# float_to_fixed_pipe

**float_to_fixed_pipe: routing congestion map**

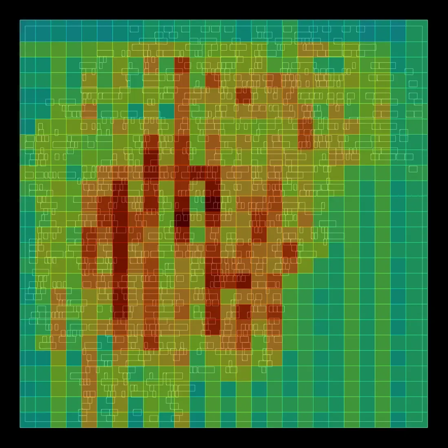

--- src/rtl/f2x_pkg.sv ---
// Shared IEEE-754 single field layout, classification codes and flag positions
// for the float-to-fixed pipeline.
package f2x_pkg;
  localparam int SIGN_W = 1;
  localparam int EXP_W  = 8;
  localparam int MAN_W  = 23;
  localparam int SIG_W  = MAN_W + 1;
  localparam int BIAS   = 127;
  localparam logic [EXP_W-1:0] EXP_ONES = '1;

  localparam int FLAG_NAN = 2;
  localparam int FLAG_OVF = 1;
  localparam int FLAG_UNF = 0;

  typedef enum logic [1:0] {
    CLS_ZERO,
    CLS_NORM,
    CLS_INF,
    CLS_NAN
  } f2x_cls_e;
endpackage

--- src/rtl/f2x_round_sat.sv ---
// Final stage logic: round (F2X_ROUND_EN) or truncate, negate, saturate, flag.
// Purely combinational; registered by the parent.
module f2x_round_sat
  import f2x_pkg::*;
#(
  parameter int WIDTH = 24
) (
  input  logic             sign,
  input  f2x_cls_e         cls,
  input  logic [WIDTH:0]   mag,
  input  logic             rnd,
  input  logic             huge,
  output logic [WIDTH-1:0] fixed,
  output logic [2:0]       flags
);
`ifdef F2X_ROUND_EN
  localparam logic ROUND_EN = 1'b1;
`else
  localparam logic ROUND_EN = 1'b0;
`endif
  localparam logic [WIDTH+1:0] LIM  = (WIDTH+2)'(1) << (WIDTH-1);
  localparam logic [WIDTH-1:0] MAXP = {1'b0, {(WIDTH-1){1'b1}}};
  localparam logic [WIDTH-1:0] MINN = {1'b1, {(WIDTH-1){1'b0}}};

  logic [WIDTH+1:0] rmag;

  always_comb begin
    fixed = '0;
    flags = '0;
    // Ties-away rounding only needs the first discarded bit.
    rmag  = {1'b0, mag} + {{(WIDTH+1){1'b0}}, rnd & ROUND_EN};
    case (cls)
      CLS_ZERO: ;
      CLS_NAN:  flags[FLAG_NAN] = 1'b1;
      CLS_INF: begin
        fixed           = sign ? MINN : MAXP;
        flags[FLAG_OVF] = 1'b1;
      end
      CLS_NORM: begin
        if (huge || (sign ? (rmag > LIM) : (rmag >= LIM))) begin
          fixed           = sign ? MINN : MAXP;
          flags[FLAG_OVF] = 1'b1;
        end else if (rmag == '0) begin
          flags[FLAG_UNF] = 1'b1;
        end else begin
          fixed = sign ? -rmag[WIDTH-1:0] : rmag[WIDTH-1:0];
        end
      end
      default: ;
    endcase
  end
endmodule

--- src/rtl/float_to_fixed_pipe.sv ---
// IEEE-754 single to signed fixed point, 3-stage valid/ready pipeline (latency 3),
// whole pipe stalls when output is held; rounding selected by F2X_ROUND_EN.
module float_to_fixed_pipe
  import f2x_pkg::*;
#(
  parameter int INT_BITS  = 1,
  parameter int FRAC_BITS = 22,
  parameter int WIDTH     = 1 + INT_BITS + FRAC_BITS
) (
  input  logic             clk,
  input  logic             reset,
  input  logic             in_valid,
  output logic             in_ready,
  input  logic [31:0]      in_float,
  output logic             out_valid,
  input  logic             out_ready,
  output logic [WIDTH-1:0] out_fixed,
  output logic [2:0]       out_flags
);
  localparam int LW = WIDTH + SIG_W;
  localparam logic signed [9:0] SH_OFF = 10'(FRAC_BITS - MAN_W - BIAS);
  localparam logic signed [9:0] SH_MAX = 10'(WIDTH);

  logic              s1_vld_q, s1_vld_d, s1_sign_q, s1_sign_d;
  f2x_cls_e          s1_cls_q, s1_cls_d;
  logic [SIG_W-1:0]  s1_sig_q, s1_sig_d;
  logic signed [9:0] s1_sh_q, s1_sh_d;
  logic              s2_vld_q, s2_vld_d, s2_sign_q, s2_sign_d;
  f2x_cls_e          s2_cls_q, s2_cls_d;
  logic [WIDTH:0]    s2_mag_q, s2_mag_d;
  logic              s2_rnd_q, s2_rnd_d, s2_huge_q, s2_huge_d;
  logic              out_valid_q, out_valid_d;
  logic [WIDTH-1:0]  out_fixed_q, out_fixed_d;
  logic [2:0]        out_flags_q, out_flags_d;

  logic              adv;
  logic [EXP_W-1:0]  in_exp;
  logic [LW-1:0]     al_ext;
  logic [SIG_W:0]    al_rsh;
  logic [9:0]        al_nsh;
  logic [4:0]        al_amt;
  logic              al_clamp, al_rnd, al_huge;
  logic [WIDTH:0]    al_mag;
  logic [WIDTH-1:0]  rs_fixed;
  logic [2:0]        rs_flags;

  assign adv      = !out_valid_q || out_ready;
  assign in_ready = adv;
  assign in_exp   = in_float[30:23];

  // Alignment: left shifts past WIDTH are certain overflow, right shifts past
  // the significand plus round bit leave nothing, so both counts clamp.
  always_comb begin
    al_ext   = '0;
    al_rsh   = '0;
    al_nsh   = '0;
    al_amt   = '0;
    al_clamp = 1'b0;
    al_rnd   = 1'b0;
    if (!s1_sh_q[9]) begin
      if (s1_sh_q > SH_MAX) al_clamp = 1'b1;
      else al_ext = LW'(s1_sig_q) << s1_sh_q[6:0];
    end else begin
      al_nsh = -s1_sh_q;
      al_amt = (al_nsh > 10'd25) ? 5'd25 : al_nsh[4:0];
      al_rsh = {s1_sig_q, 1'b0} >> al_amt;
      al_ext = LW'(al_rsh[SIG_W:1]);
      al_rnd = al_rsh[0];
    end
  end
  assign al_huge = al_clamp || (|al_ext[LW-1:WIDTH+1]);
  assign al_mag  = al_ext[WIDTH:0];

  f2x_round_sat #(.WIDTH(WIDTH)) u_round_sat (
    .sign  (s2_sign_q),
    .cls   (s2_cls_q),
    .mag   (s2_mag_q),
    .rnd   (s2_rnd_q),
    .huge  (s2_huge_q),
    .fixed (rs_fixed),
    .flags (rs_flags)
  );

  always_comb begin
    s1_vld_d = s1_vld_q;  s1_sign_d = s1_sign_q; s1_cls_d = s1_cls_q;
    s1_sig_d = s1_sig_q;  s1_sh_d = s1_sh_q;
    s2_vld_d = s2_vld_q;  s2_sign_d = s2_sign_q; s2_cls_d = s2_cls_q;
    s2_mag_d = s2_mag_q;  s2_rnd_d = s2_rnd_q;   s2_huge_d = s2_huge_q;
    out_valid_d = out_valid_q; out_fixed_d = out_fixed_q; out_flags_d = out_flags_q;
    if (adv) begin
      s1_vld_d  = in_valid;
      s1_sign_d = in_float[31];
      s1_sig_d  = {1'b1, in_float[MAN_W-1:0]};
      s1_sh_d   = $signed({2'b00, in_exp}) + SH_OFF;
      if (in_exp == '0)          s1_cls_d = CLS_ZERO;
      else if (in_exp != EXP_ONES) s1_cls_d = CLS_NORM;
      else if (in_float[MAN_W-1:0] != '0) s1_cls_d = CLS_NAN;
      else                       s1_cls_d = CLS_INF;
      s2_vld_d  = s1_vld_q;  s2_sign_d = s1_sign_q; s2_cls_d = s1_cls_q;
      s2_mag_d  = al_mag;    s2_rnd_d  = al_rnd;    s2_huge_d = al_huge;
      out_valid_d = s2_vld_q; out_fixed_d = rs_fixed; out_flags_d = rs_flags;
    end
  end

  always_ff @(posedge clk) begin
    if (reset) begin
      s1_vld_q <= 1'b0; s1_sign_q <= 1'b0; s1_cls_q <= CLS_ZERO;
      s1_sig_q <= '0;   s1_sh_q <= '0;
      s2_vld_q <= 1'b0; s2_sign_q <= 1'b0; s2_cls_q <= CLS_ZERO;
      s2_mag_q <= '0;   s2_rnd_q <= 1'b0;  s2_huge_q <= 1'b0;
      out_valid_q <= 1'b0; out_fixed_q <= '0; out_flags_q <= '0;
    end else begin
      s1_vld_q <= s1_vld_d; s1_sign_q <= s1_sign_d; s1_cls_q <= s1_cls_d;
      s1_sig_q <= s1_sig_d; s1_sh_q <= s1_sh_d;
      s2_vld_q <= s2_vld_d; s2_sign_q <= s2_sign_d; s2_cls_q <= s2_cls_d;
      s2_mag_q <= s2_mag_d; s2_rnd_q <= s2_rnd_d;   s2_huge_q <= s2_huge_d;
      out_valid_q <= out_valid_d; out_fixed_q <= out_fixed_d; out_flags_q <= out_flags_d;
    end
  end

  assign out_valid = out_valid_q;
  assign out_fixed = out_fixed_q;
  assign out_flags = out_flags_q;
endmodule

--- config.mk ---
export PLATFORM = sky130hd
export DESIGN_NAME = float_to_fixed_pipe
export DESIGN_NICKNAME = d
export VERILOG_FILES = /design/src/rtl/f2x_pkg.sv /design/src/rtl/f2x_round_sat.sv /design/src/rtl/float_to_fixed_pipe.sv
export SDC_FILE = /design/constraint.sdc
export NUM_CORES = 1
export LEC_CHECK = 0
export CAP_MARGIN = 20
export CORE_MARGIN = 2
export CORE_UTILIZATION = 25
export CTS_CLUSTER_SIZE = 30
export DETAILED_ROUTE_END_ITERATION = 8
export PLACE_DENSITY = 0.43
export SLEW_MARGIN = 20
export SYNTH_ARGS = -nofsm -noshare
export SYNTH_HDL_FRONTEND = slang
export SYNTH_SLANG_ARGS = --single-unit
--- constraint.sdc ---
create_clock -name clk -period 7.7 [get_ports clk]
set_clock_uncertainty 0.1 [all_clocks]
set_input_delay 1.925 -clock clk [delete_from_list [all_inputs] [get_ports clk]]
set_output_delay 1.925 -clock clk [all_outputs]
set_load 0.005 [all_outputs]
# character_unpacker_flat

<file path="config.mk">
export PLATFORM = sky130hd
export DESIGN_NAME = character_unpacker_flat
export DESIGN_NICKNAME = d
export VERILOG_FILES = /design/src/rtl/character_unpacker_if.sv /design/src/rtl/character_unpacker.sv /design/src/flat_wrapper.sv
export SDC_FILE = /design/constraint.sdc
export NUM_CORES = 1
export LEC_CHECK = 0
export ABC_AREA = 1
export CAP_MARGIN = 0
export CORE_MARGIN = 1.5
export CORE_UTILIZATION = 50
export CTS_BUF_LIST = sky130_fd_sc_hd__clkbuf_4 sky130_fd_sc_hd__clkbuf_8
export CTS_CLUSTER_DIAMETER = 80
export DETAILED_ROUTE_END_ITERATION = 10
export PLACE_DENSITY = 0.8
export SLEW_MARGIN = 20
export SYNTH_ARGS = -nofsm -noshare
export SYNTH_HDL_FRONTEND = slang
export SYNTH_SLANG_ARGS = --single-unit
</file>
<file path="constraint.sdc">
create_clock -name clock -period 1.6 [get_ports clock]
set_clock_uncertainty 0.15 [all_clocks]
set_input_delay 0.24 -clock clock [delete_from_list [all_inputs] [get_ports clock]]
set_output_delay 0.24 -clock clock [all_outputs]
set_load 0.1 [all_outputs]
</file>
<file path="src/rtl/character_unpacker_if.sv">
// Handshake bundle between the packed-character source, the unpacker and
// the downstream text/command writer.
interface character_unpacker_if;
  logic [31:0] word_in;
  logic        load;
  logic        busy;
  logic [7:0]  char_out;
  logic        char_valid;
  logic        char_ready;
  logic        done;
  logic [2:0]  count;

  // Side that supplies words and consumes characters
  modport master (
    output word_in, load, char_ready,
    input  busy, char_out, char_valid, done, count
  );

  // The unpacker itself
  modport slave (
    input  word_in, load, char_ready,
    output busy, char_out, char_valid, done, count
  );
endinterface

</file>
<file path="src/rtl/character_unpacker.sv">
// Serialises a 32-bit packed-character word into bytes, oldest (MSB) first,
// one per valid/ready handshake. Null bytes are optionally dropped silently.
module character_unpacker #(
  parameter bit SKIP_NULL = 1'b1
) (
  input logic                 clock,
  input logic                 reset,
  character_unpacker_if.slave bus
);

  typedef enum logic [1:0] {IDLE, SEND, DONE} state_t;

  state_t      state;
  logic [31:0] sreg;
  logic [2:0]  rem;
  logic [2:0]  count;

  logic [7:0]  top;
  logic        skip;
  logic        valid;
  logic        shift;

  // The offered byte is always the top of the shift register; nothing here
  // depends on char_ready, so valid/data come straight from registers.
  assign top   = sreg[31:24];
  assign skip  = SKIP_NULL && (top == 8'h00);
  assign valid = (state == SEND) && !skip;
  // Advance on a skipped null (ready ignored) or on a completed handshake
  assign shift = (state == SEND) && (skip || bus.char_ready);

  // Control FSM together with the shift register and counters
  always_ff @(posedge clock or negedge reset) begin
    if (!reset) begin
      state <= IDLE;
      sreg  <= 32'h0;
      rem   <= 3'd0;
      count <= 3'd0;
    end else begin
      case (state)
        IDLE: begin
          if (bus.load) begin
            sreg  <= bus.word_in;
            rem   <= 3'd4;
            count <= 3'd0;
            state <= SEND;
          end
        end
        SEND: begin
          if (shift) begin
            sreg <= {sreg[23:0], 8'h00};
            rem  <= rem - 3'd1;
            if (!skip) begin
              count <= count + 3'd1;
            end
            if (rem == 3'd1) begin
              state <= DONE;
            end
          end
        end
        DONE: begin
          // Loads arriving here are dropped because busy is still high
          state <= IDLE;
        end
        default: begin
          state <= IDLE;
        end
      endcase
    end
  end

  assign bus.char_out   = top;
  assign bus.char_valid = valid;
  assign bus.busy       = (state != IDLE);
  assign bus.done       = (state == DONE);
  assign bus.count      = count;

endmodule

</file>
<file path="src/flat_wrapper.sv">
// flat-port wrapper written by rule: the top's interface ports become plain ports
module character_unpacker_flat 
#(
  parameter bit SKIP_NULL = 1'b1
)
  (clock, reset, bus_word_in, bus_load, bus_char_ready, bus_busy, bus_char_out, bus_char_valid, bus_done, bus_count);
  character_unpacker_if bus_i ();
  input logic clock;
  input logic reset;
  input wire logic [$bits(bus_i.word_in)-1:0] bus_word_in;
  input wire logic [$bits(bus_i.load)-1:0] bus_load;
  input wire logic [$bits(bus_i.char_ready)-1:0] bus_char_ready;
  output wire logic [$bits(bus_i.busy)-1:0] bus_busy;
  output wire logic [$bits(bus_i.char_out)-1:0] bus_char_out;
  output wire logic [$bits(bus_i.char_valid)-1:0] bus_char_valid;
  output wire logic [$bits(bus_i.done)-1:0] bus_done;
  output wire logic [$bits(bus_i.count)-1:0] bus_count;
  assign bus_i.word_in = bus_word_in;
  assign bus_i.load = bus_load;
  assign bus_i.char_ready = bus_char_ready;
  assign bus_busy = bus_i.busy;
  assign bus_char_out = bus_i.char_out;
  assign bus_char_valid = bus_i.char_valid;
  assign bus_done = bus_i.done;
  assign bus_count = bus_i.count;
  character_unpacker #(.SKIP_NULL(SKIP_NULL)) u_core (.clock(clock), .reset(reset), .bus(bus_i));
endmodule
</file>
# program_loader

**src/rtl/program_loader.sv**
```systemverilog
// Program loader: takes a valid/ready byte stream, writes it to consecutive register_file
// addresses and raises op to hand the memory to the controller. Optional macro: PROG_CHECKSUM_EN.
module program_loader #(
    parameter int unsigned ADDR_WIDTH = 4,
    parameter int unsigned DATA_WIDTH = 8,
    parameter int unsigned START_ADDR = 0
) (
    input  logic                  clk,
    input  logic                  reset,
    input  logic                  start,
    input  logic [DATA_WIDTH-1:0] in_data,
    input  logic                  in_valid,
    input  logic                  in_last,
    output logic                  in_ready,
    output logic [ADDR_WIDTH-1:0] mem_address,
    output logic [DATA_WIDTH-1:0] mem_data,
    output logic                  mem_wr,
    output logic                  op,
    output logic                  done,
    output logic                  overflow,
    output logic                  csum_err,
    output logic [ADDR_WIDTH:0]   word_count
);
    localparam int unsigned           CW         = ADDR_WIDTH + 1;
    localparam logic [ADDR_WIDTH-1:0] FIRST_ADDR = ADDR_WIDTH'(START_ADDR);
    localparam logic [ADDR_WIDTH-1:0] LAST_ADDR  = '1;

    typedef enum logic [1:0] {IDLE, RECV, WRITE, RUN} state_t;

    state_t                state, state_next;
    logic                  last_q, last_next;
    logic [ADDR_WIDTH-1:0] addr_next;
    logic [DATA_WIDTH-1:0] data_next;
    logic [CW-1:0]         count_next;
    logic                  ovf_next;
    logic                  fire;

`ifdef PROG_CHECKSUM_EN
    logic [DATA_WIDTH-1:0] sum_q, sum_next;
    logic                  csum_err_next;
`endif

    assign fire = in_valid && in_ready;

    // Next-state and session bookkeeping
    always_comb begin
        state_next = state;
        addr_next  = mem_address;
        data_next  = mem_data;
        last_next  = last_q;
        count_next = word_count;
        ovf_next   = overflow;
`ifdef PROG_CHECKSUM_EN
        sum_next      = sum_q;
        csum_err_next = csum_err;
`endif
        case (state)
            IDLE, RUN: begin
                if (start) begin
                    state_next = RECV;
                    addr_next  = FIRST_ADDR;
                    count_next = '0;
                    ovf_next   = 1'b0;
`ifdef PROG_CHECKSUM_EN
                    sum_next      = '0;
                    csum_err_next = 1'b0;
`endif
                end
            end
            RECV: begin
                if (fire) begin
`ifdef PROG_CHECKSUM_EN
                    // The flagged byte is the checksum and never reaches memory
                    if (in_last) begin
                        if (sum_q == in_data) begin
                            state_next = RUN;
                        end else begin
                            csum_err_next = 1'b1;
                            state_next    = IDLE;
                        end
                    end else begin
                        sum_next   = sum_q + in_data;
                        data_next  = in_data;
                        last_next  = 1'b0;
                        state_next = WRITE;
                    end
`else
                    data_next  = in_data;
                    last_next  = in_last;
                    state_next = WRITE;
`endif
                end
            end
            WRITE: begin
                addr_next  = mem_address + ADDR_WIDTH'(1);
                count_next = word_count + CW'(1);
                if (last_q) begin
                    state_next = RUN;
                end else if (mem_address == LAST_ADDR) begin
                    ovf_next   = 1'b1;
                    state_next = IDLE;
                end else begin
                    state_next = RECV;
                end
            end
            default: state_next = IDLE;
        endcase
    end

    // State register; strobes are registered decodes of the next state
    always_ff @(posedge clk or negedge reset) begin
        if (!reset) begin
            state       <= IDLE;
            mem_address <= FIRST_ADDR;
            mem_data    <= '0;
            last_q      <= 1'b0;
            word_count  <= '0;
            overflow    <= 1'b0;
            in_ready    <= 1'b0;
            mem_wr      <= 1'b0;
            op          <= 1'b0;
            done        <= 1'b0;
        end else begin
            state       <= state_next;
            mem_address <= addr_next;
            mem_data    <= data_next;
            last_q      <= last_next;
            word_count  <= count_next;
            overflow    <= ovf_next;
            in_ready    <= (state_next == RECV);
            mem_wr      <= (state_next == WRITE);
            op          <= (state_next == RUN);
            done        <= (state_next == RUN) && (state != RUN);
        end
    end

`ifdef PROG_CHECKSUM_EN
    always_ff @(posedge clk or negedge reset) begin
        if (!reset) begin
            sum_q    <= '0;
            csum_err <= 1'b0;
        end else begin
            sum_q    <= sum_next;
            csum_err <= csum_err_next;
        end
    end
`else
    assign csum_err = 1'b0;
`endif

endmodule
```
**config.mk**
```make
export PLATFORM = sky130hd
export DESIGN_NAME = program_loader
export DESIGN_NICKNAME = d
export VERILOG_FILES = /design/src/rtl/program_loader.sv
export SDC_FILE = /design/constraint.sdc
export NUM_CORES = 1
export LEC_CHECK = 0
export CORE_MARGIN = 4
export CORE_UTILIZATION = 40
export CTS_BUF_LIST = sky130_fd_sc_hd__clkbuf_4 sky130_fd_sc_hd__clkbuf_8 sky130_fd_sc_hd__clkbuf_16
export DETAILED_ROUTE_END_ITERATION = 16
export GPL_TIMING_DRIVEN = 1
export PLACE_DENSITY = 0.75
export SYNTH_ARGS = -nofsm -noshare
export SYNTH_HDL_FRONTEND = slang
export SYNTH_SLANG_ARGS = --single-unit
```
**constraint.sdc**
```tcl
create_clock -name clk -period 3.8 [get_ports clk]
set_input_delay 0.57 -clock clk [delete_from_list [all_inputs] [get_ports clk]]
set_output_delay 0.57 -clock clk [all_outputs]
set_load 0.1 [all_outputs]
```
# shift_add_mult

File: src/rtl/mult_pkg.sv
// Shared types and constants for the shift-and-add multiplier.
// Holds the FSM state encoding and the default operand width.
package mult_pkg;

    localparam int unsigned DefaultWidth = 16;
    localparam int unsigned CntWidth     = $clog2(DefaultWidth);

    typedef enum logic [1:0] {
        StIdle,
        StCalc,
        StDone
    } state_e;

endpackage

File: src/rtl/shift_add_dp.sv
// Datapath for the shift-and-add multiplier.
// Holds the operand shift registers, the 2*WIDTH accumulator and its adder.
module shift_add_dp #(
    parameter int unsigned WIDTH = 16
) (
    input  logic               clk,
    input  logic               rst_n,
    input  logic               load,
    input  logic               step,
    input  logic [WIDTH-1:0]   a_in,
    input  logic [WIDTH-1:0]   b_in,
    output logic               b_rest_zero,
    output logic [2*WIDTH-1:0] acc_next
);

    logic [2*WIDTH-1:0] a_sh_q, a_sh_d;
    logic [2*WIDTH-1:0] acc_q, acc_d;
    logic [WIDTH-1:0]   b_q, b_d;

    // Accumulator value after the current iteration; also the final result on the last one.
    assign acc_next    = acc_q + (b_q[0] ? a_sh_q : '0);
    assign b_rest_zero = (b_q[WIDTH-1:1] == '0);

    always_comb begin
        a_sh_d = a_sh_q;
        b_d    = b_q;
        acc_d  = acc_q;
        if (load) begin
            a_sh_d = {{WIDTH{1'b0}}, a_in};
            b_d    = b_in;
            acc_d  = '0;
        end else if (step) begin
            a_sh_d = {a_sh_q[2*WIDTH-2:0], 1'b0};
            b_d    = {1'b0, b_q[WIDTH-1:1]};
            acc_d  = acc_next;
        end
    end

    always_ff @(posedge clk or negedge rst_n) begin
        if (!rst_n) begin
            a_sh_q <= '0;
            b_q    <= '0;
            acc_q  <= '0;
        end else begin
            a_sh_q <= a_sh_d;
            b_q    <= b_d;
            acc_q  <= acc_d;
        end
    end

endmodule

File: src/rtl/shift_add_mult.sv
// Sequential shift-and-add multiplier: FSM, iteration counter and result registers.
// Define SIGNED_MODE_EN to add the signed_op port and two's-complement support.
module shift_add_mult
    import mult_pkg::*;
#(
    parameter int unsigned WIDTH = DefaultWidth
) (
    input  logic               clk,
    input  logic               rst_n,
    input  logic               start,
    input  logic [WIDTH-1:0]   a_in,
    input  logic [WIDTH-1:0]   b_in,
`ifdef SIGNED_MODE_EN
    input  logic               signed_op,
`endif
    output logic               busy,
    output logic               done,
    output logic [2*WIDTH-1:0] product
);

    localparam int unsigned CntW = $clog2(WIDTH);

    state_e             state_q, state_d;
    logic [CntW-1:0]    cnt_q, cnt_d;
    logic               done_q, done_d;
    logic [2*WIDTH-1:0] product_q, product_d;

    logic               load, step, calc_last, b_rest_zero;
    logic [WIDTH-1:0]   a_mag, b_mag;
    logic [2*WIDTH-1:0] acc_next, result;

`ifdef SIGNED_MODE_EN
    logic neg_q, neg_d;

    always_comb begin
        a_mag = a_in;
        b_mag = b_in;
        neg_d = neg_q;
        if (signed_op) begin
            // -2^(WIDTH-1) negates to itself, which is the correct unsigned magnitude.
            if (a_in[WIDTH-1]) a_mag = -a_in;
            if (b_in[WIDTH-1]) b_mag = -b_in;
        end
        if (load) neg_d = signed_op & (a_in[WIDTH-1] ^ b_in[WIDTH-1]);
    end

    assign result = neg_q ? -acc_next : acc_next;

    always_ff @(posedge clk or negedge rst_n) begin
        if (!rst_n) neg_q <= 1'b0;
        else        neg_q <= neg_d;
    end
`else
    assign a_mag  = a_in;
    assign b_mag  = b_in;
    assign result = acc_next;
`endif

    assign calc_last = b_rest_zero || (cnt_q == CntW'(WIDTH - 1));

    shift_add_dp #(
        .WIDTH(WIDTH)
    ) u_dp (
        .clk        (clk),
        .rst_n      (rst_n),
        .load       (load),
        .step       (step),
        .a_in       (a_mag),
        .b_in       (b_mag),
        .b_rest_zero(b_rest_zero),
        .acc_next   (acc_next)
    );

    always_ff @(posedge clk or negedge rst_n) begin
        if (!rst_n) state_q <= StIdle;
        else        state_q <= state_d;
    end

    always_comb begin
        state_d = state_q;
        unique case (state_q)
            StIdle:  if (start) state_d = StCalc;
            StCalc:  if (calc_last) state_d = StDone;
            StDone:  state_d = StIdle;
            default: state_d = StIdle;
        endcase
    end

    always_comb begin
        busy = (state_q != StIdle);
        load = (state_q == StIdle) && start;
        step = (state_q == StCalc);
    end

    always_comb begin
        cnt_d     = cnt_q;
        done_d    = 1'b0;
        product_d = product_q;
        if (load) begin
            cnt_d = '0;
        end else if (step) begin
            cnt_d = cnt_q + 1'b1;
            if (calc_last) begin
                done_d    = 1'b1;
                product_d = result;
            end
        end
    end

    always_ff @(posedge clk or negedge rst_n) begin
        if (!rst_n) begin
            cnt_q     <= '0;
            done_q    <= 1'b0;
            product_q <= '0;
        end else begin
            cnt_q     <= cnt_d;
            done_q    <= done_d;
            product_q <= product_d;
        end
    end

    assign done    = done_q;
    assign product = product_q;

endmodule

File: config.mk
export PLATFORM = sky130hd
export DESIGN_NAME = shift_add_mult
export DESIGN_NICKNAME = d
export VERILOG_FILES = /design/src/rtl/mult_pkg.sv /design/src/rtl/shift_add_dp.sv /design/src/rtl/shift_add_mult.sv
export SDC_FILE = /design/constraint.sdc
export NUM_CORES = 1
export LEC_CHECK = 0
export CAP_MARGIN = 30
export CORE_UTILIZATION = 44
export CTS_CLUSTER_DIAMETER = 200
export DETAILED_ROUTE_END_ITERATION = 10
export PLACE_DENSITY = 0.71
export SYNTH_ARGS = -nofsm -noshare
export SYNTH_HDL_FRONTEND = slang
export SYNTH_SLANG_ARGS = --single-unit
File: constraint.sdc
create_clock -name clk -period 3.8 [get_ports clk]
set_clock_uncertainty 0.15 [all_clocks]
set_input_delay 0.76 -clock clk [delete_from_list [all_inputs] [get_ports clk]]
set_output_delay 0.76 -clock clk [all_outputs]
set_load 0.01 [all_outputs]
# shared_reg_arbiter

===== src/rtl/shared_reg_arbiter.sv =====
// Two-requester round-robin arbiter guarding one shared storage register.
// Each access runs IDLE -> ACCESS -> DONE, so a requester gets one access per three cycles.
module shared_reg_arbiter #(
    parameter int width = 32
) (
    input  logic             clk,
    input  logic             rst,
    input  logic             req0,
    input  logic             req1,
    input  logic             wr0,
    input  logic             wr1,
    input  logic [width-1:0] wdata0,
    input  logic [width-1:0] wdata1,
    output logic             gnt0,
    output logic             gnt1,
    output logic             ack0,
    output logic             ack1,
    output logic [width-1:0] read_data,
    output logic             busy
);

    // state  | meaning
    // IDLE   | no owner; arbitrate on any request
    // ACCESS | owner's latched op commits on the exit edge
    // DONE   | owner's ack is high; last_grant updates on the exit edge
    localparam logic [1:0] ST_IDLE   = 2'd0;
    localparam logic [1:0] ST_ACCESS = 2'd1;
    localparam logic [1:0] ST_DONE   = 2'd2;

    logic [1:0]       r_state;
    logic             r_last_grant;
    logic             r_owner;
    logic             r_wr;
    logic [width-1:0] r_wdata;
    logic [width-1:0] r_storage;
    logic [width-1:0] r_read_data;
    logic             r_gnt0;
    logic             r_gnt1;
    logic             r_ack0;
    logic             r_ack1;

    logic             w_winner;

    // On a tie the requester not served most recently wins.
    assign w_winner = (req0 && req1) ? !r_last_grant : req1;

    always_ff @(posedge clk) begin
        if (rst) begin
            r_state      <= ST_IDLE;
            r_last_grant <= 1'b1;
            r_owner      <= 1'b0;
            r_wr         <= 1'b0;
            r_wdata      <= '0;
            r_storage    <= '0;
            r_read_data  <= '0;
            r_gnt0       <= 1'b0;
            r_gnt1       <= 1'b0;
            r_ack0       <= 1'b0;
            r_ack1       <= 1'b0;
        end else begin
            case (r_state)
                ST_IDLE: begin
                    if (req0 || req1) begin
                        r_owner <= w_winner;
                        r_wr    <= w_winner ? wr1 : wr0;
                        r_wdata <= w_winner ? wdata1 : wdata0;
                        r_gnt0  <= !w_winner;
                        r_gnt1  <= w_winner;
                        r_state <= ST_ACCESS;
                    end
                end
                ST_ACCESS: begin
                    if (r_wr) begin
                        r_storage <= r_wdata;
                    end else begin
                        r_read_data <= r_storage;
                    end
                    r_ack0  <= !r_owner;
                    r_ack1  <= r_owner;
                    r_state <= ST_DONE;
                end
                ST_DONE: begin
                    r_ack0       <= 1'b0;
                    r_ack1       <= 1'b0;
                    r_gnt0       <= 1'b0;
                    r_gnt1       <= 1'b0;
                    r_last_grant <= r_owner;
                    r_state      <= ST_IDLE;
                end
                default: begin
                    r_ack0  <= 1'b0;
                    r_ack1  <= 1'b0;
                    r_gnt0  <= 1'b0;
                    r_gnt1  <= 1'b0;
                    r_state <= ST_IDLE;
                end
            endcase
        end
    end

    assign gnt0      = r_gnt0;
    assign gnt1      = r_gnt1;
    assign ack0      = r_ack0;
    assign ack1      = r_ack1;
    assign read_data = r_read_data;
    assign busy      = (r_state != ST_IDLE);

endmodule


===== config.mk =====
export PLATFORM = sky130hd
export DESIGN_NAME = shared_reg_arbiter
export DESIGN_NICKNAME = d
export VERILOG_FILES = /design/src/rtl/shared_reg_arbiter.sv
export SDC_FILE = /design/constraint.sdc
export NUM_CORES = 1
export LEC_CHECK = 0
export ABC_AREA = 1
export CORE_UTILIZATION = 30
export DETAILED_ROUTE_END_ITERATION = 6
export PLACE_DENSITY = 0.54
export SLEW_MARGIN = 15
export SYNTH_ARGS = -nofsm -noshare
export SYNTH_HDL_FRONTEND = slang
export SYNTH_SLANG_ARGS = --single-unit

===== constraint.sdc =====
create_clock -name clk -period 2.2 [get_ports clk]
set_input_delay 0.22 -clock clk [delete_from_list [all_inputs] [get_ports clk]]
set_output_delay 0.22 -clock clk [all_outputs]
set_load 0.005 [all_outputs]

**character_unpacker_flat: signal wires on met4**

Drawn at 6 px/um. Supply wires on this layer in grey. Cells faint in the background.
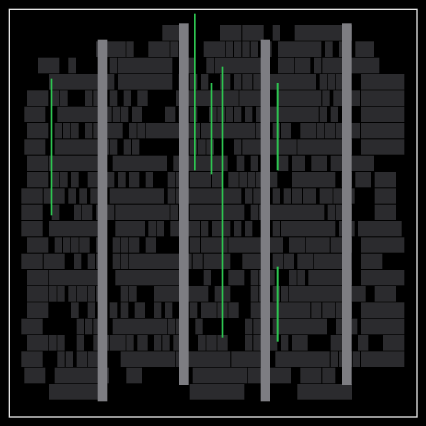
The wires run mostly vertical. 6 nets have wire on it. The layer carries 135 um of wire. The layer holds 2.8% of the routed length.
final WL: 4790 um
via count: 1920

==> flow_summary.yaml, character_unpacker_flat <==
# yosys + openroad results
status:
  status: "complete, but fails checks"
  violations: "setup timing"
synth:
  synthCells: 284
  synthTopCellsByCount: "nand2_1, dfrtp_1, nand3_1, inv_1, buf_4"
  syn-num-nets: 323
  ys_sh_mux: 0
  postSynth.asyncResetShare: 1.00
  ys_top_logic_family: "simple AND/OR/NAND/NOR gates"
layout:
  seq_share: 0.336
  layout_top_cell: "nand2_1"
placement:
  place_hpwl_um: 3520
global_routing:
  grt.total_usage: 0.243
  met1_usage: 0.291
  grt_max_degree: 28
  first_global_vias: 1882
clocking:
  cts.sinks: 40
  clkTransAtPathRegs_ns: 0.08
final_timing:
  setup-tns-final_ns: -0.175
  setup_viol: 1
  worst_slack_ns: -0.175
  finalHoldViolations: 0
  rsz0062_at_grt: "true"
route:
  highest_layer: "met4"
  drtIter0Drc: 121
critical_path:
  rr_endpoint: "u_core.sreg[25]"
  cp_cell_sequence: "nor2_2 -> nand4_1 -> nand2_4 -> clkinvlp_4 -> buf_12"
  r2r_slack_ns: 0.06
  r2r-start: "u_core.sreg[25]"
  path_class: "reg -> out"
## character_unpacker_flat: state kept, by name, summed over array words and instances, names as in the netlist
signal / flops
u_core.rem: 3
u_core.state: 2
u_core.bus.count: 3
u_core.sreg: 32
## character_unpacker_flat: worst max-delay path, delay by kind of cell, from the launching register on
| kind | cells | cell delay [ns] |
|---|---|---|
| buf+inv | 2 | 0.26 |
| flops | 1 | 0.39 |
| simple gates | 3 | 0.44 |
## character_unpacker_flat: worst max-delay path by stage
stage | to | depth (start not counted)
floorplan | bus_char_valid | 5
CTS | bus_char_valid | 5
global route | bus_char_valid | 5
detailed placement | u_core.sreg[15] | 5
global placement | u_core.rem[2] | 5
finish | bus_char_valid | 5
## character_unpacker_flat: repair_timing
| item | 4_1_cts | 5_1_grt |
|---|---|---|
| setup buffers | 0 | 0 |
| hold buffers | 1 | 0 |
| setup endpoints to repair | 2 | 26 |
| hold endpoints to repair | 17 | 0 |
| gates resized | 2 | 5 |
| pin swaps | 1 | 3 |
**float_to_fixed_pipe: the metal 2 layer**

Drawn at 2 px/um.
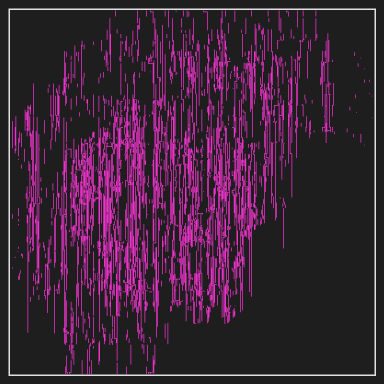
The layer holds 45% of the routed length. The layer carries 13600 um of wire.

**float_to_fixed_pipe: signal wires on met3**

Drawn at 3 px/um. Cells faint in the background.
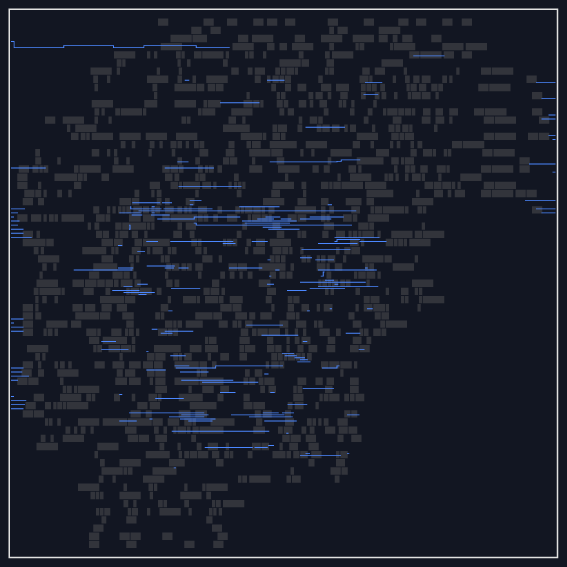
122 nets have wire on it. The layer holds 4.5% of the routed length. The longest straight run is 72.2 um. The layer carries 1340 um of wire.
met3 Track Usage GR: 0.0229
final WL: 30000 um

Notes on 'routing congestion map' of float_to_fixed_pipe above:
GR Layer Usage met2: 0.289
most used routing layer: met2
total track usage: 0.180

==> flow_summary.yaml, float_to_fixed_pipe <==
# yosys + openroad results
global_routing:
  met1_usage: 0.248
  grt_pass1_wl_um: 47200
  gr-total-overflow: 0
  first_global_vias: 7888
route:
  drc_errors: 0
  highest_layer: "met4"
  drtIter0Drc: 659
  via_per_inst: 5.63
  dr.pass1.iters: 5
  antenna_left: 0
layout:
  fillCellCount: 3512
  layout_top_cells: "nand2_1, nor2_1, a21oi_1"
  fin_nets: 1092
  seq_area_um2: 1890
  fin_area_um2: 9010
  layout_top_cell: "nand2_1"
  area_growth_pct: 13.4
  combGateArea_um2: 5510
floorplanning:
  fp.dieW_um: 182
  fp_util: 0.253
  rows: 65
synth:
  yosys.cell_count.top_type: "nand2_1"
  syn_area_um2: 7940
  largest_area_cell: "dfxtp_1"
  yosysUniqueCellTypes: 95
  yosys_warnings: 0
  top_area_frac: 0.237
  ys_seq_elements: 94
  ys_top_logic_family: "AND-OR/OR-AND gates"
  simple_gate_area_frac: 0.240
min_path:
  hold_path.class: "reg -> reg"
  hp-start: "s1_vld_q"
critical_path:
  cp-end-kind: "output pin"
  critical-path-top-delay-family: "buffers and inverters"
  cp_max_fo: 2
  crit_required_ns: 5.68
  path_class: "in -> out"
  cp_num_buf_inv: 3
  start_kind: "primary input"
  crit_start: "out_ready"
  slowest_stage: "clkdlybuf4s50_1"
clocking:
  clock_latency_ns: 0.38
  h-tree-depth: 3
  cts_hold_buf: 0
  cts_buffers: 9
  cts_tree: "yes"
  clkTransAtPathRegs_ns: 0.08
final_timing:
  setup_viol: 0
  slew_violations: 0
  max_freq_ghz: 0.193
  min_period_ns: 5.17
  rsz0062_at_grt: "false"
placement:
  port_buffers: 64
  pre_cts_slack_ns: 2.53
  gp_congestion: 0.901
status:
  status: "finished clean"
[float_to_fixed_pipe: metrics by stage]
| step | utilization | instances |
|---|---|---|
| 2_1_floorplan | - | 1066 |
| 3_3_place_gp | 0.277 | 1441 |
| 3_5_place_dp | 0.277 | 1441 |
| 4_1_cts | 0.287 | 1457 |
| 5_1_grt | 0.287 | 1457 |
| 6_report | 0.287 | 1457 |
[float_to_fixed_pipe: area by class of cell]
| cell class | instances | share of cell area |
|---|---|---|
| Sequential cell | 94 | 0.209 |
| Tap cell | 402 | 0.0558 |
| Timing Repair Buffer | 78 | 0.0822 |
| Multi-Input combinational cell | 848 | 0.611 |
| Clock inverter | 7 | 0.00833 |
| Clock buffer | 9 | 0.0250 |
| Inverter | 19 | 0.00792 |
[float_to_fixed_pipe: sequential cells by signal (all words and copies together) (netlist names)]
name,count
out_fixed,24
out_flags,3
out_valid,1
s1_cls_q,2
s1_sh_q,8
s1_sig_q,24
s1_sign_q,1
s1_vld_q,1
s2_cls_q,2
s2_huge_q,1
s2_mag_q,25
s2_sign_q,1
s2_vld_q,1
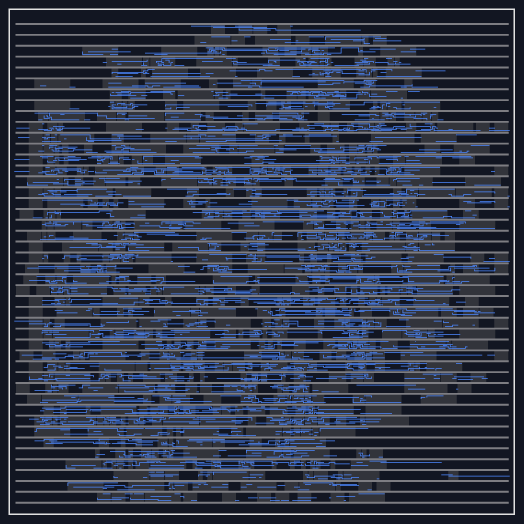
**Above:** shift_add_mult (M1 wires).
Drawn at 4 px/um. Supply wires on this layer in grey. Cells faint in the background.
The layer holds 47% of the routed length. 773 nets have wire on it.
GR Layer Usage met1: 0.326
via count: 5683

**shift_add_mult: signal wires on met4**

Drawn at 3 px/um. Supply wires on this layer in grey. Cells faint in the background.
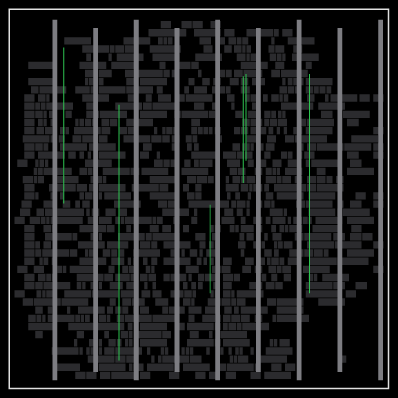
The longest straight run is 85.0 um. 4 nets have wire on it. The layer holds 1.7% of the routed length.
final WL: 17600 um

==> flow_summary.yaml, shift_add_mult <==
# yosys + openroad results
synth:
  postSynth.asyncResetShare: 1.00
  ys_seq_frac: 0.441
  yosysCellCount: 720
  xor_share: 0.0285
critical_path:
  path_class: "reg -> reg"
  crit_start: "u_dp.b_q[0]"
  r2r_slack_ns: 0.62
  cp_cell_sequence: "buf_4 -> and2_1 -> ha_1 -> and3_1 -> and2_4 -> a221o_1 -> nor2_1 -> o31ai_1 -> or2_0 -> a221o_1"
  rr_worst_depth: 10
  slowest_stage: "ha_1"
  r2r-start: "u_dp.b_q[0]"
floorplanning:
  die_area_um2: 15800
  ios: 69
  rows: 44
final_timing:
  slew_violations: 0
route:
  via_per_inst: 5.86
status:
  status: "finished clean"
layout:
  layout_top_cell: "dfrtp_1"
clocking:
  post_cts_buffers: 0
-- shift_add_mult: routing by layer --
| metal | part of all wire | GRT usage |
|---|---|---|
| met2 | 0.46 | 0.370 |
| met1 | 0.47 | 0.326 |
| met4 | 0.017 | 0.0992 |
| met3 | 0.048 | 0.0399 |
| met5 | 0 | 0 |
-- shift_add_mult: sequential cells by signal, summed over array words and instances, names as in the netlist --
signal,cells
product,32
done,1
cnt_q,4
u_dp.acc_q,32
state_q,2
u_dp.a_sh_q,32
u_dp.b_q,16
-- shift_add_mult: cells in the mapped netlist, drive strengths merged (5+ instances only) --
cell type	number
clkbuf	38
dfrtp	119
o21a	9
ha	32
o211ai	7
o21bai	5
nand3	16
a22o	38
nor2	30
and2	37
inv	12
a22oi	30
nor2b	5
o21ai	61
and3	5
nand4	8
xnor2	14
a21o	16
mux2	11
a21oi	33
nand2	104
nor3	8
buf	6
xor2	8
-- shift_add_mult: layout make-up --
class / count / area [um2]
fill: 1321 / 6530
multi-input combinational: 545 / 3570
sequential: 119 / 2980
timing repair buffer: 79 / 773
clock buffer: 23 / 488
tap: 184 / 230
clock inverter: 7 / 143
inverter: 12 / 45.0
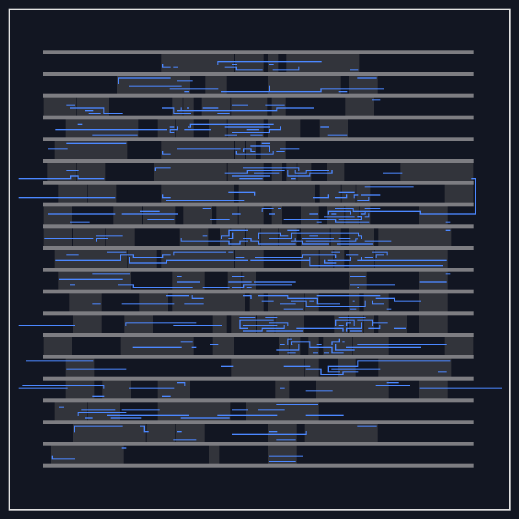
**Above:** program_loader (M1 wires).
Drawn at 8 px/um. Supply wires on this layer in grey. Cells faint in the background.
The layer holds 43% of the routed length. The layer carries 992 um of wire. The wires run mostly horizontal. The longest straight run is 16.6 um. 130 nets have wire on it.

==> flow_summary.yaml, program_loader <==
# yosys + openroad results
layout:
  ff_count: 25
  layout_top_cells: "clkdlybuf4s50_1, dfrtp_1, mux2_2"
  num_antenna_cells: 0
  final_cells: 168
  inverters: 6
final_timing:
  fin_crit_sh: 0.664
  setup-tns-final_ns: 0
  slew_violations: 0
  setup_viol: 0
job:
  tool_warnings: 28
  max_cap_viol_count: 0
critical_path:
  cp_num_buf_inv: 1
  crit_cells: 1
  cp-end-kind: "output pin"
  rr_worst_depth: 7
  start_kind: "register"
floorplanning:
  die_area_um2: 3890
  taps: 31
  design.core.area_um2: 2780
  fp_util: 0.426
  ios: 36
global_routing:
  gr-total-overflow: 0
  busiest_layer: "met2"
min_path:
  hold_path.class: "reg -> reg"
placement:
  port_buffers: 34
  place_area_um2: 1540
  pre_cts_slack_ns: 1.63
route:
  via_per_inst: 5.20
clocking:
  cts_hold_buf: 0
  cts_root_buffer: "clkbuf_4"
synth:
  synthTopCellsByCount: "dfrtp_1, mux2_2, nand2_1, o21ai_0"
  yosys.cell_count.top_type: "dfrtp_1"
  yosys_warnings: 0
  synth-main-ff-cell: "dfrtp_1"
  syn-num-nets: 121
status:
  status: "finished clean"
## program_loader: flip-flops by register name (all words and copies together) (netlist names)
signal and count:
mem_data 8, word_count 5, mem_address 4, state 2
done 1, in_ready 1, last_q 1, mem_wr 1
op 1, overflow 1
## program_loader: worst reg2reg max path, stage by stage (launching register included)
cell      delay (ns)
dfrtp_1         0.45
inv_1           0.07
ha_1            0.47
nand2b_1        0.32
o22ai_1         0.23
o22a_1          0.25
inv_1           0.08
nor2_1          0.08
## program_loader: cells by family (layout without fill, tap and decap cells)
group / count (synthesis) / count (layout) / synth area share
AND/OR/NAND/NOR: 31 / 31 / 0.147
other: 1 / 1 / 0.00317
adder cells (fa/ha/maj): 5 / 5 / 0.0529
buffers and inverters: 10 / 44 / 0.0412
flip-flops: 25 / 25 / 0.529
multiplexers: 11 / 11 / 0.103
AND-OR/OR-AND: 20 / 20 / 0.125
**shared_reg_arbiter: M1 wires**

Drawn at 4 px/um. Supply wires on this layer in grey. Cells faint in the background.
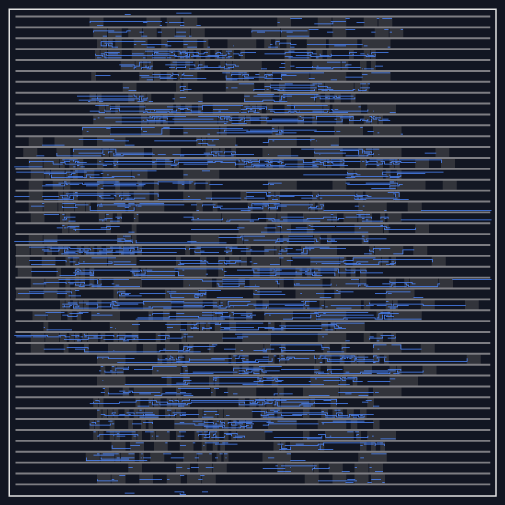
The layer carries 5440 um of wire. The longest straight run is 35.2 um. 691 nets have wire on it. The wires run mostly horizontal. The layer holds 51% of the routed length.

==> flow_summary.yaml, shared_reg_arbiter <==
# yosys + openroad results
global_routing:
  gr-total-overflow: 0
  antenna_found_initial: 0
clocking:
  cts_hold_buf: 0
  cts_tree: "yes"
  clock_latency_ns: 0.34
  ctsResizeCount: 0
  h-tree-depth: 3
  post_cts_buffers: 0
floorplanning:
  die_area_um2: 14700
  design.core.area_um2: 13900
  fp.dieW_um: 121
route:
  drt-met1-wl_um: 5440
  via_per_inst: 4.58
synth:
  top_cells_by_area: "dfxtp_1, nand2_1, nand3_1"
  yosysCellCount: 595
  ys_sh_aoi: 0.123
  ys_sh_mux: 0
  fa_ha_area_frac: 0
  synth-main-ff-cell: "dfxtp_1"
  ys_seq_elements: 105
  xor_share: 0
  postSynth.asyncResetShare: 0
  ys_top_logic_family: "simple AND/OR/NAND/NOR gates"
  top_area_frac: 0.492
  ys_seq_frac: 0.492
critical_path:
  critPathArrivalTime_ns: 1.49
  cp_cell_sequence: "nor2_4 -> inv_2 -> clkdlybuf4s50_1"
  cp-end-kind: "output pin"
  critical-path-top-delay-family: "buffers and inverters"
  crit_start: "r_state[1]"
  crit_cells: 3
  rr_worst_depth: 5
final_timing:
  finalHoldViolations: 0
  hold_slack_ns: 0.453
  worst_slack_ns: 0.494
  slew_violations: 0
  fin_crit_sh: 0.776
layout:
  fin_util: 0.413
  num_antenna_cells: 0
job:
  tool_warnings: 26
placement:
  pre_cts_slack_ns: 0.520
status:
  status: "finished clean"
[shared_reg_arbiter: path summary, 6_finish.rpt]
path,to
setup / recovery,busy
hold / removal,r_last_grant
setup reg to reg,r_storage[29]
hold reg to reg,read_data[0]
[shared_reg_arbiter: cell usage in the layout, fill, tap and decap left out]
cell / count
a21oi_1: 81
buf_12: 1
buf_2: 1
buf_4: 12
bufinv_16: 2
clkbuf_16: 9
clkbuf_8: 2
clkdlybuf4s50_1: 105
clkinv_2: 1
dfxtp_1: 105
inv_1: 26
inv_2: 1
nand2_1: 166
nand3_1: 82
nor2_1: 62
nor2_4: 3
o21ai_0: 23
o21ai_1: 1
[shared_reg_arbiter: cell type report]
type / count / area [um2] / area share
Sequential cell: 105 / 2100 / 0.366
Multi-Input combinational cell: 418 / 1830 / 0.318
Timing Repair Buffer: 119 / 1170 / 0.203
Clock buffer: 11 / 253 / 0.0440
Tap cell: 180 / 225 / 0.0392
Inverter: 27 / 101 / 0.0177
Clock inverter: 3 / 65.1 / 0.0113

# alu_sequencer

**alu_sequencer: M1 wires**

Drawn at 4 px/um. Supply wires on this layer in grey. Cells faint in the background.
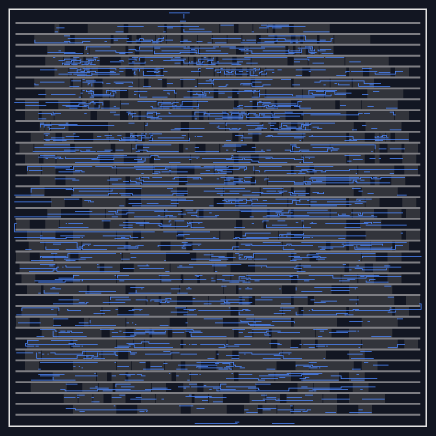

[src/rtl/alu_sequencer.sv]
// Command sequencer for the 16-bit AND/OR/ADD/SUB ALU controller: two-deep command
// FIFO, Control/operand registers, fixed-latency result capture and a running accumulator.
`timescale 1ns/1ps
module alu_sequencer #(
  parameter int WIDTH   = 16,
  parameter int ALU_LAT = 1
) (
  input  logic             Clk,
  input  logic             nReset,
  input  logic             CmdValid,
  output logic             CmdReady,
  input  logic [1:0]       CmdOp,
  input  logic             CmdAcc,
  input  logic [WIDTH-1:0] CmdA,
  input  logic [WIDTH-1:0] CmdB,
  input  logic             AccClr,
  output logic [1:0]       Control,
  output logic [WIDTH-1:0] OperandA,
  output logic [WIDTH-1:0] OperandB,
  input  logic [WIDTH-1:0] AluResult,
  output logic             RspValid,
  input  logic             RspReady,
  output logic [WIDTH-1:0] RspData,
  output logic             RspZero,
  output logic             Busy
);

  localparam int         ENTRY_W  = 3 + 2 * WIDTH;
  localparam logic [2:0] CNT_INIT = 3'(ALU_LAT - 1);

  typedef enum logic [1:0] {IDLE, EXEC, RESP} state_t;

  state_t             state;
  logic [ENTRY_W-1:0] fifo_mem [2];
  logic               rd_ptr;
  logic               wr_ptr;
  logic [1:0]         count;
  logic [2:0]         cnt;
  logic [WIDTH-1:0]   acc;
  logic               push;
  logic               pop;
  logic [1:0]         head_op;
  logic               head_acc;
  logic [WIDTH-1:0]   head_a;
  logic [WIDTH-1:0]   head_b;

  assign CmdReady = (count < 2'd2);
  assign push     = CmdValid && CmdReady;
  assign pop      = (state == IDLE) && (count != 2'd0);
  assign Busy     = (state != IDLE) || (count != 2'd0);
  assign {head_op, head_acc, head_a, head_b} = fifo_mem[rd_ptr];

  // Queue storage carries data only; occupancy is tracked by the pointers and count.
  always_ff @(posedge Clk) begin
    if (push) begin
      fifo_mem[wr_ptr] <= {CmdOp, CmdAcc, CmdA, CmdB};
    end
  end

  always_ff @(posedge Clk or negedge nReset) begin
    if (!nReset) begin
      rd_ptr <= 1'b0;
      wr_ptr <= 1'b0;
      count  <= 2'd0;
    end else begin
      if (push) wr_ptr <= ~wr_ptr;
      if (pop)  rd_ptr <= ~rd_ptr;
      case ({push, pop})
        2'b10:   count <= count + 2'd1;
        2'b01:   count <= count - 2'd1;
        default: count <= count;
      endcase
    end
  end

  // The clear is placed first so a capture in the same cycle overrides it, while an
  // accumulator-sourced pop still reads the pre-clear value.
  always_ff @(posedge Clk or negedge nReset) begin
    if (!nReset) begin
      state    <= IDLE;
      cnt      <= 3'd0;
      Control  <= 2'b00;
      OperandA <= '0;
      OperandB <= '0;
      acc      <= '0;
      RspValid <= 1'b0;
      RspData  <= '0;
      RspZero  <= 1'b1;
    end else begin
      if (AccClr) acc <= '0;
      case (state)
        IDLE: begin
          if (pop) begin
            Control  <= head_op;
            OperandA <= head_acc ? acc : head_a;
            OperandB <= head_b;
            cnt      <= CNT_INIT;
            state    <= EXEC;
          end
        end
        EXEC: begin
          if (cnt != 3'd0) begin
            cnt <= cnt - 3'd1;
          end else begin
            RspData  <= AluResult;
            RspZero  <= (AluResult == '0);
            acc      <= AluResult;
            RspValid <= 1'b1;
            state    <= RESP;
          end
        end
        RESP: begin
          if (RspReady) begin
            RspValid <= 1'b0;
            state    <= IDLE;
          end
        end
        default: state <= IDLE;
      endcase
    end
  end

endmodule

[config.mk]
export PLATFORM = sky130hd
export DESIGN_NAME = alu_sequencer
export DESIGN_NICKNAME = d
export VERILOG_FILES = /design/src/rtl/alu_sequencer.sv
export SDC_FILE = /design/constraint.sdc
export NUM_CORES = 1
export LEC_CHECK = 0
export CAP_MARGIN = 0
export CORE_UTILIZATION = 56
export CTS_CLUSTER_SIZE = 25
export DETAILED_ROUTE_END_ITERATION = 12
export GPL_ROUTABILITY_DRIVEN = 0
export PLACE_DENSITY = 0.85
export SLEW_MARGIN = 10
export SYNTH_ARGS = -nofsm -noshare
export SYNTH_HDL_FRONTEND = slang
export SYNTH_SLANG_ARGS = --single-unit
[constraint.sdc]
create_clock -name Clk -period 4.8 [get_ports Clk]
set_input_delay 0.48 -clock Clk [delete_from_list [all_inputs] [get_ports Clk]]
set_output_delay 0.48 -clock Clk [all_outputs]
set_load 0.01 [all_outputs]
# dmem_arbiter

--- config.mk ---
export PLATFORM = sky130hd
export DESIGN_NAME = dmem_arbiter
export DESIGN_NICKNAME = d
export VERILOG_FILES = /design/src/rtl/dmem_pkg.sv /design/src/rtl/rr_arb2.sv /design/src/rtl/dmem_arbiter.sv
export SDC_FILE = /design/constraint.sdc
export NUM_CORES = 1
export LEC_CHECK = 0
export ABC_AREA = 0
export CAP_MARGIN = 30
export CORE_AREA = 2 2 119 121
export CTS_CLUSTER_SIZE = 25
export DETAILED_ROUTE_END_ITERATION = 10
export DIE_AREA = 0 0 121 123
export MAX_ROUTING_LAYER = met4
export PLACE_DENSITY = 0.7
export SETUP_SLACK_MARGIN = 0.15
export SYNTH_ARGS = -nofsm -noshare
export SYNTH_HDL_FRONTEND = slang
export SYNTH_HIERARCHICAL = 1
export SYNTH_SLANG_ARGS = --single-unit
--- constraint.sdc ---
create_clock -name clk -period 3.1 [get_ports clk]
set_clock_uncertainty 0.05 [all_clocks]
set_input_delay 0.93 -clock clk [delete_from_list [all_inputs] [get_ports clk]]
set_output_delay 0.93 -clock clk [all_outputs]
set_load 0.03 [all_outputs]
--- src/rtl/dmem_pkg.sv ---
// Shared types and constants for the data-memory arbiter.
// Port indices, FSM state encoding and bus width defaults.
package dmem_pkg;

  localparam int ADDR_W_DEF = 32;
  localparam int DATA_W_DEF = 32;

  localparam logic CPU = 1'b0;
  localparam logic DMA = 1'b1;

  typedef enum logic [1:0] {
    IDLE = 2'd0,
    OWN0 = 2'd1,
    OWN1 = 2'd2
  } state_t;

endpackage

--- src/rtl/rr_arb2.sv ---
// Two-way round-robin picker with an ownership override.
// Produces a one-hot (or zero) grant vector.
module rr_arb2 (
  input  logic [1:0] req,
  input  logic       last,
  input  logic       own_valid,
  input  logic       own_id,
  output logic [1:0] gnt
);

  always_comb begin
    gnt = 2'b00;
    // An owner blocks the other port even when it is not requesting
    if (own_valid) begin
      if (own_id) gnt = {req[1], 1'b0};
      else        gnt = {1'b0, req[0]};
    end else if (req == 2'b11) begin
      gnt = last ? 2'b01 : 2'b10;
    end else begin
      gnt = req;
    end
  end

endmodule

--- src/rtl/dmem_arbiter.sv ---
// Round-robin arbiter with burst lock sharing one data memory
// between the CPU load/store unit (port 0) and the DMA (port 1).
module dmem_arbiter
  import dmem_pkg::*;
#(
  parameter int ADDR_W   = ADDR_W_DEF,
  parameter int DATA_W   = DATA_W_DEF,
  parameter int LOCK_MAX = 16
) (
  input  logic              clk,
  input  logic              reset,
  input  logic              req0,
  input  logic              req1,
  input  logic              we0,
  input  logic              we1,
  input  logic              lock0,
  input  logic              lock1,
  input  logic [ADDR_W-1:0] addr0,
  input  logic [ADDR_W-1:0] addr1,
  input  logic [DATA_W-1:0] wdata0,
  input  logic [DATA_W-1:0] wdata1,
  output logic              gnt0,
  output logic              gnt1,
  output logic              rvalid0,
  output logic              rvalid1,
  output logic [DATA_W-1:0] rdata0,
  output logic [DATA_W-1:0] rdata1,
  output logic [ADDR_W-1:0] mem_access_addr,
  output logic [DATA_W-1:0] mem_in,
  output logic              mem_write_en,
  output logic              mem_read_en,
  input  logic [DATA_W-1:0] mem_out
);

  localparam int CNT_W = $clog2(LOCK_MAX) + 1;
  localparam logic [CNT_W-1:0] CNT_LAST = CNT_W'(LOCK_MAX - 1);

  state_t           state, state_n;
  logic             last, last_n;
  logic [CNT_W-1:0] lock_cnt, cnt_n;

  logic [1:0] gnt_raw;
  logic [1:0] gnt_v;
  logic       any_gnt;
  logic       gid;
  logic       sel_we;
  logic       sel_lock;

  rr_arb2 u_arb (
    .req       ({req1, req0}),
    .last      (last),
    .own_valid (state != IDLE),
    .own_id    (state == OWN1),
    .gnt       (gnt_raw)
  );

  assign gnt_v   = reset ? 2'b00 : gnt_raw;
  assign gnt0    = gnt_v[0];
  assign gnt1    = gnt_v[1];
  assign any_gnt = |gnt_v;
  assign gid     = gnt_v[1];

  always_comb begin
    sel_we          = gid ? we1 : we0;
    sel_lock        = gid ? lock1 : lock0;
    mem_write_en    = any_gnt & sel_we;
    mem_read_en     = any_gnt & ~sel_we;
    mem_access_addr = '0;
    mem_in          = '0;
    if (any_gnt) begin
      mem_access_addr = gid ? addr1 : addr0;
      mem_in          = gid ? wdata1 : wdata0;
    end
  end

  // lock_cnt counts grants of the current locked session
  always_comb begin
    state_n = state;
    last_n  = last;
    cnt_n   = lock_cnt;
    if (any_gnt) last_n = gid;
    unique case (state)
      IDLE: begin
        if (any_gnt && sel_lock && (LOCK_MAX > 1)) begin
          state_n = gid ? OWN1 : OWN0;
          cnt_n   = CNT_W'(1);
        end
      end
      OWN0, OWN1: begin
        if (any_gnt) begin
          if (!sel_lock || lock_cnt == CNT_LAST) begin
            state_n = IDLE;
            cnt_n   = '0;
          end else begin
            cnt_n = lock_cnt + CNT_W'(1);
          end
        end
      end
      default: begin
        state_n = IDLE;
        cnt_n   = '0;
      end
    endcase
  end

  always_ff @(posedge clk or posedge reset) begin
    if (reset) begin
      state    <= IDLE;
      last     <= DMA;
      lock_cnt <= '0;
    end else begin
      state    <= state_n;
      last     <= last_n;
      lock_cnt <= cnt_n;
    end
  end

  always_ff @(posedge clk or posedge reset) begin
    if (reset) begin
      rvalid0 <= 1'b0;
      rvalid1 <= 1'b0;
      rdata0  <= '0;
      rdata1  <= '0;
    end else begin
      rvalid0 <= gnt_v[0] & ~we0;
      rvalid1 <= gnt_v[1] & ~we1;
      if (gnt_v[0] & ~we0) rdata0 <= mem_out;
      if (gnt_v[1] & ~we1) rdata1 <= mem_out;
    end
  end

endmodule


==> notes/layouts.md <==
Pictures saved along the way, in no particular order.

Routing congestion map.
Plate I
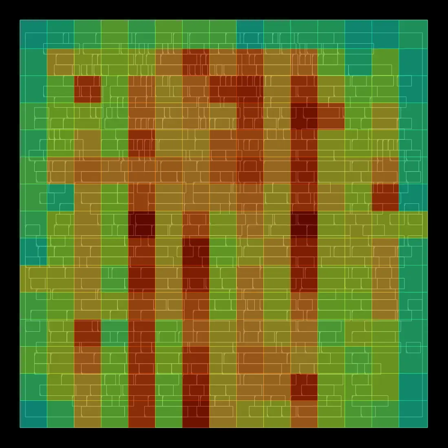
Plate II
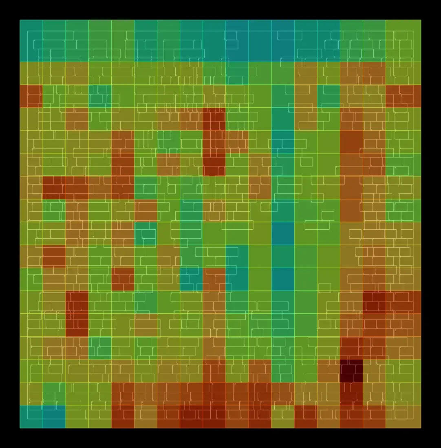
dmem_arbiter -> Plate II
alu_sequencer -> Plate I

**alu_sequencer: the metal 2 layer**

Drawn at 4 px/um.
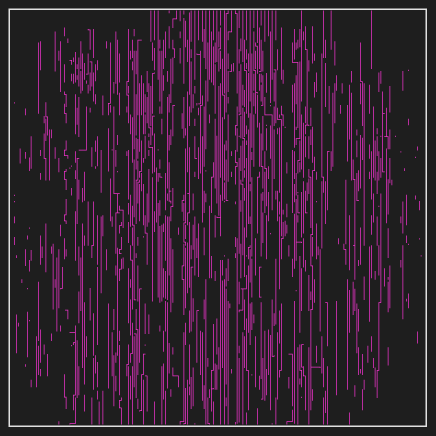
The longest straight run is 46.2 um. The layer carries 6530 um of wire. The layer holds 54% of the routed length. 484 nets have wire on it. The wires run mostly vertical.

Notes on 'M1 wires' of alu_sequencer above:
The layer carries 4880 um of wire. The wires run mostly horizontal. The layer holds 40% of the routed length.
GR Layer Usage met1: 0.305
via count: 3365

==> flow_summary.yaml, alu_sequencer <==
# yosys + openroad results
final_timing:
  worst_slack_ns: 2.20
  rsz0062_at_grt: "false"
  max_slew_margin: 0.288
  finalClockSkew_ns: 0.00706
  hold_slack_ns: 0.0993
synth:
  top_area_frac: 0.361
  ys_seq_elements: 147
  yosys_warnings: 0
job:
  max_cap_viol_count: 0
critical_path:
  path_class: "reg -> reg"
  r2r_slack_ns: 2.20
  cp-endpoint: "OperandA[15]"
  cp_max_fo: 36
layout:
  buffers: 111
  drive_gt1_frac: 0.259
  fin_nets: 532
  final_cells: 619
  seq_area_um2: 4030
  num_antenna_cells: 0
  regMostFlops: "fifo_mem"
min_path:
  hold_path.class: "in -> async"
global_routing:
  grt.total_usage: 0.244
  gr-total-overflow: 0
  grt.met2_usage: 0.417
clocking:
  ctsResizeCount: 0
  cts_tree: "yes"
  clockBufferDepth: 2
  post_cts_buffers: 0
placement:
  dpl.cell_count: 587
  place_hpwl_um: 7580
  port_buffers: 109
floorplanning:
  taps: 133
  fp.dieH_um: 104
  rows: 36
power:
  power_density_nw_per_um2: 691
  swShare: 0.303
  pwr-share-comb: 0.355
  max-vdd-ir-drop_mv: 0.388
  power.total_uw: 5250
route:
  drt_wl_total_um: 12200
  drtIter0Drc: 167
status:
  status: "finished clean"
-- alu_sequencer: cell families (layout without fill, tap and decap cells) --
kind of cell,count (synthesis),in the layout,synth area share
DFF,147,147,0.693
muxes,86,86,0.181
and+or+nand+nor,70,70,0.0546
AOI/OAI and AO/OA,25,25,0.0336
buffers and inverters,24,150,0.0237
xor gates and xnor gates,5,5,0.00753
adders and majority gates,3,3,0.00646
-- alu_sequencer: worst max-delay path: stages, from the launching register on --
cell     delay [ns]
dfrtp_2        0.96
mux2i_4        0.84
mux2_2         0.42
mux2_2         0.26
-- alu_sequencer: cells in the final DEF (no fill, tap or decap), types with 2 or more instances in the layout --
cell type / instances
clkinv_4: 2
nand2_1: 52
nor2_1: 3
nor4_1: 4
mux2_2: 64
inv_1: 7
clkdlybuf4s50_1: 108
edfxtp_1: 70
buf_4: 3
mux2_4: 20
xnor2_1: 4
clkinv_2: 4
bufinv_16: 3
clkbuf_8: 2
o21ai_0: 6
a22o_1: 16
clkinvlp_4: 3
ha_1: 3
dfrtp_1: 75
clkbuf_16: 16
-- alu_sequencer: routing by layer --
layer / up-vias / wire length [um]
met5: - / 0
met4: 0 / 225
met3: 20 / 559
met2: 108 / 6530
met1: 1704 / 4880
li1: 1533 / -
**dmem_arbiter: signal wires on met3**

Drawn at 4 px/um. Cells faint in the background.
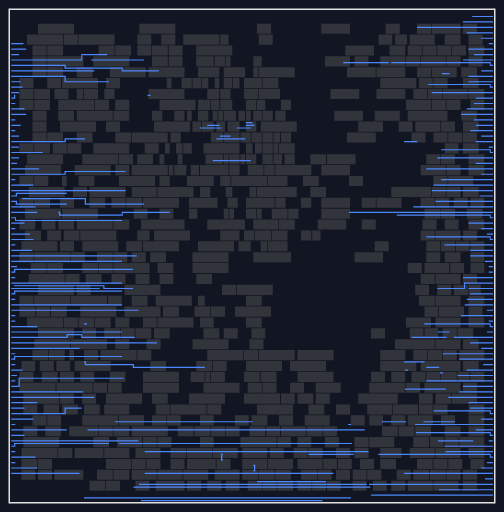
The wires run mostly horizontal. The layer holds 13% of the routed length. 195 nets have wire on it. The longest straight run is 69.0 um. The layer carries 2480 um of wire.

==> flow_summary.yaml, dmem_arbiter <==
# yosys + openroad results
status:
  status: "complete, but fails checks"
  violations: "setup timing"
critical_path:
  critPathMaxStageDelay_ns: 0.40
  path_class: "reg -> out"
  rr_worst_depth: 12
  crit_start: "state[0]"
  cp_cell_sequence: "inv_2 -> ha_4 -> inv_8 -> a221oi_4 -> nand2b_4 -> nor2_4 -> buf_6 -> buf_12 -> buf_12 -> a22o_2 -> buf_6"
route:
  drc_errors: 0
  highest_layer: "met4"
  dr.pass1.iters: 6
  drt-met1-wl_um: 6720
placement:
  dpl.cell_count: 779
min_path:
  hold_path.class: "reg -> reg"
global_routing:
  antenna_found_initial: 6
  gr-total-overflow: 0
final_timing:
  setup_viol: 66
  min_period_ns: 3.26
  max_freq_ghz: 0.307
  worst_slack_ns: -0.160
clocking:
  clock_latency_ns: 0.33
  post_cts_buffers: 11
  clkTransAtPathRegs_ns: 0.05
power:
  power_density_nw_per_um2: 881
  p_comb_uw: 5020
  power.total_uw: 7710
layout:
  fin_util: 0.643
  drive_gt1_frac: 0.443
  fillCellCount: 1035
job:
  max_cap_viol_count: 0
floorplanning:
  fp_util: 0.276
synth:
  ys_seq_frac: 0.494
==> dmem_arbiter: Yosys cell counts, drive strengths merged, types with 2 or more instances <==
cell type and instances:
dfrtp 73, mux2 67, a22o 64, buf 19, inv 11, nor2 10
nand2 6, nand2b 6, a21oi 5, ha 5, and3 4, o211ai 3
nand3 2, nor3 2
==> dmem_arbiter: cells by family (layout without fill, tap and decap cells) <==
| kind of cell | Yosys count | in the layout | synth area share |
|---|---|---|---|
| fa+ha+maj | 5 | 5 | 0.0167 |
| compound gates | 84 | 84 | 0.188 |
| simple gates | 36 | 36 | 0.0553 |
| other cells | 0 | 6 | 0 |
| mux | 68 | 68 | 0.207 |
| buf+inv | 31 | 381 | 0.0400 |
| flops | 74 | 74 | 0.494 |
==> dmem_arbiter: cell type report <==
type | instances | area [um2] | share of cell area
multi-input combinational | 193 | 2330 | 0.266
antenna | 6 | 15.0 | 0.00172
clock buffer | 13 | 240 | 0.0275
timing repair buffer | 354 | 3990 | 0.456
clock inverter | 3 | 40.0 | 0.00458
tap | 180 | 225 | 0.0257
sequential | 74 | 1850 | 0.212
inverter | 11 | 60.1 | 0.00687

# lcd_message_streamer_flat

**lcd_message_streamer_flat: M1 wires**

Drawn at 2 px/um. Supply wires on this layer in grey. Cells faint in the background.
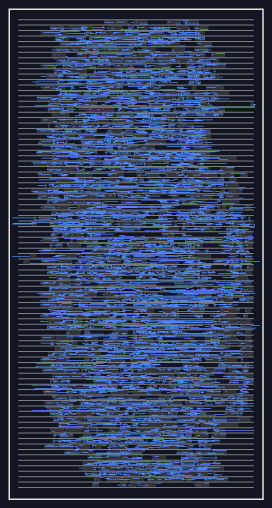

===== src/rtl/lcd_message_streamer_pkg.sv =====
// Shared constants, state encoding and the printable-character filter for the LCD message streamer.
package lcd_message_streamer_pkg;

    localparam logic [7:0] LCD_CMD_LINE0 = 8'h80;
    localparam logic [7:0] LCD_CMD_LINE1 = 8'hC0;
    localparam int         LCD_COLS      = 16;
    localparam int         LCD_DEPTH     = 2 * LCD_COLS;
    localparam logic [7:0] ASCII_SPACE   = 8'h20;
    localparam logic [7:0] ASCII_MAX     = 8'h7E;

    typedef enum logic [1:0] {
        ST_IDLE = 2'd0,
        ST_ADDR = 2'd1,
        ST_CHAR = 2'd2,
        ST_GAP  = 2'd3
    } state_e;

    // Codes the panel cannot render are shown as the blank character instead.
    function automatic logic [7:0] sanitise(input logic [7:0] code, input logic [7:0] blank);
        return ((code < ASCII_SPACE) || (code > ASCII_MAX)) ? blank : code;
    endfunction

endpackage


===== src/rtl/lcd_message_streamer_if.sv =====
// Frame-buffer write port, refresh request and byte handshake towards the LCD driver.
// Handshake: a byte moves on every cycle where data_valid && lcd_ready; while data_valid is high
// and lcd_ready is low, data_in and is_cmd hold their value; data_valid drops after acceptance.
interface lcd_message_streamer_if;
    import lcd_message_streamer_pkg::*;

    logic       wr_en;
    logic [4:0] wr_addr;
    logic [7:0] wr_data;
    logic       refresh;
    logic       lcd_ready;
    logic [7:0] data_in;
    logic       is_cmd;
    logic       data_valid;
    logic       write_text;
    logic       busy;
    logic       done;
    state_e     dbg_state;

    modport master (
        output wr_en, wr_addr, wr_data, refresh, lcd_ready,
        input  data_in, is_cmd, data_valid, write_text, busy, done, dbg_state
    );

    modport slave (
        input  wr_en, wr_addr, wr_data, refresh, lcd_ready,
        output data_in, is_cmd, data_valid, write_text, busy, done, dbg_state
    );

endinterface


===== src/rtl/lcd_message_streamer_char_buffer.sv =====
// 2x16 character store: one synchronous write port, one asynchronous read port, reset to blanks.
module lcd_message_streamer_char_buffer #(
    parameter int         AW         = 5,
    parameter logic [7:0] BLANK_CHAR = 8'h20
) (
    input  logic          clk,
    input  logic          rst,
    input  logic          wr_en,
    input  logic [AW-1:0] wr_addr,
    input  logic [7:0]    wr_data,
    input  logic [AW-1:0] rd_addr,
    output logic [7:0]    rd_data
);
    localparam int DEPTH = 2 ** AW;

    logic [7:0] mem_q [DEPTH];
    logic [7:0] mem_d [DEPTH];

    always_comb begin
        mem_d = mem_q;
        if (wr_en) begin
            mem_d[wr_addr] = wr_data;
        end
    end

    always_ff @(posedge clk) begin
        if (rst) begin
            for (int i = 0; i < DEPTH; i++) begin
                mem_q[i] <= BLANK_CHAR;
            end
        end else begin
            mem_q <= mem_d;
        end
    end

    assign rd_data = mem_q[rd_addr];

endmodule


===== src/rtl/lcd_message_streamer.sv =====
// Streams the 2x16 frame to the LCD driver: line command then 16 characters, for each line,
// with a fixed idle gap after every accepted byte.
module lcd_message_streamer
    import lcd_message_streamer_pkg::*;
#(
    parameter int         COLS       = LCD_COLS,
    parameter int         GAP_CYCLES = 100,
    parameter logic [7:0] BLANK_CHAR = ASCII_SPACE
) (
    input  logic                  clk,
    input  logic                  rst,
    lcd_message_streamer_if.slave bus
);
    localparam int            GW       = (GAP_CYCLES > 1) ? $clog2(GAP_CYCLES) : 1;
    localparam logic [GW-1:0] LAST_GAP = GW'(GAP_CYCLES - 1);
    localparam logic [3:0]    LAST_COL = 4'(COLS - 1);

    state_e        state_q, state_d;
    logic          line_q, line_d;
    logic [3:0]    col_q, col_d;
    logic [GW-1:0] gap_q, gap_d;
    logic          after_addr_q, after_addr_d;
    logic          pending_q, pending_d;
    logic          done_q, done_d;
    logic [7:0]    char_q, char_d;

    logic [3:0]    next_col;
    logic [4:0]    rd_addr;
    logic [7:0]    rd_data;

    logic          offer_valid;
    logic          offer_cmd;
    logic [7:0]    offer_data;
    logic          streaming;

    // During the gap the buffer is addressed at the character that will be issued next,
    // so it is captured exactly when the CHAR state is entered and held stable afterwards.
    assign next_col = col_q + 4'd1;
    assign rd_addr  = {line_q, after_addr_q ? col_q : next_col};

    lcd_message_streamer_char_buffer #(
        .AW         (5),
        .BLANK_CHAR (BLANK_CHAR)
    ) u_buf (
        .clk     (clk),
        .rst     (rst),
        .wr_en   (bus.wr_en),
        .wr_addr (bus.wr_addr),
        .wr_data (bus.wr_data),
        .rd_addr (rd_addr),
        .rd_data (rd_data)
    );

    always_comb begin
        state_d      = state_q;
        line_d       = line_q;
        col_d        = col_q;
        gap_d        = gap_q;
        after_addr_d = after_addr_q;
        pending_d    = pending_q;
        done_d       = 1'b0;
        char_d       = char_q;
        offer_valid  = 1'b0;
        offer_cmd    = 1'b0;
        offer_data   = 8'h00;
        streaming    = 1'b1;

        // Requests arriving mid-stream merge into a single follow-up pass.
        if (bus.refresh && (state_q != ST_IDLE)) begin
            pending_d = 1'b1;
        end

        case (state_q)
            ST_IDLE: begin
                streaming = 1'b0;
                if (bus.refresh || pending_q) begin
                    state_d   = ST_ADDR;
                    line_d    = 1'b0;
                    col_d     = 4'd0;
                    pending_d = 1'b0;
                end
            end
            ST_ADDR: begin
                offer_valid = 1'b1;
                offer_cmd   = 1'b1;
                offer_data  = line_q ? LCD_CMD_LINE1 : LCD_CMD_LINE0;
                if (bus.lcd_ready) begin
                    state_d      = ST_GAP;
                    gap_d        = '0;
                    col_d        = 4'd0;
                    after_addr_d = 1'b1;
                end
            end
            ST_CHAR: begin
                offer_valid = 1'b1;
                offer_data  = char_q;
                if (bus.lcd_ready) begin
                    state_d      = ST_GAP;
                    gap_d        = '0;
                    after_addr_d = 1'b0;
                    if (line_q && (col_q == LAST_COL)) begin
                        done_d = 1'b1;
                    end
                end
            end
            ST_GAP: begin
                if (gap_q == LAST_GAP) begin
                    if (after_addr_q) begin
                        state_d = ST_CHAR;
                        char_d  = sanitise(rd_data, BLANK_CHAR);
                    end else if (col_q != LAST_COL) begin
                        state_d = ST_CHAR;
                        col_d   = next_col;
                        char_d  = sanitise(rd_data, BLANK_CHAR);
                    end else if (!line_q) begin
                        state_d = ST_ADDR;
                        line_d  = 1'b1;
                    end else begin
                        state_d = ST_IDLE;
                    end
                end else begin
                    gap_d = gap_q + GW'(1);
                end
            end
            default: begin
                state_d = ST_IDLE;
            end
        endcase
    end

    always_ff @(posedge clk) begin
        if (rst) begin
            state_q      <= ST_IDLE;
            line_q       <= 1'b0;
            col_q        <= 4'd0;
            gap_q        <= '0;
            after_addr_q <= 1'b0;
            pending_q    <= 1'b0;
            done_q       <= 1'b0;
            char_q       <= BLANK_CHAR;
        end else begin
            state_q      <= state_d;
            line_q       <= line_d;
            col_q        <= col_d;
            gap_q        <= gap_d;
            after_addr_q <= after_addr_d;
            pending_q    <= pending_d;
            done_q       <= done_d;
            char_q       <= char_d;
        end
    end

    assign bus.data_in    = offer_data;
    assign bus.is_cmd     = offer_cmd;
    assign bus.data_valid = offer_valid;
    assign bus.write_text = streaming;
    assign bus.busy       = streaming;
    assign bus.done       = done_q;
    assign bus.dbg_state  = state_q;

endmodule

===== src/flat_wrapper.sv =====
// flat-port wrapper written by rule: the top's interface ports become plain ports
module lcd_message_streamer_flat import lcd_message_streamer_pkg::*;
#(
    parameter int         COLS       = LCD_COLS,
    parameter int         GAP_CYCLES = 100,
    parameter logic [7:0] BLANK_CHAR = ASCII_SPACE
)
  (clk, rst, bus_wr_en, bus_wr_addr, bus_wr_data, bus_refresh, bus_lcd_ready, bus_data_in, bus_is_cmd, bus_data_valid, bus_write_text, bus_busy, bus_done, bus_dbg_state);
  lcd_message_streamer_if bus_i ();
  input  logic clk;
  input  logic rst;
  input wire logic [$bits(bus_i.wr_en)-1:0] bus_wr_en;
  input wire logic [$bits(bus_i.wr_addr)-1:0] bus_wr_addr;
  input wire logic [$bits(bus_i.wr_data)-1:0] bus_wr_data;
  input wire logic [$bits(bus_i.refresh)-1:0] bus_refresh;
  input wire logic [$bits(bus_i.lcd_ready)-1:0] bus_lcd_ready;
  output wire logic [$bits(bus_i.data_in)-1:0] bus_data_in;
  output wire logic [$bits(bus_i.is_cmd)-1:0] bus_is_cmd;
  output wire logic [$bits(bus_i.data_valid)-1:0] bus_data_valid;
  output wire logic [$bits(bus_i.write_text)-1:0] bus_write_text;
  output wire logic [$bits(bus_i.busy)-1:0] bus_busy;
  output wire logic [$bits(bus_i.done)-1:0] bus_done;
  output wire logic [$bits(bus_i.dbg_state)-1:0] bus_dbg_state;
  assign bus_i.wr_en = bus_wr_en;
  assign bus_i.wr_addr = bus_wr_addr;
  assign bus_i.wr_data = bus_wr_data;
  assign bus_i.refresh = bus_refresh;
  assign bus_i.lcd_ready = bus_lcd_ready;
  assign bus_data_in = bus_i.data_in;
  assign bus_is_cmd = bus_i.is_cmd;
  assign bus_data_valid = bus_i.data_valid;
  assign bus_write_text = bus_i.write_text;
  assign bus_busy = bus_i.busy;
  assign bus_done = bus_i.done;
  assign bus_dbg_state = bus_i.dbg_state;
  lcd_message_streamer #(.COLS(COLS), .GAP_CYCLES(GAP_CYCLES), .BLANK_CHAR(BLANK_CHAR)) u_core (.clk(clk), .rst(rst), .bus(bus_i));
endmodule

===== config.mk =====
export PLATFORM = sky130hd
export DESIGN_NAME = lcd_message_streamer_flat
export DESIGN_NICKNAME = d
export VERILOG_FILES = /design/src/rtl/lcd_message_streamer_pkg.sv /design/src/rtl/lcd_message_streamer_if.sv /design/src/rtl/lcd_message_streamer_char_buffer.sv /design/src/rtl/lcd_message_streamer.sv /design/src/flat_wrapper.sv
export SDC_FILE = /design/constraint.sdc
export NUM_CORES = 1
export LEC_CHECK = 0
export CAP_MARGIN = 15
export CORE_ASPECT_RATIO = 2
export CORE_MARGIN = 4
export CORE_UTILIZATION = 50
export DETAILED_ROUTE_END_ITERATION = 7
export GPL_TIMING_DRIVEN = 0
export PLACE_DENSITY = 0.73
export SLEW_MARGIN = 40
export SYNTH_ARGS = -nofsm -noshare
export SYNTH_HDL_FRONTEND = slang
export SYNTH_SLANG_ARGS = --single-unit

===== constraint.sdc =====
create_clock -name clk -period 3.86 [get_ports clk]
set_input_delay 1.158 -clock clk [delete_from_list [all_inputs] [get_ports clk]]
set_output_delay 1.158 -clock clk [all_outputs]
set_load 0.03 [all_outputs]

# mc_ctrl

==> config.mk <==
export PLATFORM = sky130hd
export DESIGN_NAME = mc_ctrl
export DESIGN_NICKNAME = d
export VERILOG_FILES = /design/src/rtl/mc_ctrl_pkg.sv /design/src/rtl/mc_ctrl_dec.sv /design/src/rtl/mc_ctrl.sv
export SDC_FILE = /design/constraint.sdc
export NUM_CORES = 1
export LEC_CHECK = 0
export CORE_MARGIN = 3
export CORE_UTILIZATION = 46
export CTS_CLUSTER_SIZE = 16
export DETAILED_ROUTE_END_ITERATION = 10
export GPL_TIMING_DRIVEN = 0
export PLACE_DENSITY = 0.79
export SYNTH_ARGS = -nofsm -noshare
export SYNTH_HDL_FRONTEND = slang
export SYNTH_SLANG_ARGS = --single-unit
==> constraint.sdc <==
create_clock -name clk -period 4.6 [get_ports clk]
set_clock_uncertainty 0.05 [all_clocks]
set_input_delay 0.69 -clock clk [delete_from_list [all_inputs] [get_ports clk]]
set_output_delay 0.69 -clock clk [all_outputs]
set_load 0.005 [all_outputs]
==> src/rtl/mc_ctrl_pkg.sv <==
// Shared encodings for the multi-cycle controller: ALU codes, FSM states,
// opcode/funct values, operand/PC select codes and the decoded instruction class.
package mc_ctrl_pkg;

  localparam logic [3:0] ALU_OR  = 4'd1;
  localparam logic [3:0] ALU_ADD = 4'd2;
  localparam logic [3:0] ALU_XOR = 4'd3;
  localparam logic [3:0] ALU_SLL = 4'd4;
  localparam logic [3:0] ALU_LUI = 4'd5;
  localparam logic [3:0] ALU_SUB = 4'd6;

  typedef enum logic [2:0] {
    ST_FETCH  = 3'd0,
    ST_DECODE = 3'd1,
    ST_EXEC   = 3'd2,
    ST_MEM    = 3'd3,
    ST_WB     = 3'd4
  } state_e;

  localparam logic [5:0] OP_RTYPE = 6'b000000;
  localparam logic [5:0] OP_J     = 6'b000010;
  localparam logic [5:0] OP_BEQ   = 6'b000100;
  localparam logic [5:0] OP_ORI   = 6'b001101;
  localparam logic [5:0] OP_LUI   = 6'b001111;
  localparam logic [5:0] OP_LW    = 6'b100011;
  localparam logic [5:0] OP_SW    = 6'b101011;

  localparam logic [5:0] FN_SLL = 6'b000000;
  localparam logic [5:0] FN_ADD = 6'b100000;
  localparam logic [5:0] FN_SUB = 6'b100010;
  localparam logic [5:0] FN_OR  = 6'b100101;
  localparam logic [5:0] FN_XOR = 6'b100110;

  localparam logic [1:0] SRCB_RT   = 2'd0;
  localparam logic [1:0] SRCB_FOUR = 2'd1;
  localparam logic [1:0] SRCB_ZIMM = 2'd2;
  localparam logic [1:0] SRCB_SIMM = 2'd3;

  localparam logic [1:0] PCSRC_ALU = 2'd0;
  localparam logic [1:0] PCSRC_BR  = 2'd1;
  localparam logic [1:0] PCSRC_JMP = 2'd2;

  typedef enum logic [2:0] {
    CL_RTYPE,
    CL_IMM,
    CL_LW,
    CL_SW,
    CL_BEQ,
    CL_J,
    CL_BAD
  } iclass_e;

endpackage

==> src/rtl/mc_ctrl_dec.sv <==
// Instruction decoder: maps opcode/funct to an instruction class and the ALU
// operation used in EXEC. Anything not recognised is CL_BAD (retired as a nop).
module mc_ctrl_dec
  import mc_ctrl_pkg::*;
(
  input  logic [5:0] opcode,
  input  logic [5:0] funct,
  output iclass_e    iclass,
  output logic [3:0] alu_op
);

  always_comb begin
    // NOTE: defaults first so every path assigns both outputs and no latch is inferred.
    iclass = CL_BAD;
    alu_op = ALU_ADD;
    case (opcode)
      OP_RTYPE: begin
        case (funct)
          FN_ADD: begin iclass = CL_RTYPE; alu_op = ALU_ADD; end
          FN_SUB: begin iclass = CL_RTYPE; alu_op = ALU_SUB; end
          FN_OR:  begin iclass = CL_RTYPE; alu_op = ALU_OR;  end
          FN_XOR: begin iclass = CL_RTYPE; alu_op = ALU_XOR; end
          FN_SLL: begin iclass = CL_RTYPE; alu_op = ALU_SLL; end
          default: ;
        endcase
      end
      OP_ORI:  begin iclass = CL_IMM; alu_op = ALU_OR;  end
      OP_LUI:  begin iclass = CL_IMM; alu_op = ALU_LUI; end
      OP_LW:   iclass = CL_LW;
      OP_SW:   iclass = CL_SW;
      OP_BEQ:  begin iclass = CL_BEQ; alu_op = ALU_SUB; end
      OP_J:    iclass = CL_J;
      default: ;
    endcase
  end

endmodule

==> src/rtl/mc_ctrl.sv <==
// Multi-cycle MIPS-subset controller: FETCH/DECODE/EXEC/MEM/WB FSM with
// combinational control decode and a retired-instruction counter.
module mc_ctrl
  import mc_ctrl_pkg::*;
(
  input  logic        clk,
  input  logic        reset,
  input  logic [5:0]  opcode,
  input  logic [5:0]  funct,
  input  logic        zero,
  input  logic        memAck,
  output logic        memReq,
  output logic        memWe,
  output logic        iorD,
  output logic        irWr,
  output logic        pcWr,
  output logic        regWr,
  output logic [3:0]  aluOp,
  output logic        aluSrcA,
  output logic [1:0]  aluSrcB,
  output logic        regDst,
  output logic        memToReg,
  output logic [1:0]  pcSrc,
  output logic [2:0]  state,
  output logic [31:0] retireCnt
);

  state_e     state_q;
  state_e     state_d;
  iclass_e    iclass;
  logic [3:0] dec_alu_op;
  logic       retire;

  mc_ctrl_dec u_dec (
    .opcode (opcode),
    .funct  (funct),
    .iclass (iclass),
    .alu_op (dec_alu_op)
  );

  always_comb begin
    state_d  = state_q;
    memReq   = 1'b0;
    memWe    = 1'b0;
    iorD     = 1'b0;
    irWr     = 1'b0;
    pcWr     = 1'b0;
    regWr    = 1'b0;
    aluOp    = ALU_ADD;
    aluSrcA  = 1'b0;
    aluSrcB  = SRCB_RT;
    regDst   = 1'b0;
    memToReg = 1'b0;
    pcSrc    = PCSRC_ALU;
    // Reset holds every control at its idle value; the register forces FETCH.
    if (!reset) begin
      case (state_q)
        ST_FETCH: begin
          memReq  = 1'b1;
          aluSrcB = SRCB_FOUR;
          if (memAck) begin
            irWr    = 1'b1;
            pcWr    = 1'b1;
            state_d = ST_DECODE;
          end
        end
        ST_DECODE: begin
          case (iclass)
            CL_J:    state_d = ST_WB;
            CL_BAD:  state_d = ST_FETCH;
            default: state_d = ST_EXEC;
          endcase
        end
        ST_EXEC: begin
          aluOp = dec_alu_op;
          case (iclass)
            CL_RTYPE: begin
              aluSrcA = 1'b1;
              state_d = ST_WB;
            end
            CL_IMM: begin
              aluSrcB = SRCB_ZIMM;
              state_d = ST_WB;
            end
            CL_LW, CL_SW: begin
              aluSrcB = SRCB_SIMM;
              state_d = ST_MEM;
            end
            CL_BEQ: begin
              pcWr    = zero;
              pcSrc   = PCSRC_BR;
              state_d = ST_FETCH;
            end
            default: state_d = ST_FETCH;
          endcase
        end
        ST_MEM: begin
          memReq = 1'b1;
          iorD   = 1'b1;
          memWe  = (iclass == CL_SW);
          if (memAck) state_d = (iclass == CL_LW) ? ST_WB : ST_FETCH;
        end
        ST_WB: begin
          case (iclass)
            CL_RTYPE: begin regWr = 1'b1; regDst = 1'b1; end
            CL_IMM:   regWr = 1'b1;
            CL_LW:    begin regWr = 1'b1; memToReg = 1'b1; end
            CL_J:     begin pcWr = 1'b1; pcSrc = PCSRC_JMP; end
            default: ;
          endcase
          state_d = ST_FETCH;
        end
        default: state_d = ST_FETCH;
      endcase
    end
  end

  // An instruction retires on the cycle it hands control back to FETCH.
  assign retire = (state_q != ST_FETCH) && (state_d == ST_FETCH);
  assign state  = state_q;

  always_ff @(posedge clk) begin
    // NOTE: non-blocking assignments so all state updates see pre-edge values.
    if (reset) begin
      state_q   <= ST_FETCH;
      retireCnt <= '0;
    end else begin
      state_q <= state_d;
      if (retire) retireCnt <= retireCnt + 32'd1;
    end
  end

endmodule

# layer_scheduler_flat

**src/rtl/layer_scheduler_if.sv**
```systemverilog
// Handshake bundle between a frame controller and layer_scheduler.
// master: frame controller / stage engines side; slave: the scheduler.
interface layer_scheduler_if #(
    parameter int CNT_W = 4
);
    logic             start;
    logic             abort;
    logic [CNT_W-1:0] num_layers;
    logic [5:0]       stage_done;
    logic [5:0]       stage_start;
    logic [2:0]       stage_idx;
    logic [CNT_W-1:0] layer_cnt;
    logic             busy;
    logic             frame_done;
    logic             error;

    modport master (
        output start, abort, num_layers, stage_done,
        input  stage_start, stage_idx, layer_cnt, busy, frame_done, error
    );

    modport slave (
        input  start, abort, num_layers, stage_done,
        output stage_start, stage_idx, layer_cnt, busy, frame_done, error
    );
endinterface

```
**src/rtl/layer_scheduler.sv**
```systemverilog
// layer_scheduler: sequences one frame through FETCH, (CONV, POOL, ACT) x N,
// FC, DET. Each stage gets a one-cycle launch pulse and the scheduler then
// waits for that stage's done bit; done bits of other stages are ignored.
// A done seen in the launch cycle itself advances straight to the next launch.
// Optional macro LAYER_SCHED_TIMEOUT_EN adds a per-stage watchdog and an ERR
// state with a sticky error flag.
module layer_scheduler #(
    parameter int CNT_W          = 4,
    parameter int TIMEOUT_CYCLES = 1024
) (
    input logic               clk,
    input logic               rst_n,
    layer_scheduler_if.slave  bus
);

    typedef enum logic [1:0] {
        S_IDLE  = 2'd0,
        S_ISSUE = 2'd1,
        S_WAIT  = 2'd2
`ifdef LAYER_SCHED_TIMEOUT_EN
        , S_ERR = 2'd3
`endif
    } state_t;

    localparam logic [2:0] ST_FETCH = 3'd0;
    localparam logic [2:0] ST_CONV  = 3'd1;
    localparam logic [2:0] ST_ACT   = 3'd3;
    localparam logic [2:0] ST_FC    = 3'd4;
    localparam logic [2:0] ST_DET   = 3'd5;

    // Elaboration-time sanity on the configuration.
    if (CNT_W < 1 || TIMEOUT_CYCLES < 1) begin : g_bad_cfg
        $error("layer_scheduler: CNT_W and TIMEOUT_CYCLES must be >= 1");
    end

    state_t           state_q, state_d;
    logic [2:0]       idx_q, idx_d;
    logic [CNT_W-1:0] layer_q, layer_d;
    logic [CNT_W-1:0] nl_q, nl_d;
    logic [5:0]       start_q, start_d;
    logic             busy_q, busy_d;
    logic             fdone_q, fdone_d;
    logic             done_hit;
    logic             idle_like;

`ifdef LAYER_SCHED_TIMEOUT_EN
    localparam int TMO_W = $clog2(TIMEOUT_CYCLES + 1);
    logic [TMO_W-1:0] tmo_q, tmo_d;
    logic             err_q, err_d;
    assign idle_like = (state_q == S_IDLE) || (state_q == S_ERR);
    assign bus.error = err_q;
`else
    assign idle_like = (state_q == S_IDLE);
    assign bus.error = 1'b0;
`endif

    assign done_hit = bus.stage_done[idx_q];

    // State register plus registered outputs.
    always_ff @(posedge clk or negedge rst_n) begin
        if (!rst_n) begin
            state_q <= S_IDLE;
            idx_q   <= ST_FETCH;
            layer_q <= '0;
            nl_q    <= '0;
            start_q <= '0;
            busy_q  <= 1'b0;
            fdone_q <= 1'b0;
`ifdef LAYER_SCHED_TIMEOUT_EN
            tmo_q   <= '0;
            err_q   <= 1'b0;
`endif
        end else begin
            state_q <= state_d;
            idx_q   <= idx_d;
            layer_q <= layer_d;
            nl_q    <= nl_d;
            start_q <= start_d;
            busy_q  <= busy_d;
            fdone_q <= fdone_d;
`ifdef LAYER_SCHED_TIMEOUT_EN
            tmo_q   <= tmo_d;
            err_q   <= err_d;
`endif
        end
    end

    // Next-state: start acceptance, stage advance, abort and watchdog.
    always_comb begin
        state_d = state_q;
        idx_d   = idx_q;
        layer_d = layer_q;
        nl_d    = nl_q;
        fdone_d = 1'b0;
`ifdef LAYER_SCHED_TIMEOUT_EN
        tmo_d   = tmo_q;
        err_d   = err_q;
`endif
        if (idle_like) begin
            if (bus.start) begin
                state_d = S_ISSUE;
                idx_d   = ST_FETCH;
                layer_d = '0;
                // A zero pass count still runs one conv/pool/act pass.
                nl_d    = (bus.num_layers == '0) ? CNT_W'(1) : bus.num_layers;
`ifdef LAYER_SCHED_TIMEOUT_EN
                err_d   = 1'b0;
`endif
            end
        end else if (bus.abort) begin
            // Abort wins over a done arriving in the same cycle.
            state_d = S_IDLE;
        end else if (done_hit) begin
            state_d = S_ISSUE;
            case (idx_q)
                ST_ACT: begin
                    if (layer_q < nl_q - CNT_W'(1)) begin
                        idx_d   = ST_CONV;
                        layer_d = layer_q + CNT_W'(1);
                    end else begin
                        idx_d = ST_FC;
                    end
                end
                ST_DET: begin
                    state_d = S_IDLE;
                    fdone_d = 1'b1;
                end
                default: idx_d = idx_q + 3'd1;
            endcase
        end else begin
            state_d = S_WAIT;
`ifdef LAYER_SCHED_TIMEOUT_EN
            if (state_q == S_WAIT && tmo_q == TMO_W'(TIMEOUT_CYCLES - 1)) begin
                state_d = S_ERR;
                err_d   = 1'b1;
            end
`endif
        end
`ifdef LAYER_SCHED_TIMEOUT_EN
        // Watchdog restarts with every launch and counts only while waiting.
        if (state_q == S_ISSUE)
            tmo_d = '0;
        else if (state_q == S_WAIT)
            tmo_d = tmo_q + TMO_W'(1);
`endif
    end

    // Output decode from the next state so every output leaves a flop.
    always_comb begin
        start_d = '0;
        busy_d  = (state_d == S_ISSUE) || (state_d == S_WAIT);
        if (state_d == S_ISSUE)
            start_d = 6'b000001 << idx_d;
    end

    assign bus.stage_start = start_q;
    assign bus.stage_idx   = idx_q;
    assign bus.layer_cnt   = layer_q;
    assign bus.busy        = busy_q;
    assign bus.frame_done  = fdone_q;

endmodule

```
**src/flat_wrapper.sv**
```systemverilog
// flat-port wrapper written by rule: the top's interface ports become plain ports
module layer_scheduler_flat 
#(
    parameter int CNT_W          = 4,
    parameter int TIMEOUT_CYCLES = 1024
)
  (clk, rst_n, bus_start, bus_abort, bus_num_layers, bus_stage_done, bus_stage_start, bus_stage_idx, bus_layer_cnt, bus_busy, bus_frame_done, bus_error);
  layer_scheduler_if #(.CNT_W(CNT_W)) bus_i ();
  input logic clk;
  input logic rst_n;
  input wire logic [$bits(bus_i.start)-1:0] bus_start;
  input wire logic [$bits(bus_i.abort)-1:0] bus_abort;
  input wire logic [$bits(bus_i.num_layers)-1:0] bus_num_layers;
  input wire logic [$bits(bus_i.stage_done)-1:0] bus_stage_done;
  output wire logic [$bits(bus_i.stage_start)-1:0] bus_stage_start;
  output wire logic [$bits(bus_i.stage_idx)-1:0] bus_stage_idx;
  output wire logic [$bits(bus_i.layer_cnt)-1:0] bus_layer_cnt;
  output wire logic [$bits(bus_i.busy)-1:0] bus_busy;
  output wire logic [$bits(bus_i.frame_done)-1:0] bus_frame_done;
  output wire logic [$bits(bus_i.error)-1:0] bus_error;
  assign bus_i.start = bus_start;
  assign bus_i.abort = bus_abort;
  assign bus_i.num_layers = bus_num_layers;
  assign bus_i.stage_done = bus_stage_done;
  assign bus_stage_start = bus_i.stage_start;
  assign bus_stage_idx = bus_i.stage_idx;
  assign bus_layer_cnt = bus_i.layer_cnt;
  assign bus_busy = bus_i.busy;
  assign bus_frame_done = bus_i.frame_done;
  assign bus_error = bus_i.error;
  layer_scheduler #(.CNT_W(CNT_W), .TIMEOUT_CYCLES(TIMEOUT_CYCLES)) u_core (.clk(clk), .rst_n(rst_n), .bus(bus_i));
endmodule
```
**config.mk**
```make
export PLATFORM = sky130hd
export DESIGN_NAME = layer_scheduler_flat
export DESIGN_NICKNAME = d
export VERILOG_FILES = /design/src/rtl/layer_scheduler_if.sv /design/src/rtl/layer_scheduler.sv /design/src/flat_wrapper.sv
export SDC_FILE = /design/constraint.sdc
export NUM_CORES = 1
export LEC_CHECK = 0
export CAP_MARGIN = 25
export CORE_MARGIN = 5
export CORE_UTILIZATION = 52
export CTS_CLUSTER_DIAMETER = 50
export DETAILED_ROUTE_END_ITERATION = 16
export PLACE_DENSITY = 0.91
export REMOVE_ABC_BUFFERS = 1
export SLEW_MARGIN = 5
export SYNTH_ARGS = -nofsm -noshare
export SYNTH_HDL_FRONTEND = slang
export SYNTH_SLANG_ARGS = --single-unit
export TNS_END_PERCENT = 10
```
**constraint.sdc**
```tcl
create_clock -name clk -period 3.4 [get_ports clk]
set_input_delay 0.85 -clock clk [delete_from_list [all_inputs] [get_ports clk]]
set_output_delay 0.85 -clock clk [all_outputs]
set_load 0.01 [all_outputs]
```

==> notes/layouts.md <==
Pictures saved along the way, in no particular order.

The metal 2 layer.
image #1
Drawn at 6 px/um.
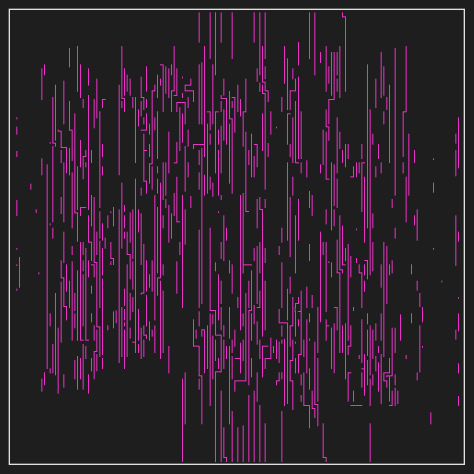
image #2
Drawn at 2 px/um.
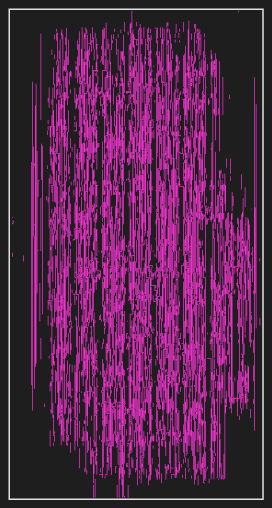
image #3
Drawn at 8 px/um.
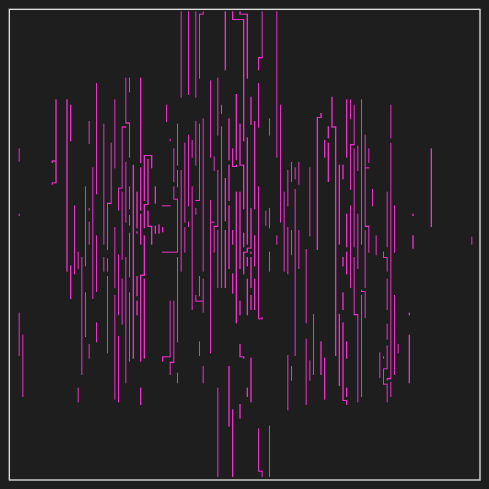
image #3: layer_scheduler_flat
image #1: mc_ctrl
image #2: lcd_message_streamer_flat
Of these, smallest die: image #3
Of these, largest die: image #2

**lcd_message_streamer_flat: routing congestion map**

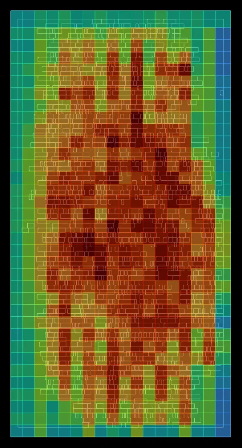
Core Util, Final: 0.566
total track usage: 0.309
most used routing layer: met2
Wirelength per Cell: 26.2 um
GR Layer Usage met2: 0.544

**lcd_message_streamer_flat: signal wires on met4**

Drawn at 2 px/um. Supply wires on this layer in grey. Cells faint in the background.
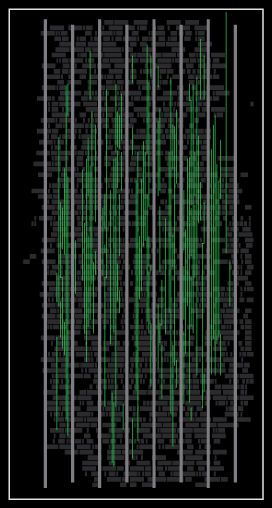
The longest straight run is 168 um. The wires run mostly vertical.
final WL: 48500 um
via count: 11548

## Picture notes: 'M1 wires' of lcd_message_streamer_flat
The layer carries 16000 um of wire. The wires run mostly horizontal. The layer holds 33% of the routed length. 1442 nets have wire on it.

==> flow_summary.yaml, lcd_message_streamer_flat <==
# yosys + openroad results
placement:
  pre_cts_slack_ns: -0.144
  port_buffers: 27
clocking:
  cts_hold_buf: 0
  ctsResizeCount: 3
  post_cts_buffers: 0
  clock_latency_ns: 0.57
  cts_buffers: 25
critical_path:
  crit_cells: 10
  slowest_stage: "nor3b_1"
  cp_max_fo: 10
  critical-path-top-delay-family: "simple AND/OR/NAND/NOR gates"
layout:
  bufAreaShareNonClock: 0.0550
  area_growth_pct: 11.8
  combGateArea_um2: 7790
floorplanning:
  fp.dieW_um: 126
synth:
  largest_area_cell: "dfxtp_1"
  simple_gate_area_frac: 0.167
route:
  highest_layer: "met5"
  drtIter0Drc: 962
final_timing:
  rsz0062_at_grt: "false"
  hold_slack_ns: 0.447
  finalClockSkew_ns: 0.0316
power:
  max-vdd-ir-drop_mv: 0.305
status:
  status: "finished clean"
lcd_message_streamer_flat: cells by family (layout without fill, tap and decap cells):
logic type,count (synthesis),after routing
buffers and inverters,117,189
muxes,345,345
DFF,281,281
and+or+nand+nor,520,520
adders and majority gates,6,6
xor gates and xnor gates,12,12
AOI/OAI and AO/OA,148,148
lcd_message_streamer_flat: state kept, by name, indices dropped and copies added (netlist names):
register	flops
u_core.char_q	8
u_core.line_q	1
u_core.bus.done	1
u_core.gap_q	7
u_core.u_buf.mem_q	256
u_core.after_addr_q	1
u_core.col_q	4
u_core.pending_q	1
u_core.bus.dbg_state	2
lcd_message_streamer_flat: per-layer routing:
metal	global-route usage	up-vias
met3	0.0450	231
li1	-	5220
met1	0.309	5511
met2	0.544	584
met5	0	-
met4	0.277	2
lcd_message_streamer_flat: power groups by stage:
stage          registers (uW)  clock network, uW  logic [uW]
6_report                 2970               2640        1160
5_1_grt                  2970               2750        1210
4_1_cts                  2970               2640        1140
3_5_place_dp             3040                  0        1140
3_3_place_gp             3030                  0        1120
2_1_floorplan            3040                  0         714
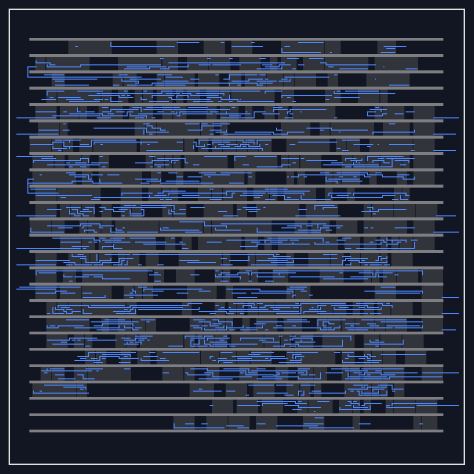
**Above:** mc_ctrl (M1 wires).
Drawn at 6 px/um. Supply wires on this layer in grey. Cells faint in the background.
The wires run mostly horizontal. The layer carries 2800 um of wire.

==> flow_summary.yaml, mc_ctrl <==
# yosys + openroad results
floorplanning:
  rows: 24
  ios: 68
  die_area_um2: 5720
  fp.dieW_um: 75.6
placement:
  place_area_um2: 2920
  port_buffers: 63
route:
  dr.pass1.iters: 4
  drtIter0Drc: 179
  wl_per_cell_um: 15.1
  via_per_inst: 5.90
final_timing:
  finalHoldViolations: 0
  worst_slack_ns: 0.413
  fin_crit_sh: 0.910
  slew_violations: 0
synth:
  fa_ha_area_frac: 0.00561
  yosys.cell_count.top_type: "dfxtp_1"
  ys_area_um2: 2230
  ys_seq_elements: 35
  top_cells_by_area: "dfxtp_1, or3_1, a21oi_1"
  avgSynthCellArea_um2: 7.66
  ys_sh_mux: 0.0230
  largest_area_cell: "dfxtp_1"
power:
  clockPowerShare: 0.429
  p_int_uw: 497
  powerSeq_uw: 305
  p_leak_uw: 0.000949
  max-vdd-ir-drop_mv: 0.343
clocking:
  ctsResizeCount: 0
  cts_tree: "yes"
  clkTransAtPathRegs_ns: 0.08
  clock_latency_ns: 0.29
  cts.sinks: 35
layout:
  fin_util: 0.674
  layout_top_cell: "clkdlybuf4s50_1"
  num_antenna_cells: 0
  drive_gt1_frac: 0.0856
critical_path:
  cp_num_buf_inv: 3
  path_class: "in -> out"
  slowest_stage: "clkdlybuf4s50_1"
  cpMostUsedCell: "clkdlybuf4s50_1"
  start_kind: "primary input"
status:
  status: "finished clean"
min_path:
  hold_path.class: "reg -> reg"
global_routing:
  grt.total_usage: 0.231
mc_ctrl: worst min path at each step:
stage / end / from / depth (start not counted) / slack (ns)
CTS: retireCnt[31] / retireCnt[31] / 2 / 0.44
detailed placement: retireCnt[31] / retireCnt[31] / 2 / 0.43
global route: retireCnt[31] / retireCnt[31] / 2 / 0.47
finish: retireCnt[31] / retireCnt[31] / 2 / 0.44
global placement: retireCnt[31] / retireCnt[31] / 2 / 0.42
floorplan: retireCnt[31] / retireCnt[31] / 2 / 0.42
mc_ctrl: area by class of cell:
type | instances | area [um2]
fillers | 401 | 1470
multi-input cells | 227 | 1400
flip-flops and latches | 35 | 701
repair buffers | 63 | 631
plain buffers | 15 | 78.8
clock buffers | 5 | 68.8
well taps | 52 | 65.1
inverters | 14 | 52.6
clock inverters | 3 | 43.8
mc_ctrl: layer usage:
layer  up-vias  global-route usage  wire length [um]
met5         -                   0                 0
met4         0              0.0466                53
met3         6              0.0501               429
met2        82               0.384              2970
met1      1145               0.309              2800
li1       1211                   -                 -
mc_ctrl: registers in the layout, summed over array words and instances (netlist names):
signal	count
retireCnt	32
state	3
**layer_scheduler_flat: M1 wires**

Drawn at 8 px/um. Supply wires on this layer in grey. Cells faint in the background.
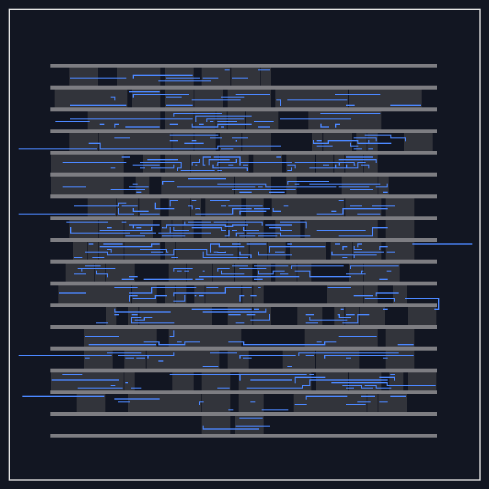
The longest straight run is 17.0 um. The layer holds 41% of the routed length. 149 nets have wire on it. The layer carries 1120 um of wire.

==> flow_summary.yaml, layer_scheduler_flat <==
# yosys + openroad results
clocking:
  clock_latency_ns: 0.31
  cts_buffers: 3
power:
  p_int_uw: 592
  power.total_uw: 970
  p_comb_uw: 479
  pwr.group.clock_uw: 120
critical_path:
  cp-end-kind: "register"
  critPathArrivalTime_ns: 2.91
  crit_required_ns: 3.60
  slowest_stage: "clkdlybuf4s50_1"
  rr_endpoint: "u_core.bus.layer_cnt[3]"
  crit_cells: 11
placement:
  dpl.cell_count: 169
  pre_cts_slack_ns: 0.381
status:
  status: "finished clean"
final_timing:
  finalHoldViolations: 0
  setup_viol: 0
  min_period_ns: 2.71
  slew_violations: 0
  setup-tns-final_ns: 0
  finalClockSkew_ns: 0.00476
  rsz0062_at_grt: "false"
  max_freq_ghz: 0.369
synth:
  yosys_warnings: 0
  synthCells: 116
  ys_area_um2: 1230
  syn_area_um2: 1230
  postSynth.asyncResetShare: 1.00
  yosysUniqueCellTypes: 45
floorplanning:
  design.core.area_um2: 2230
  fp.dieH_um: 58.7
route:
  drt_wl_total_um: 2740
  vias: 983
  drt-met1-wl_um: 1120
  wl_per_cell_um: 15.7
layout:
  largest_register_ff_count: 6
  fin_util: 0.699
  fin_nets: 170
min_path:
  hp-start: "u_core.nl_q[3]"
  hold_path.class: "reg -> reg"
global_routing:
  use_met3: 0.0329
  grt_pass1_wl_um: 4600
  antenna_found_initial: 0
job:
  max_cap_viol_count: 0
layer_scheduler_flat: logic make-up after synthesis:
| kind of cell | count (synthesis) | synth area share |
|---|---|---|
| buffers and inverters | 12 | 0.0518 |
| DFF | 21 | 0.427 |
| and+or+nand+nor | 40 | 0.183 |
| adders and majority gates | 9 | 0.0915 |
| muxes | 10 | 0.0935 |
| AOI/OAI and AO/OA | 21 | 0.136 |
| other | 1 | 0.00305 |
| xor gates and xnor gates | 2 | 0.0142 |
layer_scheduler_flat: cell usage after synthesis, drive strengths merged, types with 2 or more instances:
master  count  area share
or2         2       0.010
a21oi       3       0.012
nand2b      2       0.010
nor2        7       0.021
and4        2       0.014
nand2       9       0.027
o211ai      3       0.018
or3b        2       0.014
nor3        5       0.024
buf         3       0.024
dfrtp      21        0.43
o21ai       2      0.0081
nor2b       3       0.015
mux2        6       0.061
a31oi       2       0.022
a22oi       2       0.012
ha          9       0.091
inv         8       0.024
xnor2       2       0.014
mux2i       4       0.033
layer_scheduler_flat: final cells by class:
cell class	count	area, um2
fill	165	672
multi-input combinational	83	642
tap	28	35.0
timing repair buffer	30	303
inverter	8	30.0
sequential	21	526
clock buffer	4	26.3

# muldiv_unit

<file path="config.mk">
export PLATFORM = sky130hd
export DESIGN_NAME = muldiv_unit
export DESIGN_NICKNAME = d
export VERILOG_FILES = /design/src/rtl/muldiv_unit.sv
export SDC_FILE = /design/constraint.sdc
export NUM_CORES = 1
export LEC_CHECK = 0
export CAP_MARGIN = 0
export CORE_MARGIN = 2
export CORE_UTILIZATION = 34
export CTS_BUF_LIST = sky130_fd_sc_hd__clkbuf_4 sky130_fd_sc_hd__clkbuf_8
export CTS_CLUSTER_SIZE = 14
export DETAILED_ROUTE_END_ITERATION = 8
export GPL_ROUTABILITY_DRIVEN = 0
export HOLD_SLACK_MARGIN = 0.03
export PLACE_DENSITY_LB_ADDON = 0.3
export REMOVE_ABC_BUFFERS = 1
export SLEW_MARGIN = 20
export SYNTH_ARGS = -nofsm -noshare
export SYNTH_HDL_FRONTEND = slang
export SYNTH_SLANG_ARGS = --single-unit
</file>
<file path="constraint.sdc">
create_clock -name clock -period 5.1 [get_ports clock]
set_clock_uncertainty 0.2 [all_clocks]
set_input_delay 1.275 -clock clock [delete_from_list [all_inputs] [get_ports clock]]
set_output_delay 1.275 -clock clock [all_outputs]
set_load 0.03 [all_outputs]
</file>
<file path="src/rtl/muldiv_unit.sv">
// Iterative multiply/divide unit with HI/LO registers: shift-add multiply,
// restoring divide, one bit per cycle, followed by a one-cycle sign fix-up.
module muldiv_unit #(
  parameter int WIDTH = 32,
  parameter int CNT_W = 6
) (
  input  logic             clock,
  input  logic             resetn,
  input  logic             start,
  input  logic [2:0]       op,
  input  logic [WIDTH-1:0] a,
  input  logic [WIDTH-1:0] b,
  input  logic             cancel,
  output logic             busy,
  output logic             done,
  output logic [WIDTH-1:0] hi,
  output logic [WIDTH-1:0] lo
);

  typedef enum logic [1:0] {
    IDLE = 2'd0,
    RUN  = 2'd1,
    FIX  = 2'd2
  } state_t;

  state_t               state_reg, state_next;
  logic [CNT_W-1:0]     cnt_reg;
  logic [2*WIDTH-1:0]   acc_reg;    // mul: {partial product, multiplier}; div: {remainder, quotient}
  logic [WIDTH-1:0]     opnd_reg;   // multiplicand magnitude or divisor magnitude
  logic [WIDTH-1:0]     a_orig_reg;
  logic                 div_reg;
  logic                 neg_res_reg;
  logic                 neg_rem_reg;
  logic                 dz_reg;
  logic [WIDTH-1:0]     hi_reg, lo_reg;
  logic                 done_reg;

  logic                 accept_md;
  logic                 accept_mt;
  logic                 last_iter;
  logic                 is_signed;
  logic [WIDTH-1:0]     mag_a, mag_b;

  logic [WIDTH:0]       mul_sum;
  logic [WIDTH:0]       div_wide;
  logic                 div_ge;
  logic [WIDTH-1:0]     div_rem;
  logic [2*WIDTH-1:0]   iter_next;

  logic [2*WIDTH-1:0]   prod_fix;
  logic [WIDTH-1:0]     quo_raw, rem_raw;
  logic [WIDTH-1:0]     fix_hi, fix_lo;

  assign accept_md = start && !cancel && (op[2] == 1'b0);
  assign accept_mt = start && !cancel && (op[2:1] == 2'b10);
  assign last_iter = (cnt_reg == CNT_W'(WIDTH - 1));

  // Operand conditioning at issue: MULT (000) and DIV (010) are the signed ops.
  always_comb begin
    is_signed = ~op[0];
    mag_a     = (is_signed && a[WIDTH-1]) ? -a : a;
    mag_b     = (is_signed && b[WIDTH-1]) ? -b : b;
  end

  // One iteration of either algorithm.
  always_comb begin
    mul_sum   = {1'b0, acc_reg[2*WIDTH-1:WIDTH]} +
                {1'b0, (acc_reg[0] ? opnd_reg : {WIDTH{1'b0}})};
    div_wide  = acc_reg[2*WIDTH-1:WIDTH-1];
    div_ge    = (div_wide >= {1'b0, opnd_reg});
    // When the trial subtract succeeds the difference is below the divisor,
    // so a WIDTH-bit modular subtract yields the exact remainder.
    div_rem   = div_ge ? (div_wide[WIDTH-1:0] - opnd_reg) : div_wide[WIDTH-1:0];
    iter_next = div_reg ? {div_rem, acc_reg[WIDTH-2:0], div_ge}
                        : {mul_sum, acc_reg[WIDTH-1:1]};
  end

  // Sign correction and divide-by-zero result selection.
  always_comb begin
    prod_fix = neg_res_reg ? -acc_reg : acc_reg;
    quo_raw  = acc_reg[WIDTH-1:0];
    rem_raw  = acc_reg[2*WIDTH-1:WIDTH];
    fix_hi   = prod_fix[2*WIDTH-1:WIDTH];
    fix_lo   = prod_fix[WIDTH-1:0];
    if (div_reg) begin
      if (dz_reg) begin
        fix_lo = {WIDTH{1'b1}};
        fix_hi = a_orig_reg;
      end else begin
        fix_lo = neg_res_reg ? -quo_raw : quo_raw;
        fix_hi = neg_rem_reg ? -rem_raw : rem_raw;
      end
    end
  end

  always_ff @(posedge clock) begin
    if (!resetn) state_reg <= IDLE;
    else         state_reg <= state_next;
  end

  always_comb begin
    state_next = state_reg;
    busy       = (state_reg != IDLE);
    case (state_reg)
      IDLE: if (accept_md) state_next = RUN;
      RUN: begin
        if (cancel)         state_next = IDLE;
        else if (last_iter) state_next = FIX;
      end
      FIX:     state_next = IDLE;
      default: state_next = IDLE;
    endcase
  end

  always_ff @(posedge clock) begin
    if (!resetn) begin
      cnt_reg     <= '0;
      acc_reg     <= '0;
      opnd_reg    <= '0;
      a_orig_reg  <= '0;
      div_reg     <= 1'b0;
      neg_res_reg <= 1'b0;
      neg_rem_reg <= 1'b0;
      dz_reg      <= 1'b0;
      hi_reg      <= '0;
      lo_reg      <= '0;
      done_reg    <= 1'b0;
    end else begin
      done_reg <= 1'b0;
      case (state_reg)
        IDLE: begin
          if (accept_md) begin
            cnt_reg     <= '0;
            div_reg     <= op[1];
            opnd_reg    <= op[1] ? mag_b : mag_a;
            acc_reg     <= {{WIDTH{1'b0}}, (op[1] ? mag_a : mag_b)};
            a_orig_reg  <= a;
            neg_res_reg <= is_signed && (a[WIDTH-1] ^ b[WIDTH-1]);
            neg_rem_reg <= is_signed && a[WIDTH-1];
            dz_reg      <= (b == '0);
          end else if (accept_mt) begin
            if (op[0]) lo_reg <= a;
            else       hi_reg <= a;
          end
        end
        RUN: begin
          if (!cancel) begin
            acc_reg <= iter_next;
            cnt_reg <= cnt_reg + CNT_W'(1);
          end
        end
        FIX: begin
          if (!cancel) begin
            hi_reg   <= fix_hi;
            lo_reg   <= fix_lo;
            done_reg <= 1'b1;
          end
        end
        default: ;
      endcase
    end
  end

  assign hi   = hi_reg;
  assign lo   = lo_reg;
  assign done = done_reg;

endmodule

</file>
**muldiv_unit: M1 wires**

Drawn at 2 px/um. Supply wires on this layer in grey. Cells faint in the background.
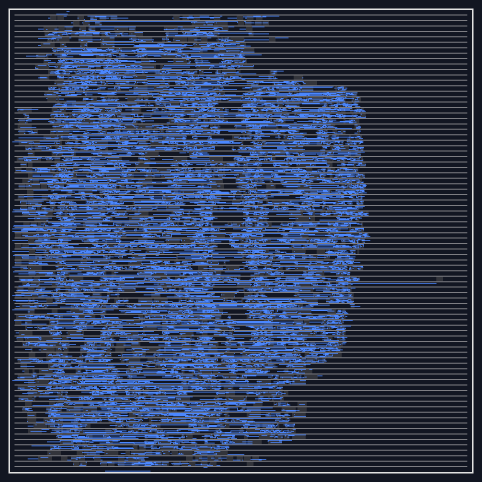
The wires run mostly horizontal. The layer holds 43% of the routed length. 2456 nets have wire on it. The layer carries 28.3 mm of wire.
via count: 18755
final WL: 66300 um
GR Layer Usage met1: 0.318

**muldiv_unit: the metal 2 layer**

Drawn at 2 px/um.
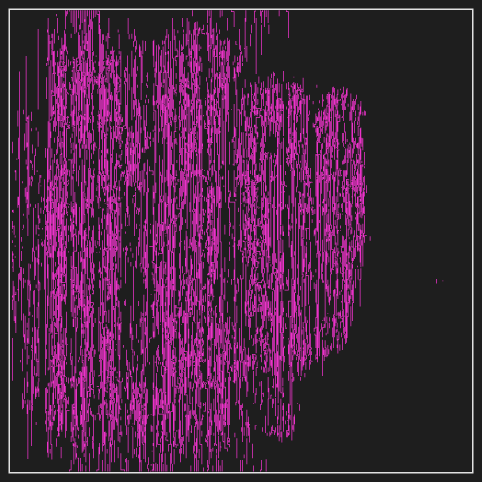
The layer holds 46% of the routed length. The longest straight run is 101 um. The layer carries 30.3 mm of wire. The wires run mostly vertical. 2073 nets have wire on it.
GR Layer Usage met2: 0.393

==> flow_summary.yaml <==
# yosys + openroad results
clocking:
  cts_buffers: 37
  cts_root_buffer: "clkbuf_8"
  clock_latency_ns: 0.58
job:
  max_cap_viol_count: 0
synth:
  avgSynthCellArea_um2: 7.31
  edf_count: 0
  yosys_warnings: 0
  ys_area_um2: 17500
  fa_ha_area_frac: 0.0516
  ys_sh_aoi: 0.296
  xor_share: 0.0920
power:
  swShare: 0.335
  p_int_uw: 3070
  p_sw_uw: 1540
  seqPwrFrac: 0.371
route:
  highest_layer: "met4"
  antenna_left: 0
  dr.pass1.iters: 7
layout:
  fin_area_um2: 20300
  final_cells: 3153
  layout_top_cells: "nand2_1, dfxtp_1, o21ai_0"
  inverters: 80
  clkbuf_count: 59
status:
  status: "finished clean"
critical_path:
  critPathMaxStageDelay_ns: 0.50
  cp-end-kind: "register"
  cp_max_fo: 21
final_timing:
  max_freq_ghz: 0.236
  worstMarginPinSlew_ns: 1.10
floorplanning:
  fp.dieW_um: 231
global_routing:
  gr-total-overflow: 0
placement:
  place_area_um2: 19500
[power groups by stage]
stage | sequential [uW] | clock (uW) | combinational [uW]
after floorplan | 1740 | 0 | 646
after global placement | 1740 | 0 | 1120
after detailed placement | 1740 | 0 | 1130
after CTS | 1710 | 1780 | 1140
after global routing | 1710 | 1840 | 1250
final | 1710 | 1740 | 1160
[through the flow]
| stage | setup slack [ns] | total power, uW | utilization | setup TNS [ns] | hold slack, ns |
|---|---|---|---|---|---|
| 6_report | 0.866 | 4610 | 0.398 | 0 | 0.263 |
| 5_1_grt | 0.581 | 4800 | 0.398 | 0 | 0.288 |
| 4_1_cts | 0.972 | 4630 | 0.398 | 0 | 0.265 |
| 3_5_place_dp | 0.481 | 2870 | 0.382 | 0 | 0.257 |
| 3_3_place_gp | 0.506 | 2870 | 0.382 | 0 | 0.248 |
| 2_1_floorplan | -0.189 | 2390 | - | -0.189 | 0.230 |
[worst max-delay path, delay by kind of cell (launching register included)]
kind / cells / cell delay [ns]
buf+inv: 2 / 0.78
compound gates: 6 / 1.89
flops: 1 / 0.39
mux: 1 / 0.32
simple gates: 2 / 0.19
fa+ha+maj: 1 / 0.37


==> layout pictures side by side <==
The metal 2 layer.
shot_01.png
Drawn at 4 px/um.
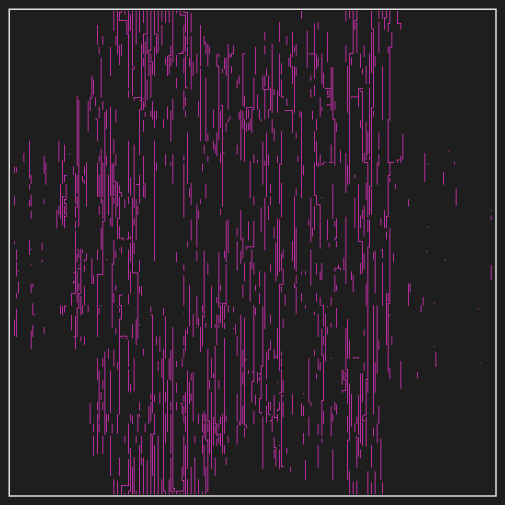
shot_02.png
Drawn at 6 px/um.
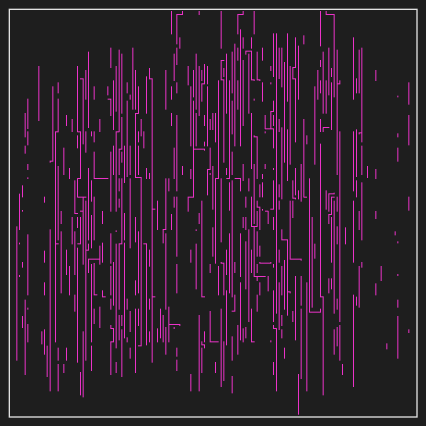
shot_03.png
Drawn at 4 px/um.
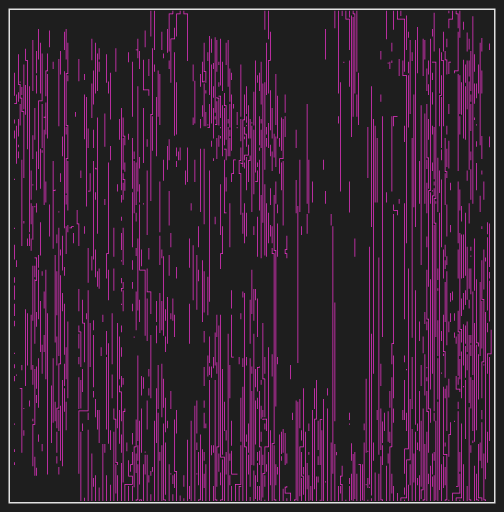
shot_04.png
Drawn at 4 px/um.
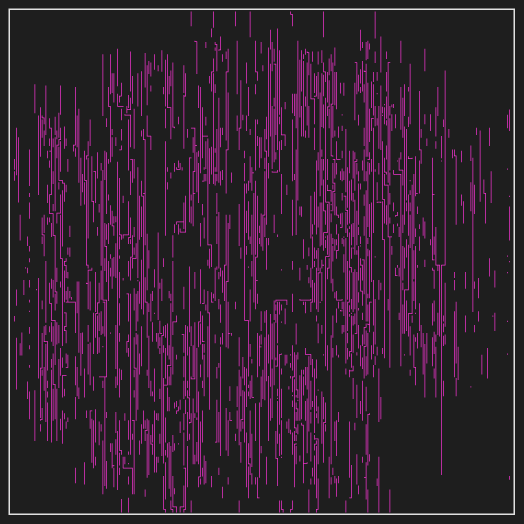
shot_05.png
Drawn at 8 px/um.
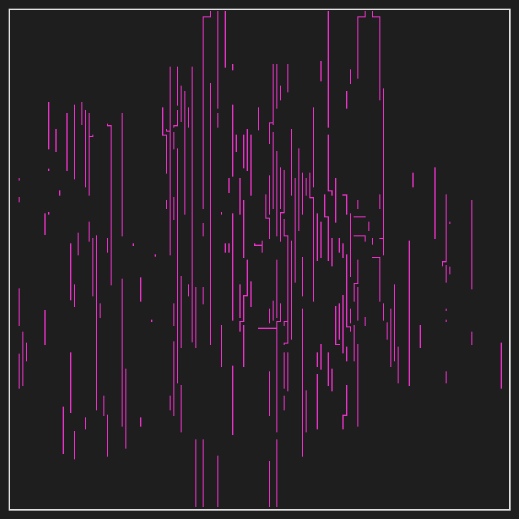
For program_loader, see shot_05.png.
For shared_reg_arbiter, see shot_01.png.
For shift_add_mult, see shot_04.png.
For dmem_arbiter, see shot_03.png.
For character_unpacker_flat, see shot_02.png.

Key to shot_04.png:
The layer holds 46% of the routed length. The wires run mostly vertical.


==> screenshots <==
Signal wires on met4.
picture 1
Drawn at 3 px/um. Supply wires on this layer in grey. Cells faint in the background.
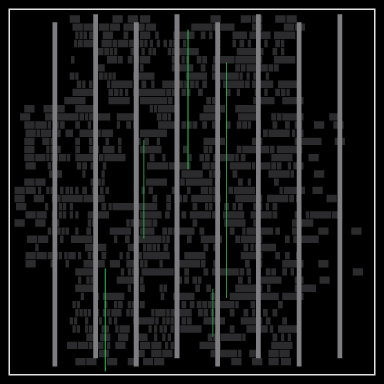
picture 2
Drawn at 2 px/um. Supply wires on this layer in grey. Cells faint in the background.
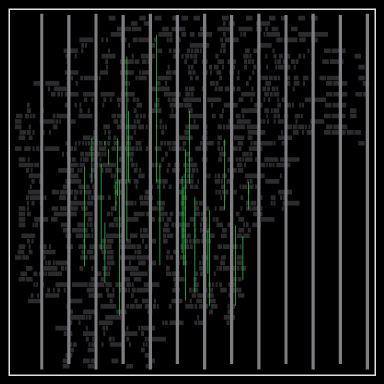
picture 3
Drawn at 4 px/um. Supply wires on this layer in grey. Cells faint in the background.
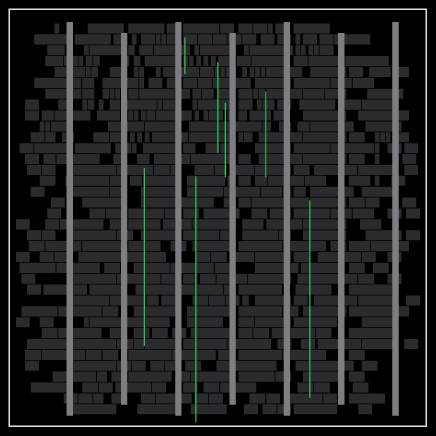
picture 4
Drawn at 3 px/um. Supply wires on this layer in grey. Cells faint in the background.
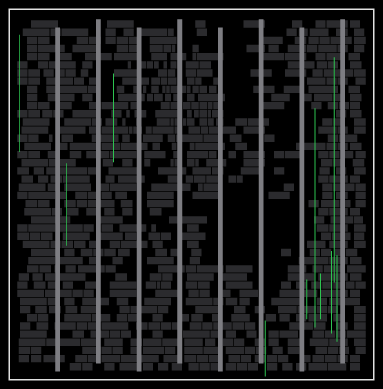
picture 5
Drawn at 1.5 px/um. Supply wires on this layer in grey. Cells faint in the background.
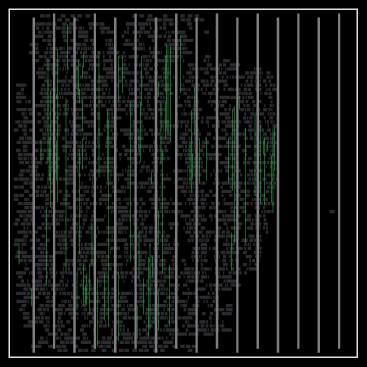
| picture | from |
|---|---|
| picture 1 | shared_reg_arbiter |
| picture 5 | muldiv_unit |
| picture 3 | alu_sequencer |
| picture 2 | float_to_fixed_pipe |
| picture 4 | dmem_arbiter |
- largest die: picture 5

Key to picture 5:
The layer holds 4.5% of the routed length. 66 nets have wire on it.

Power figures rest on the tool's default switching activity, not on a simulated workload.
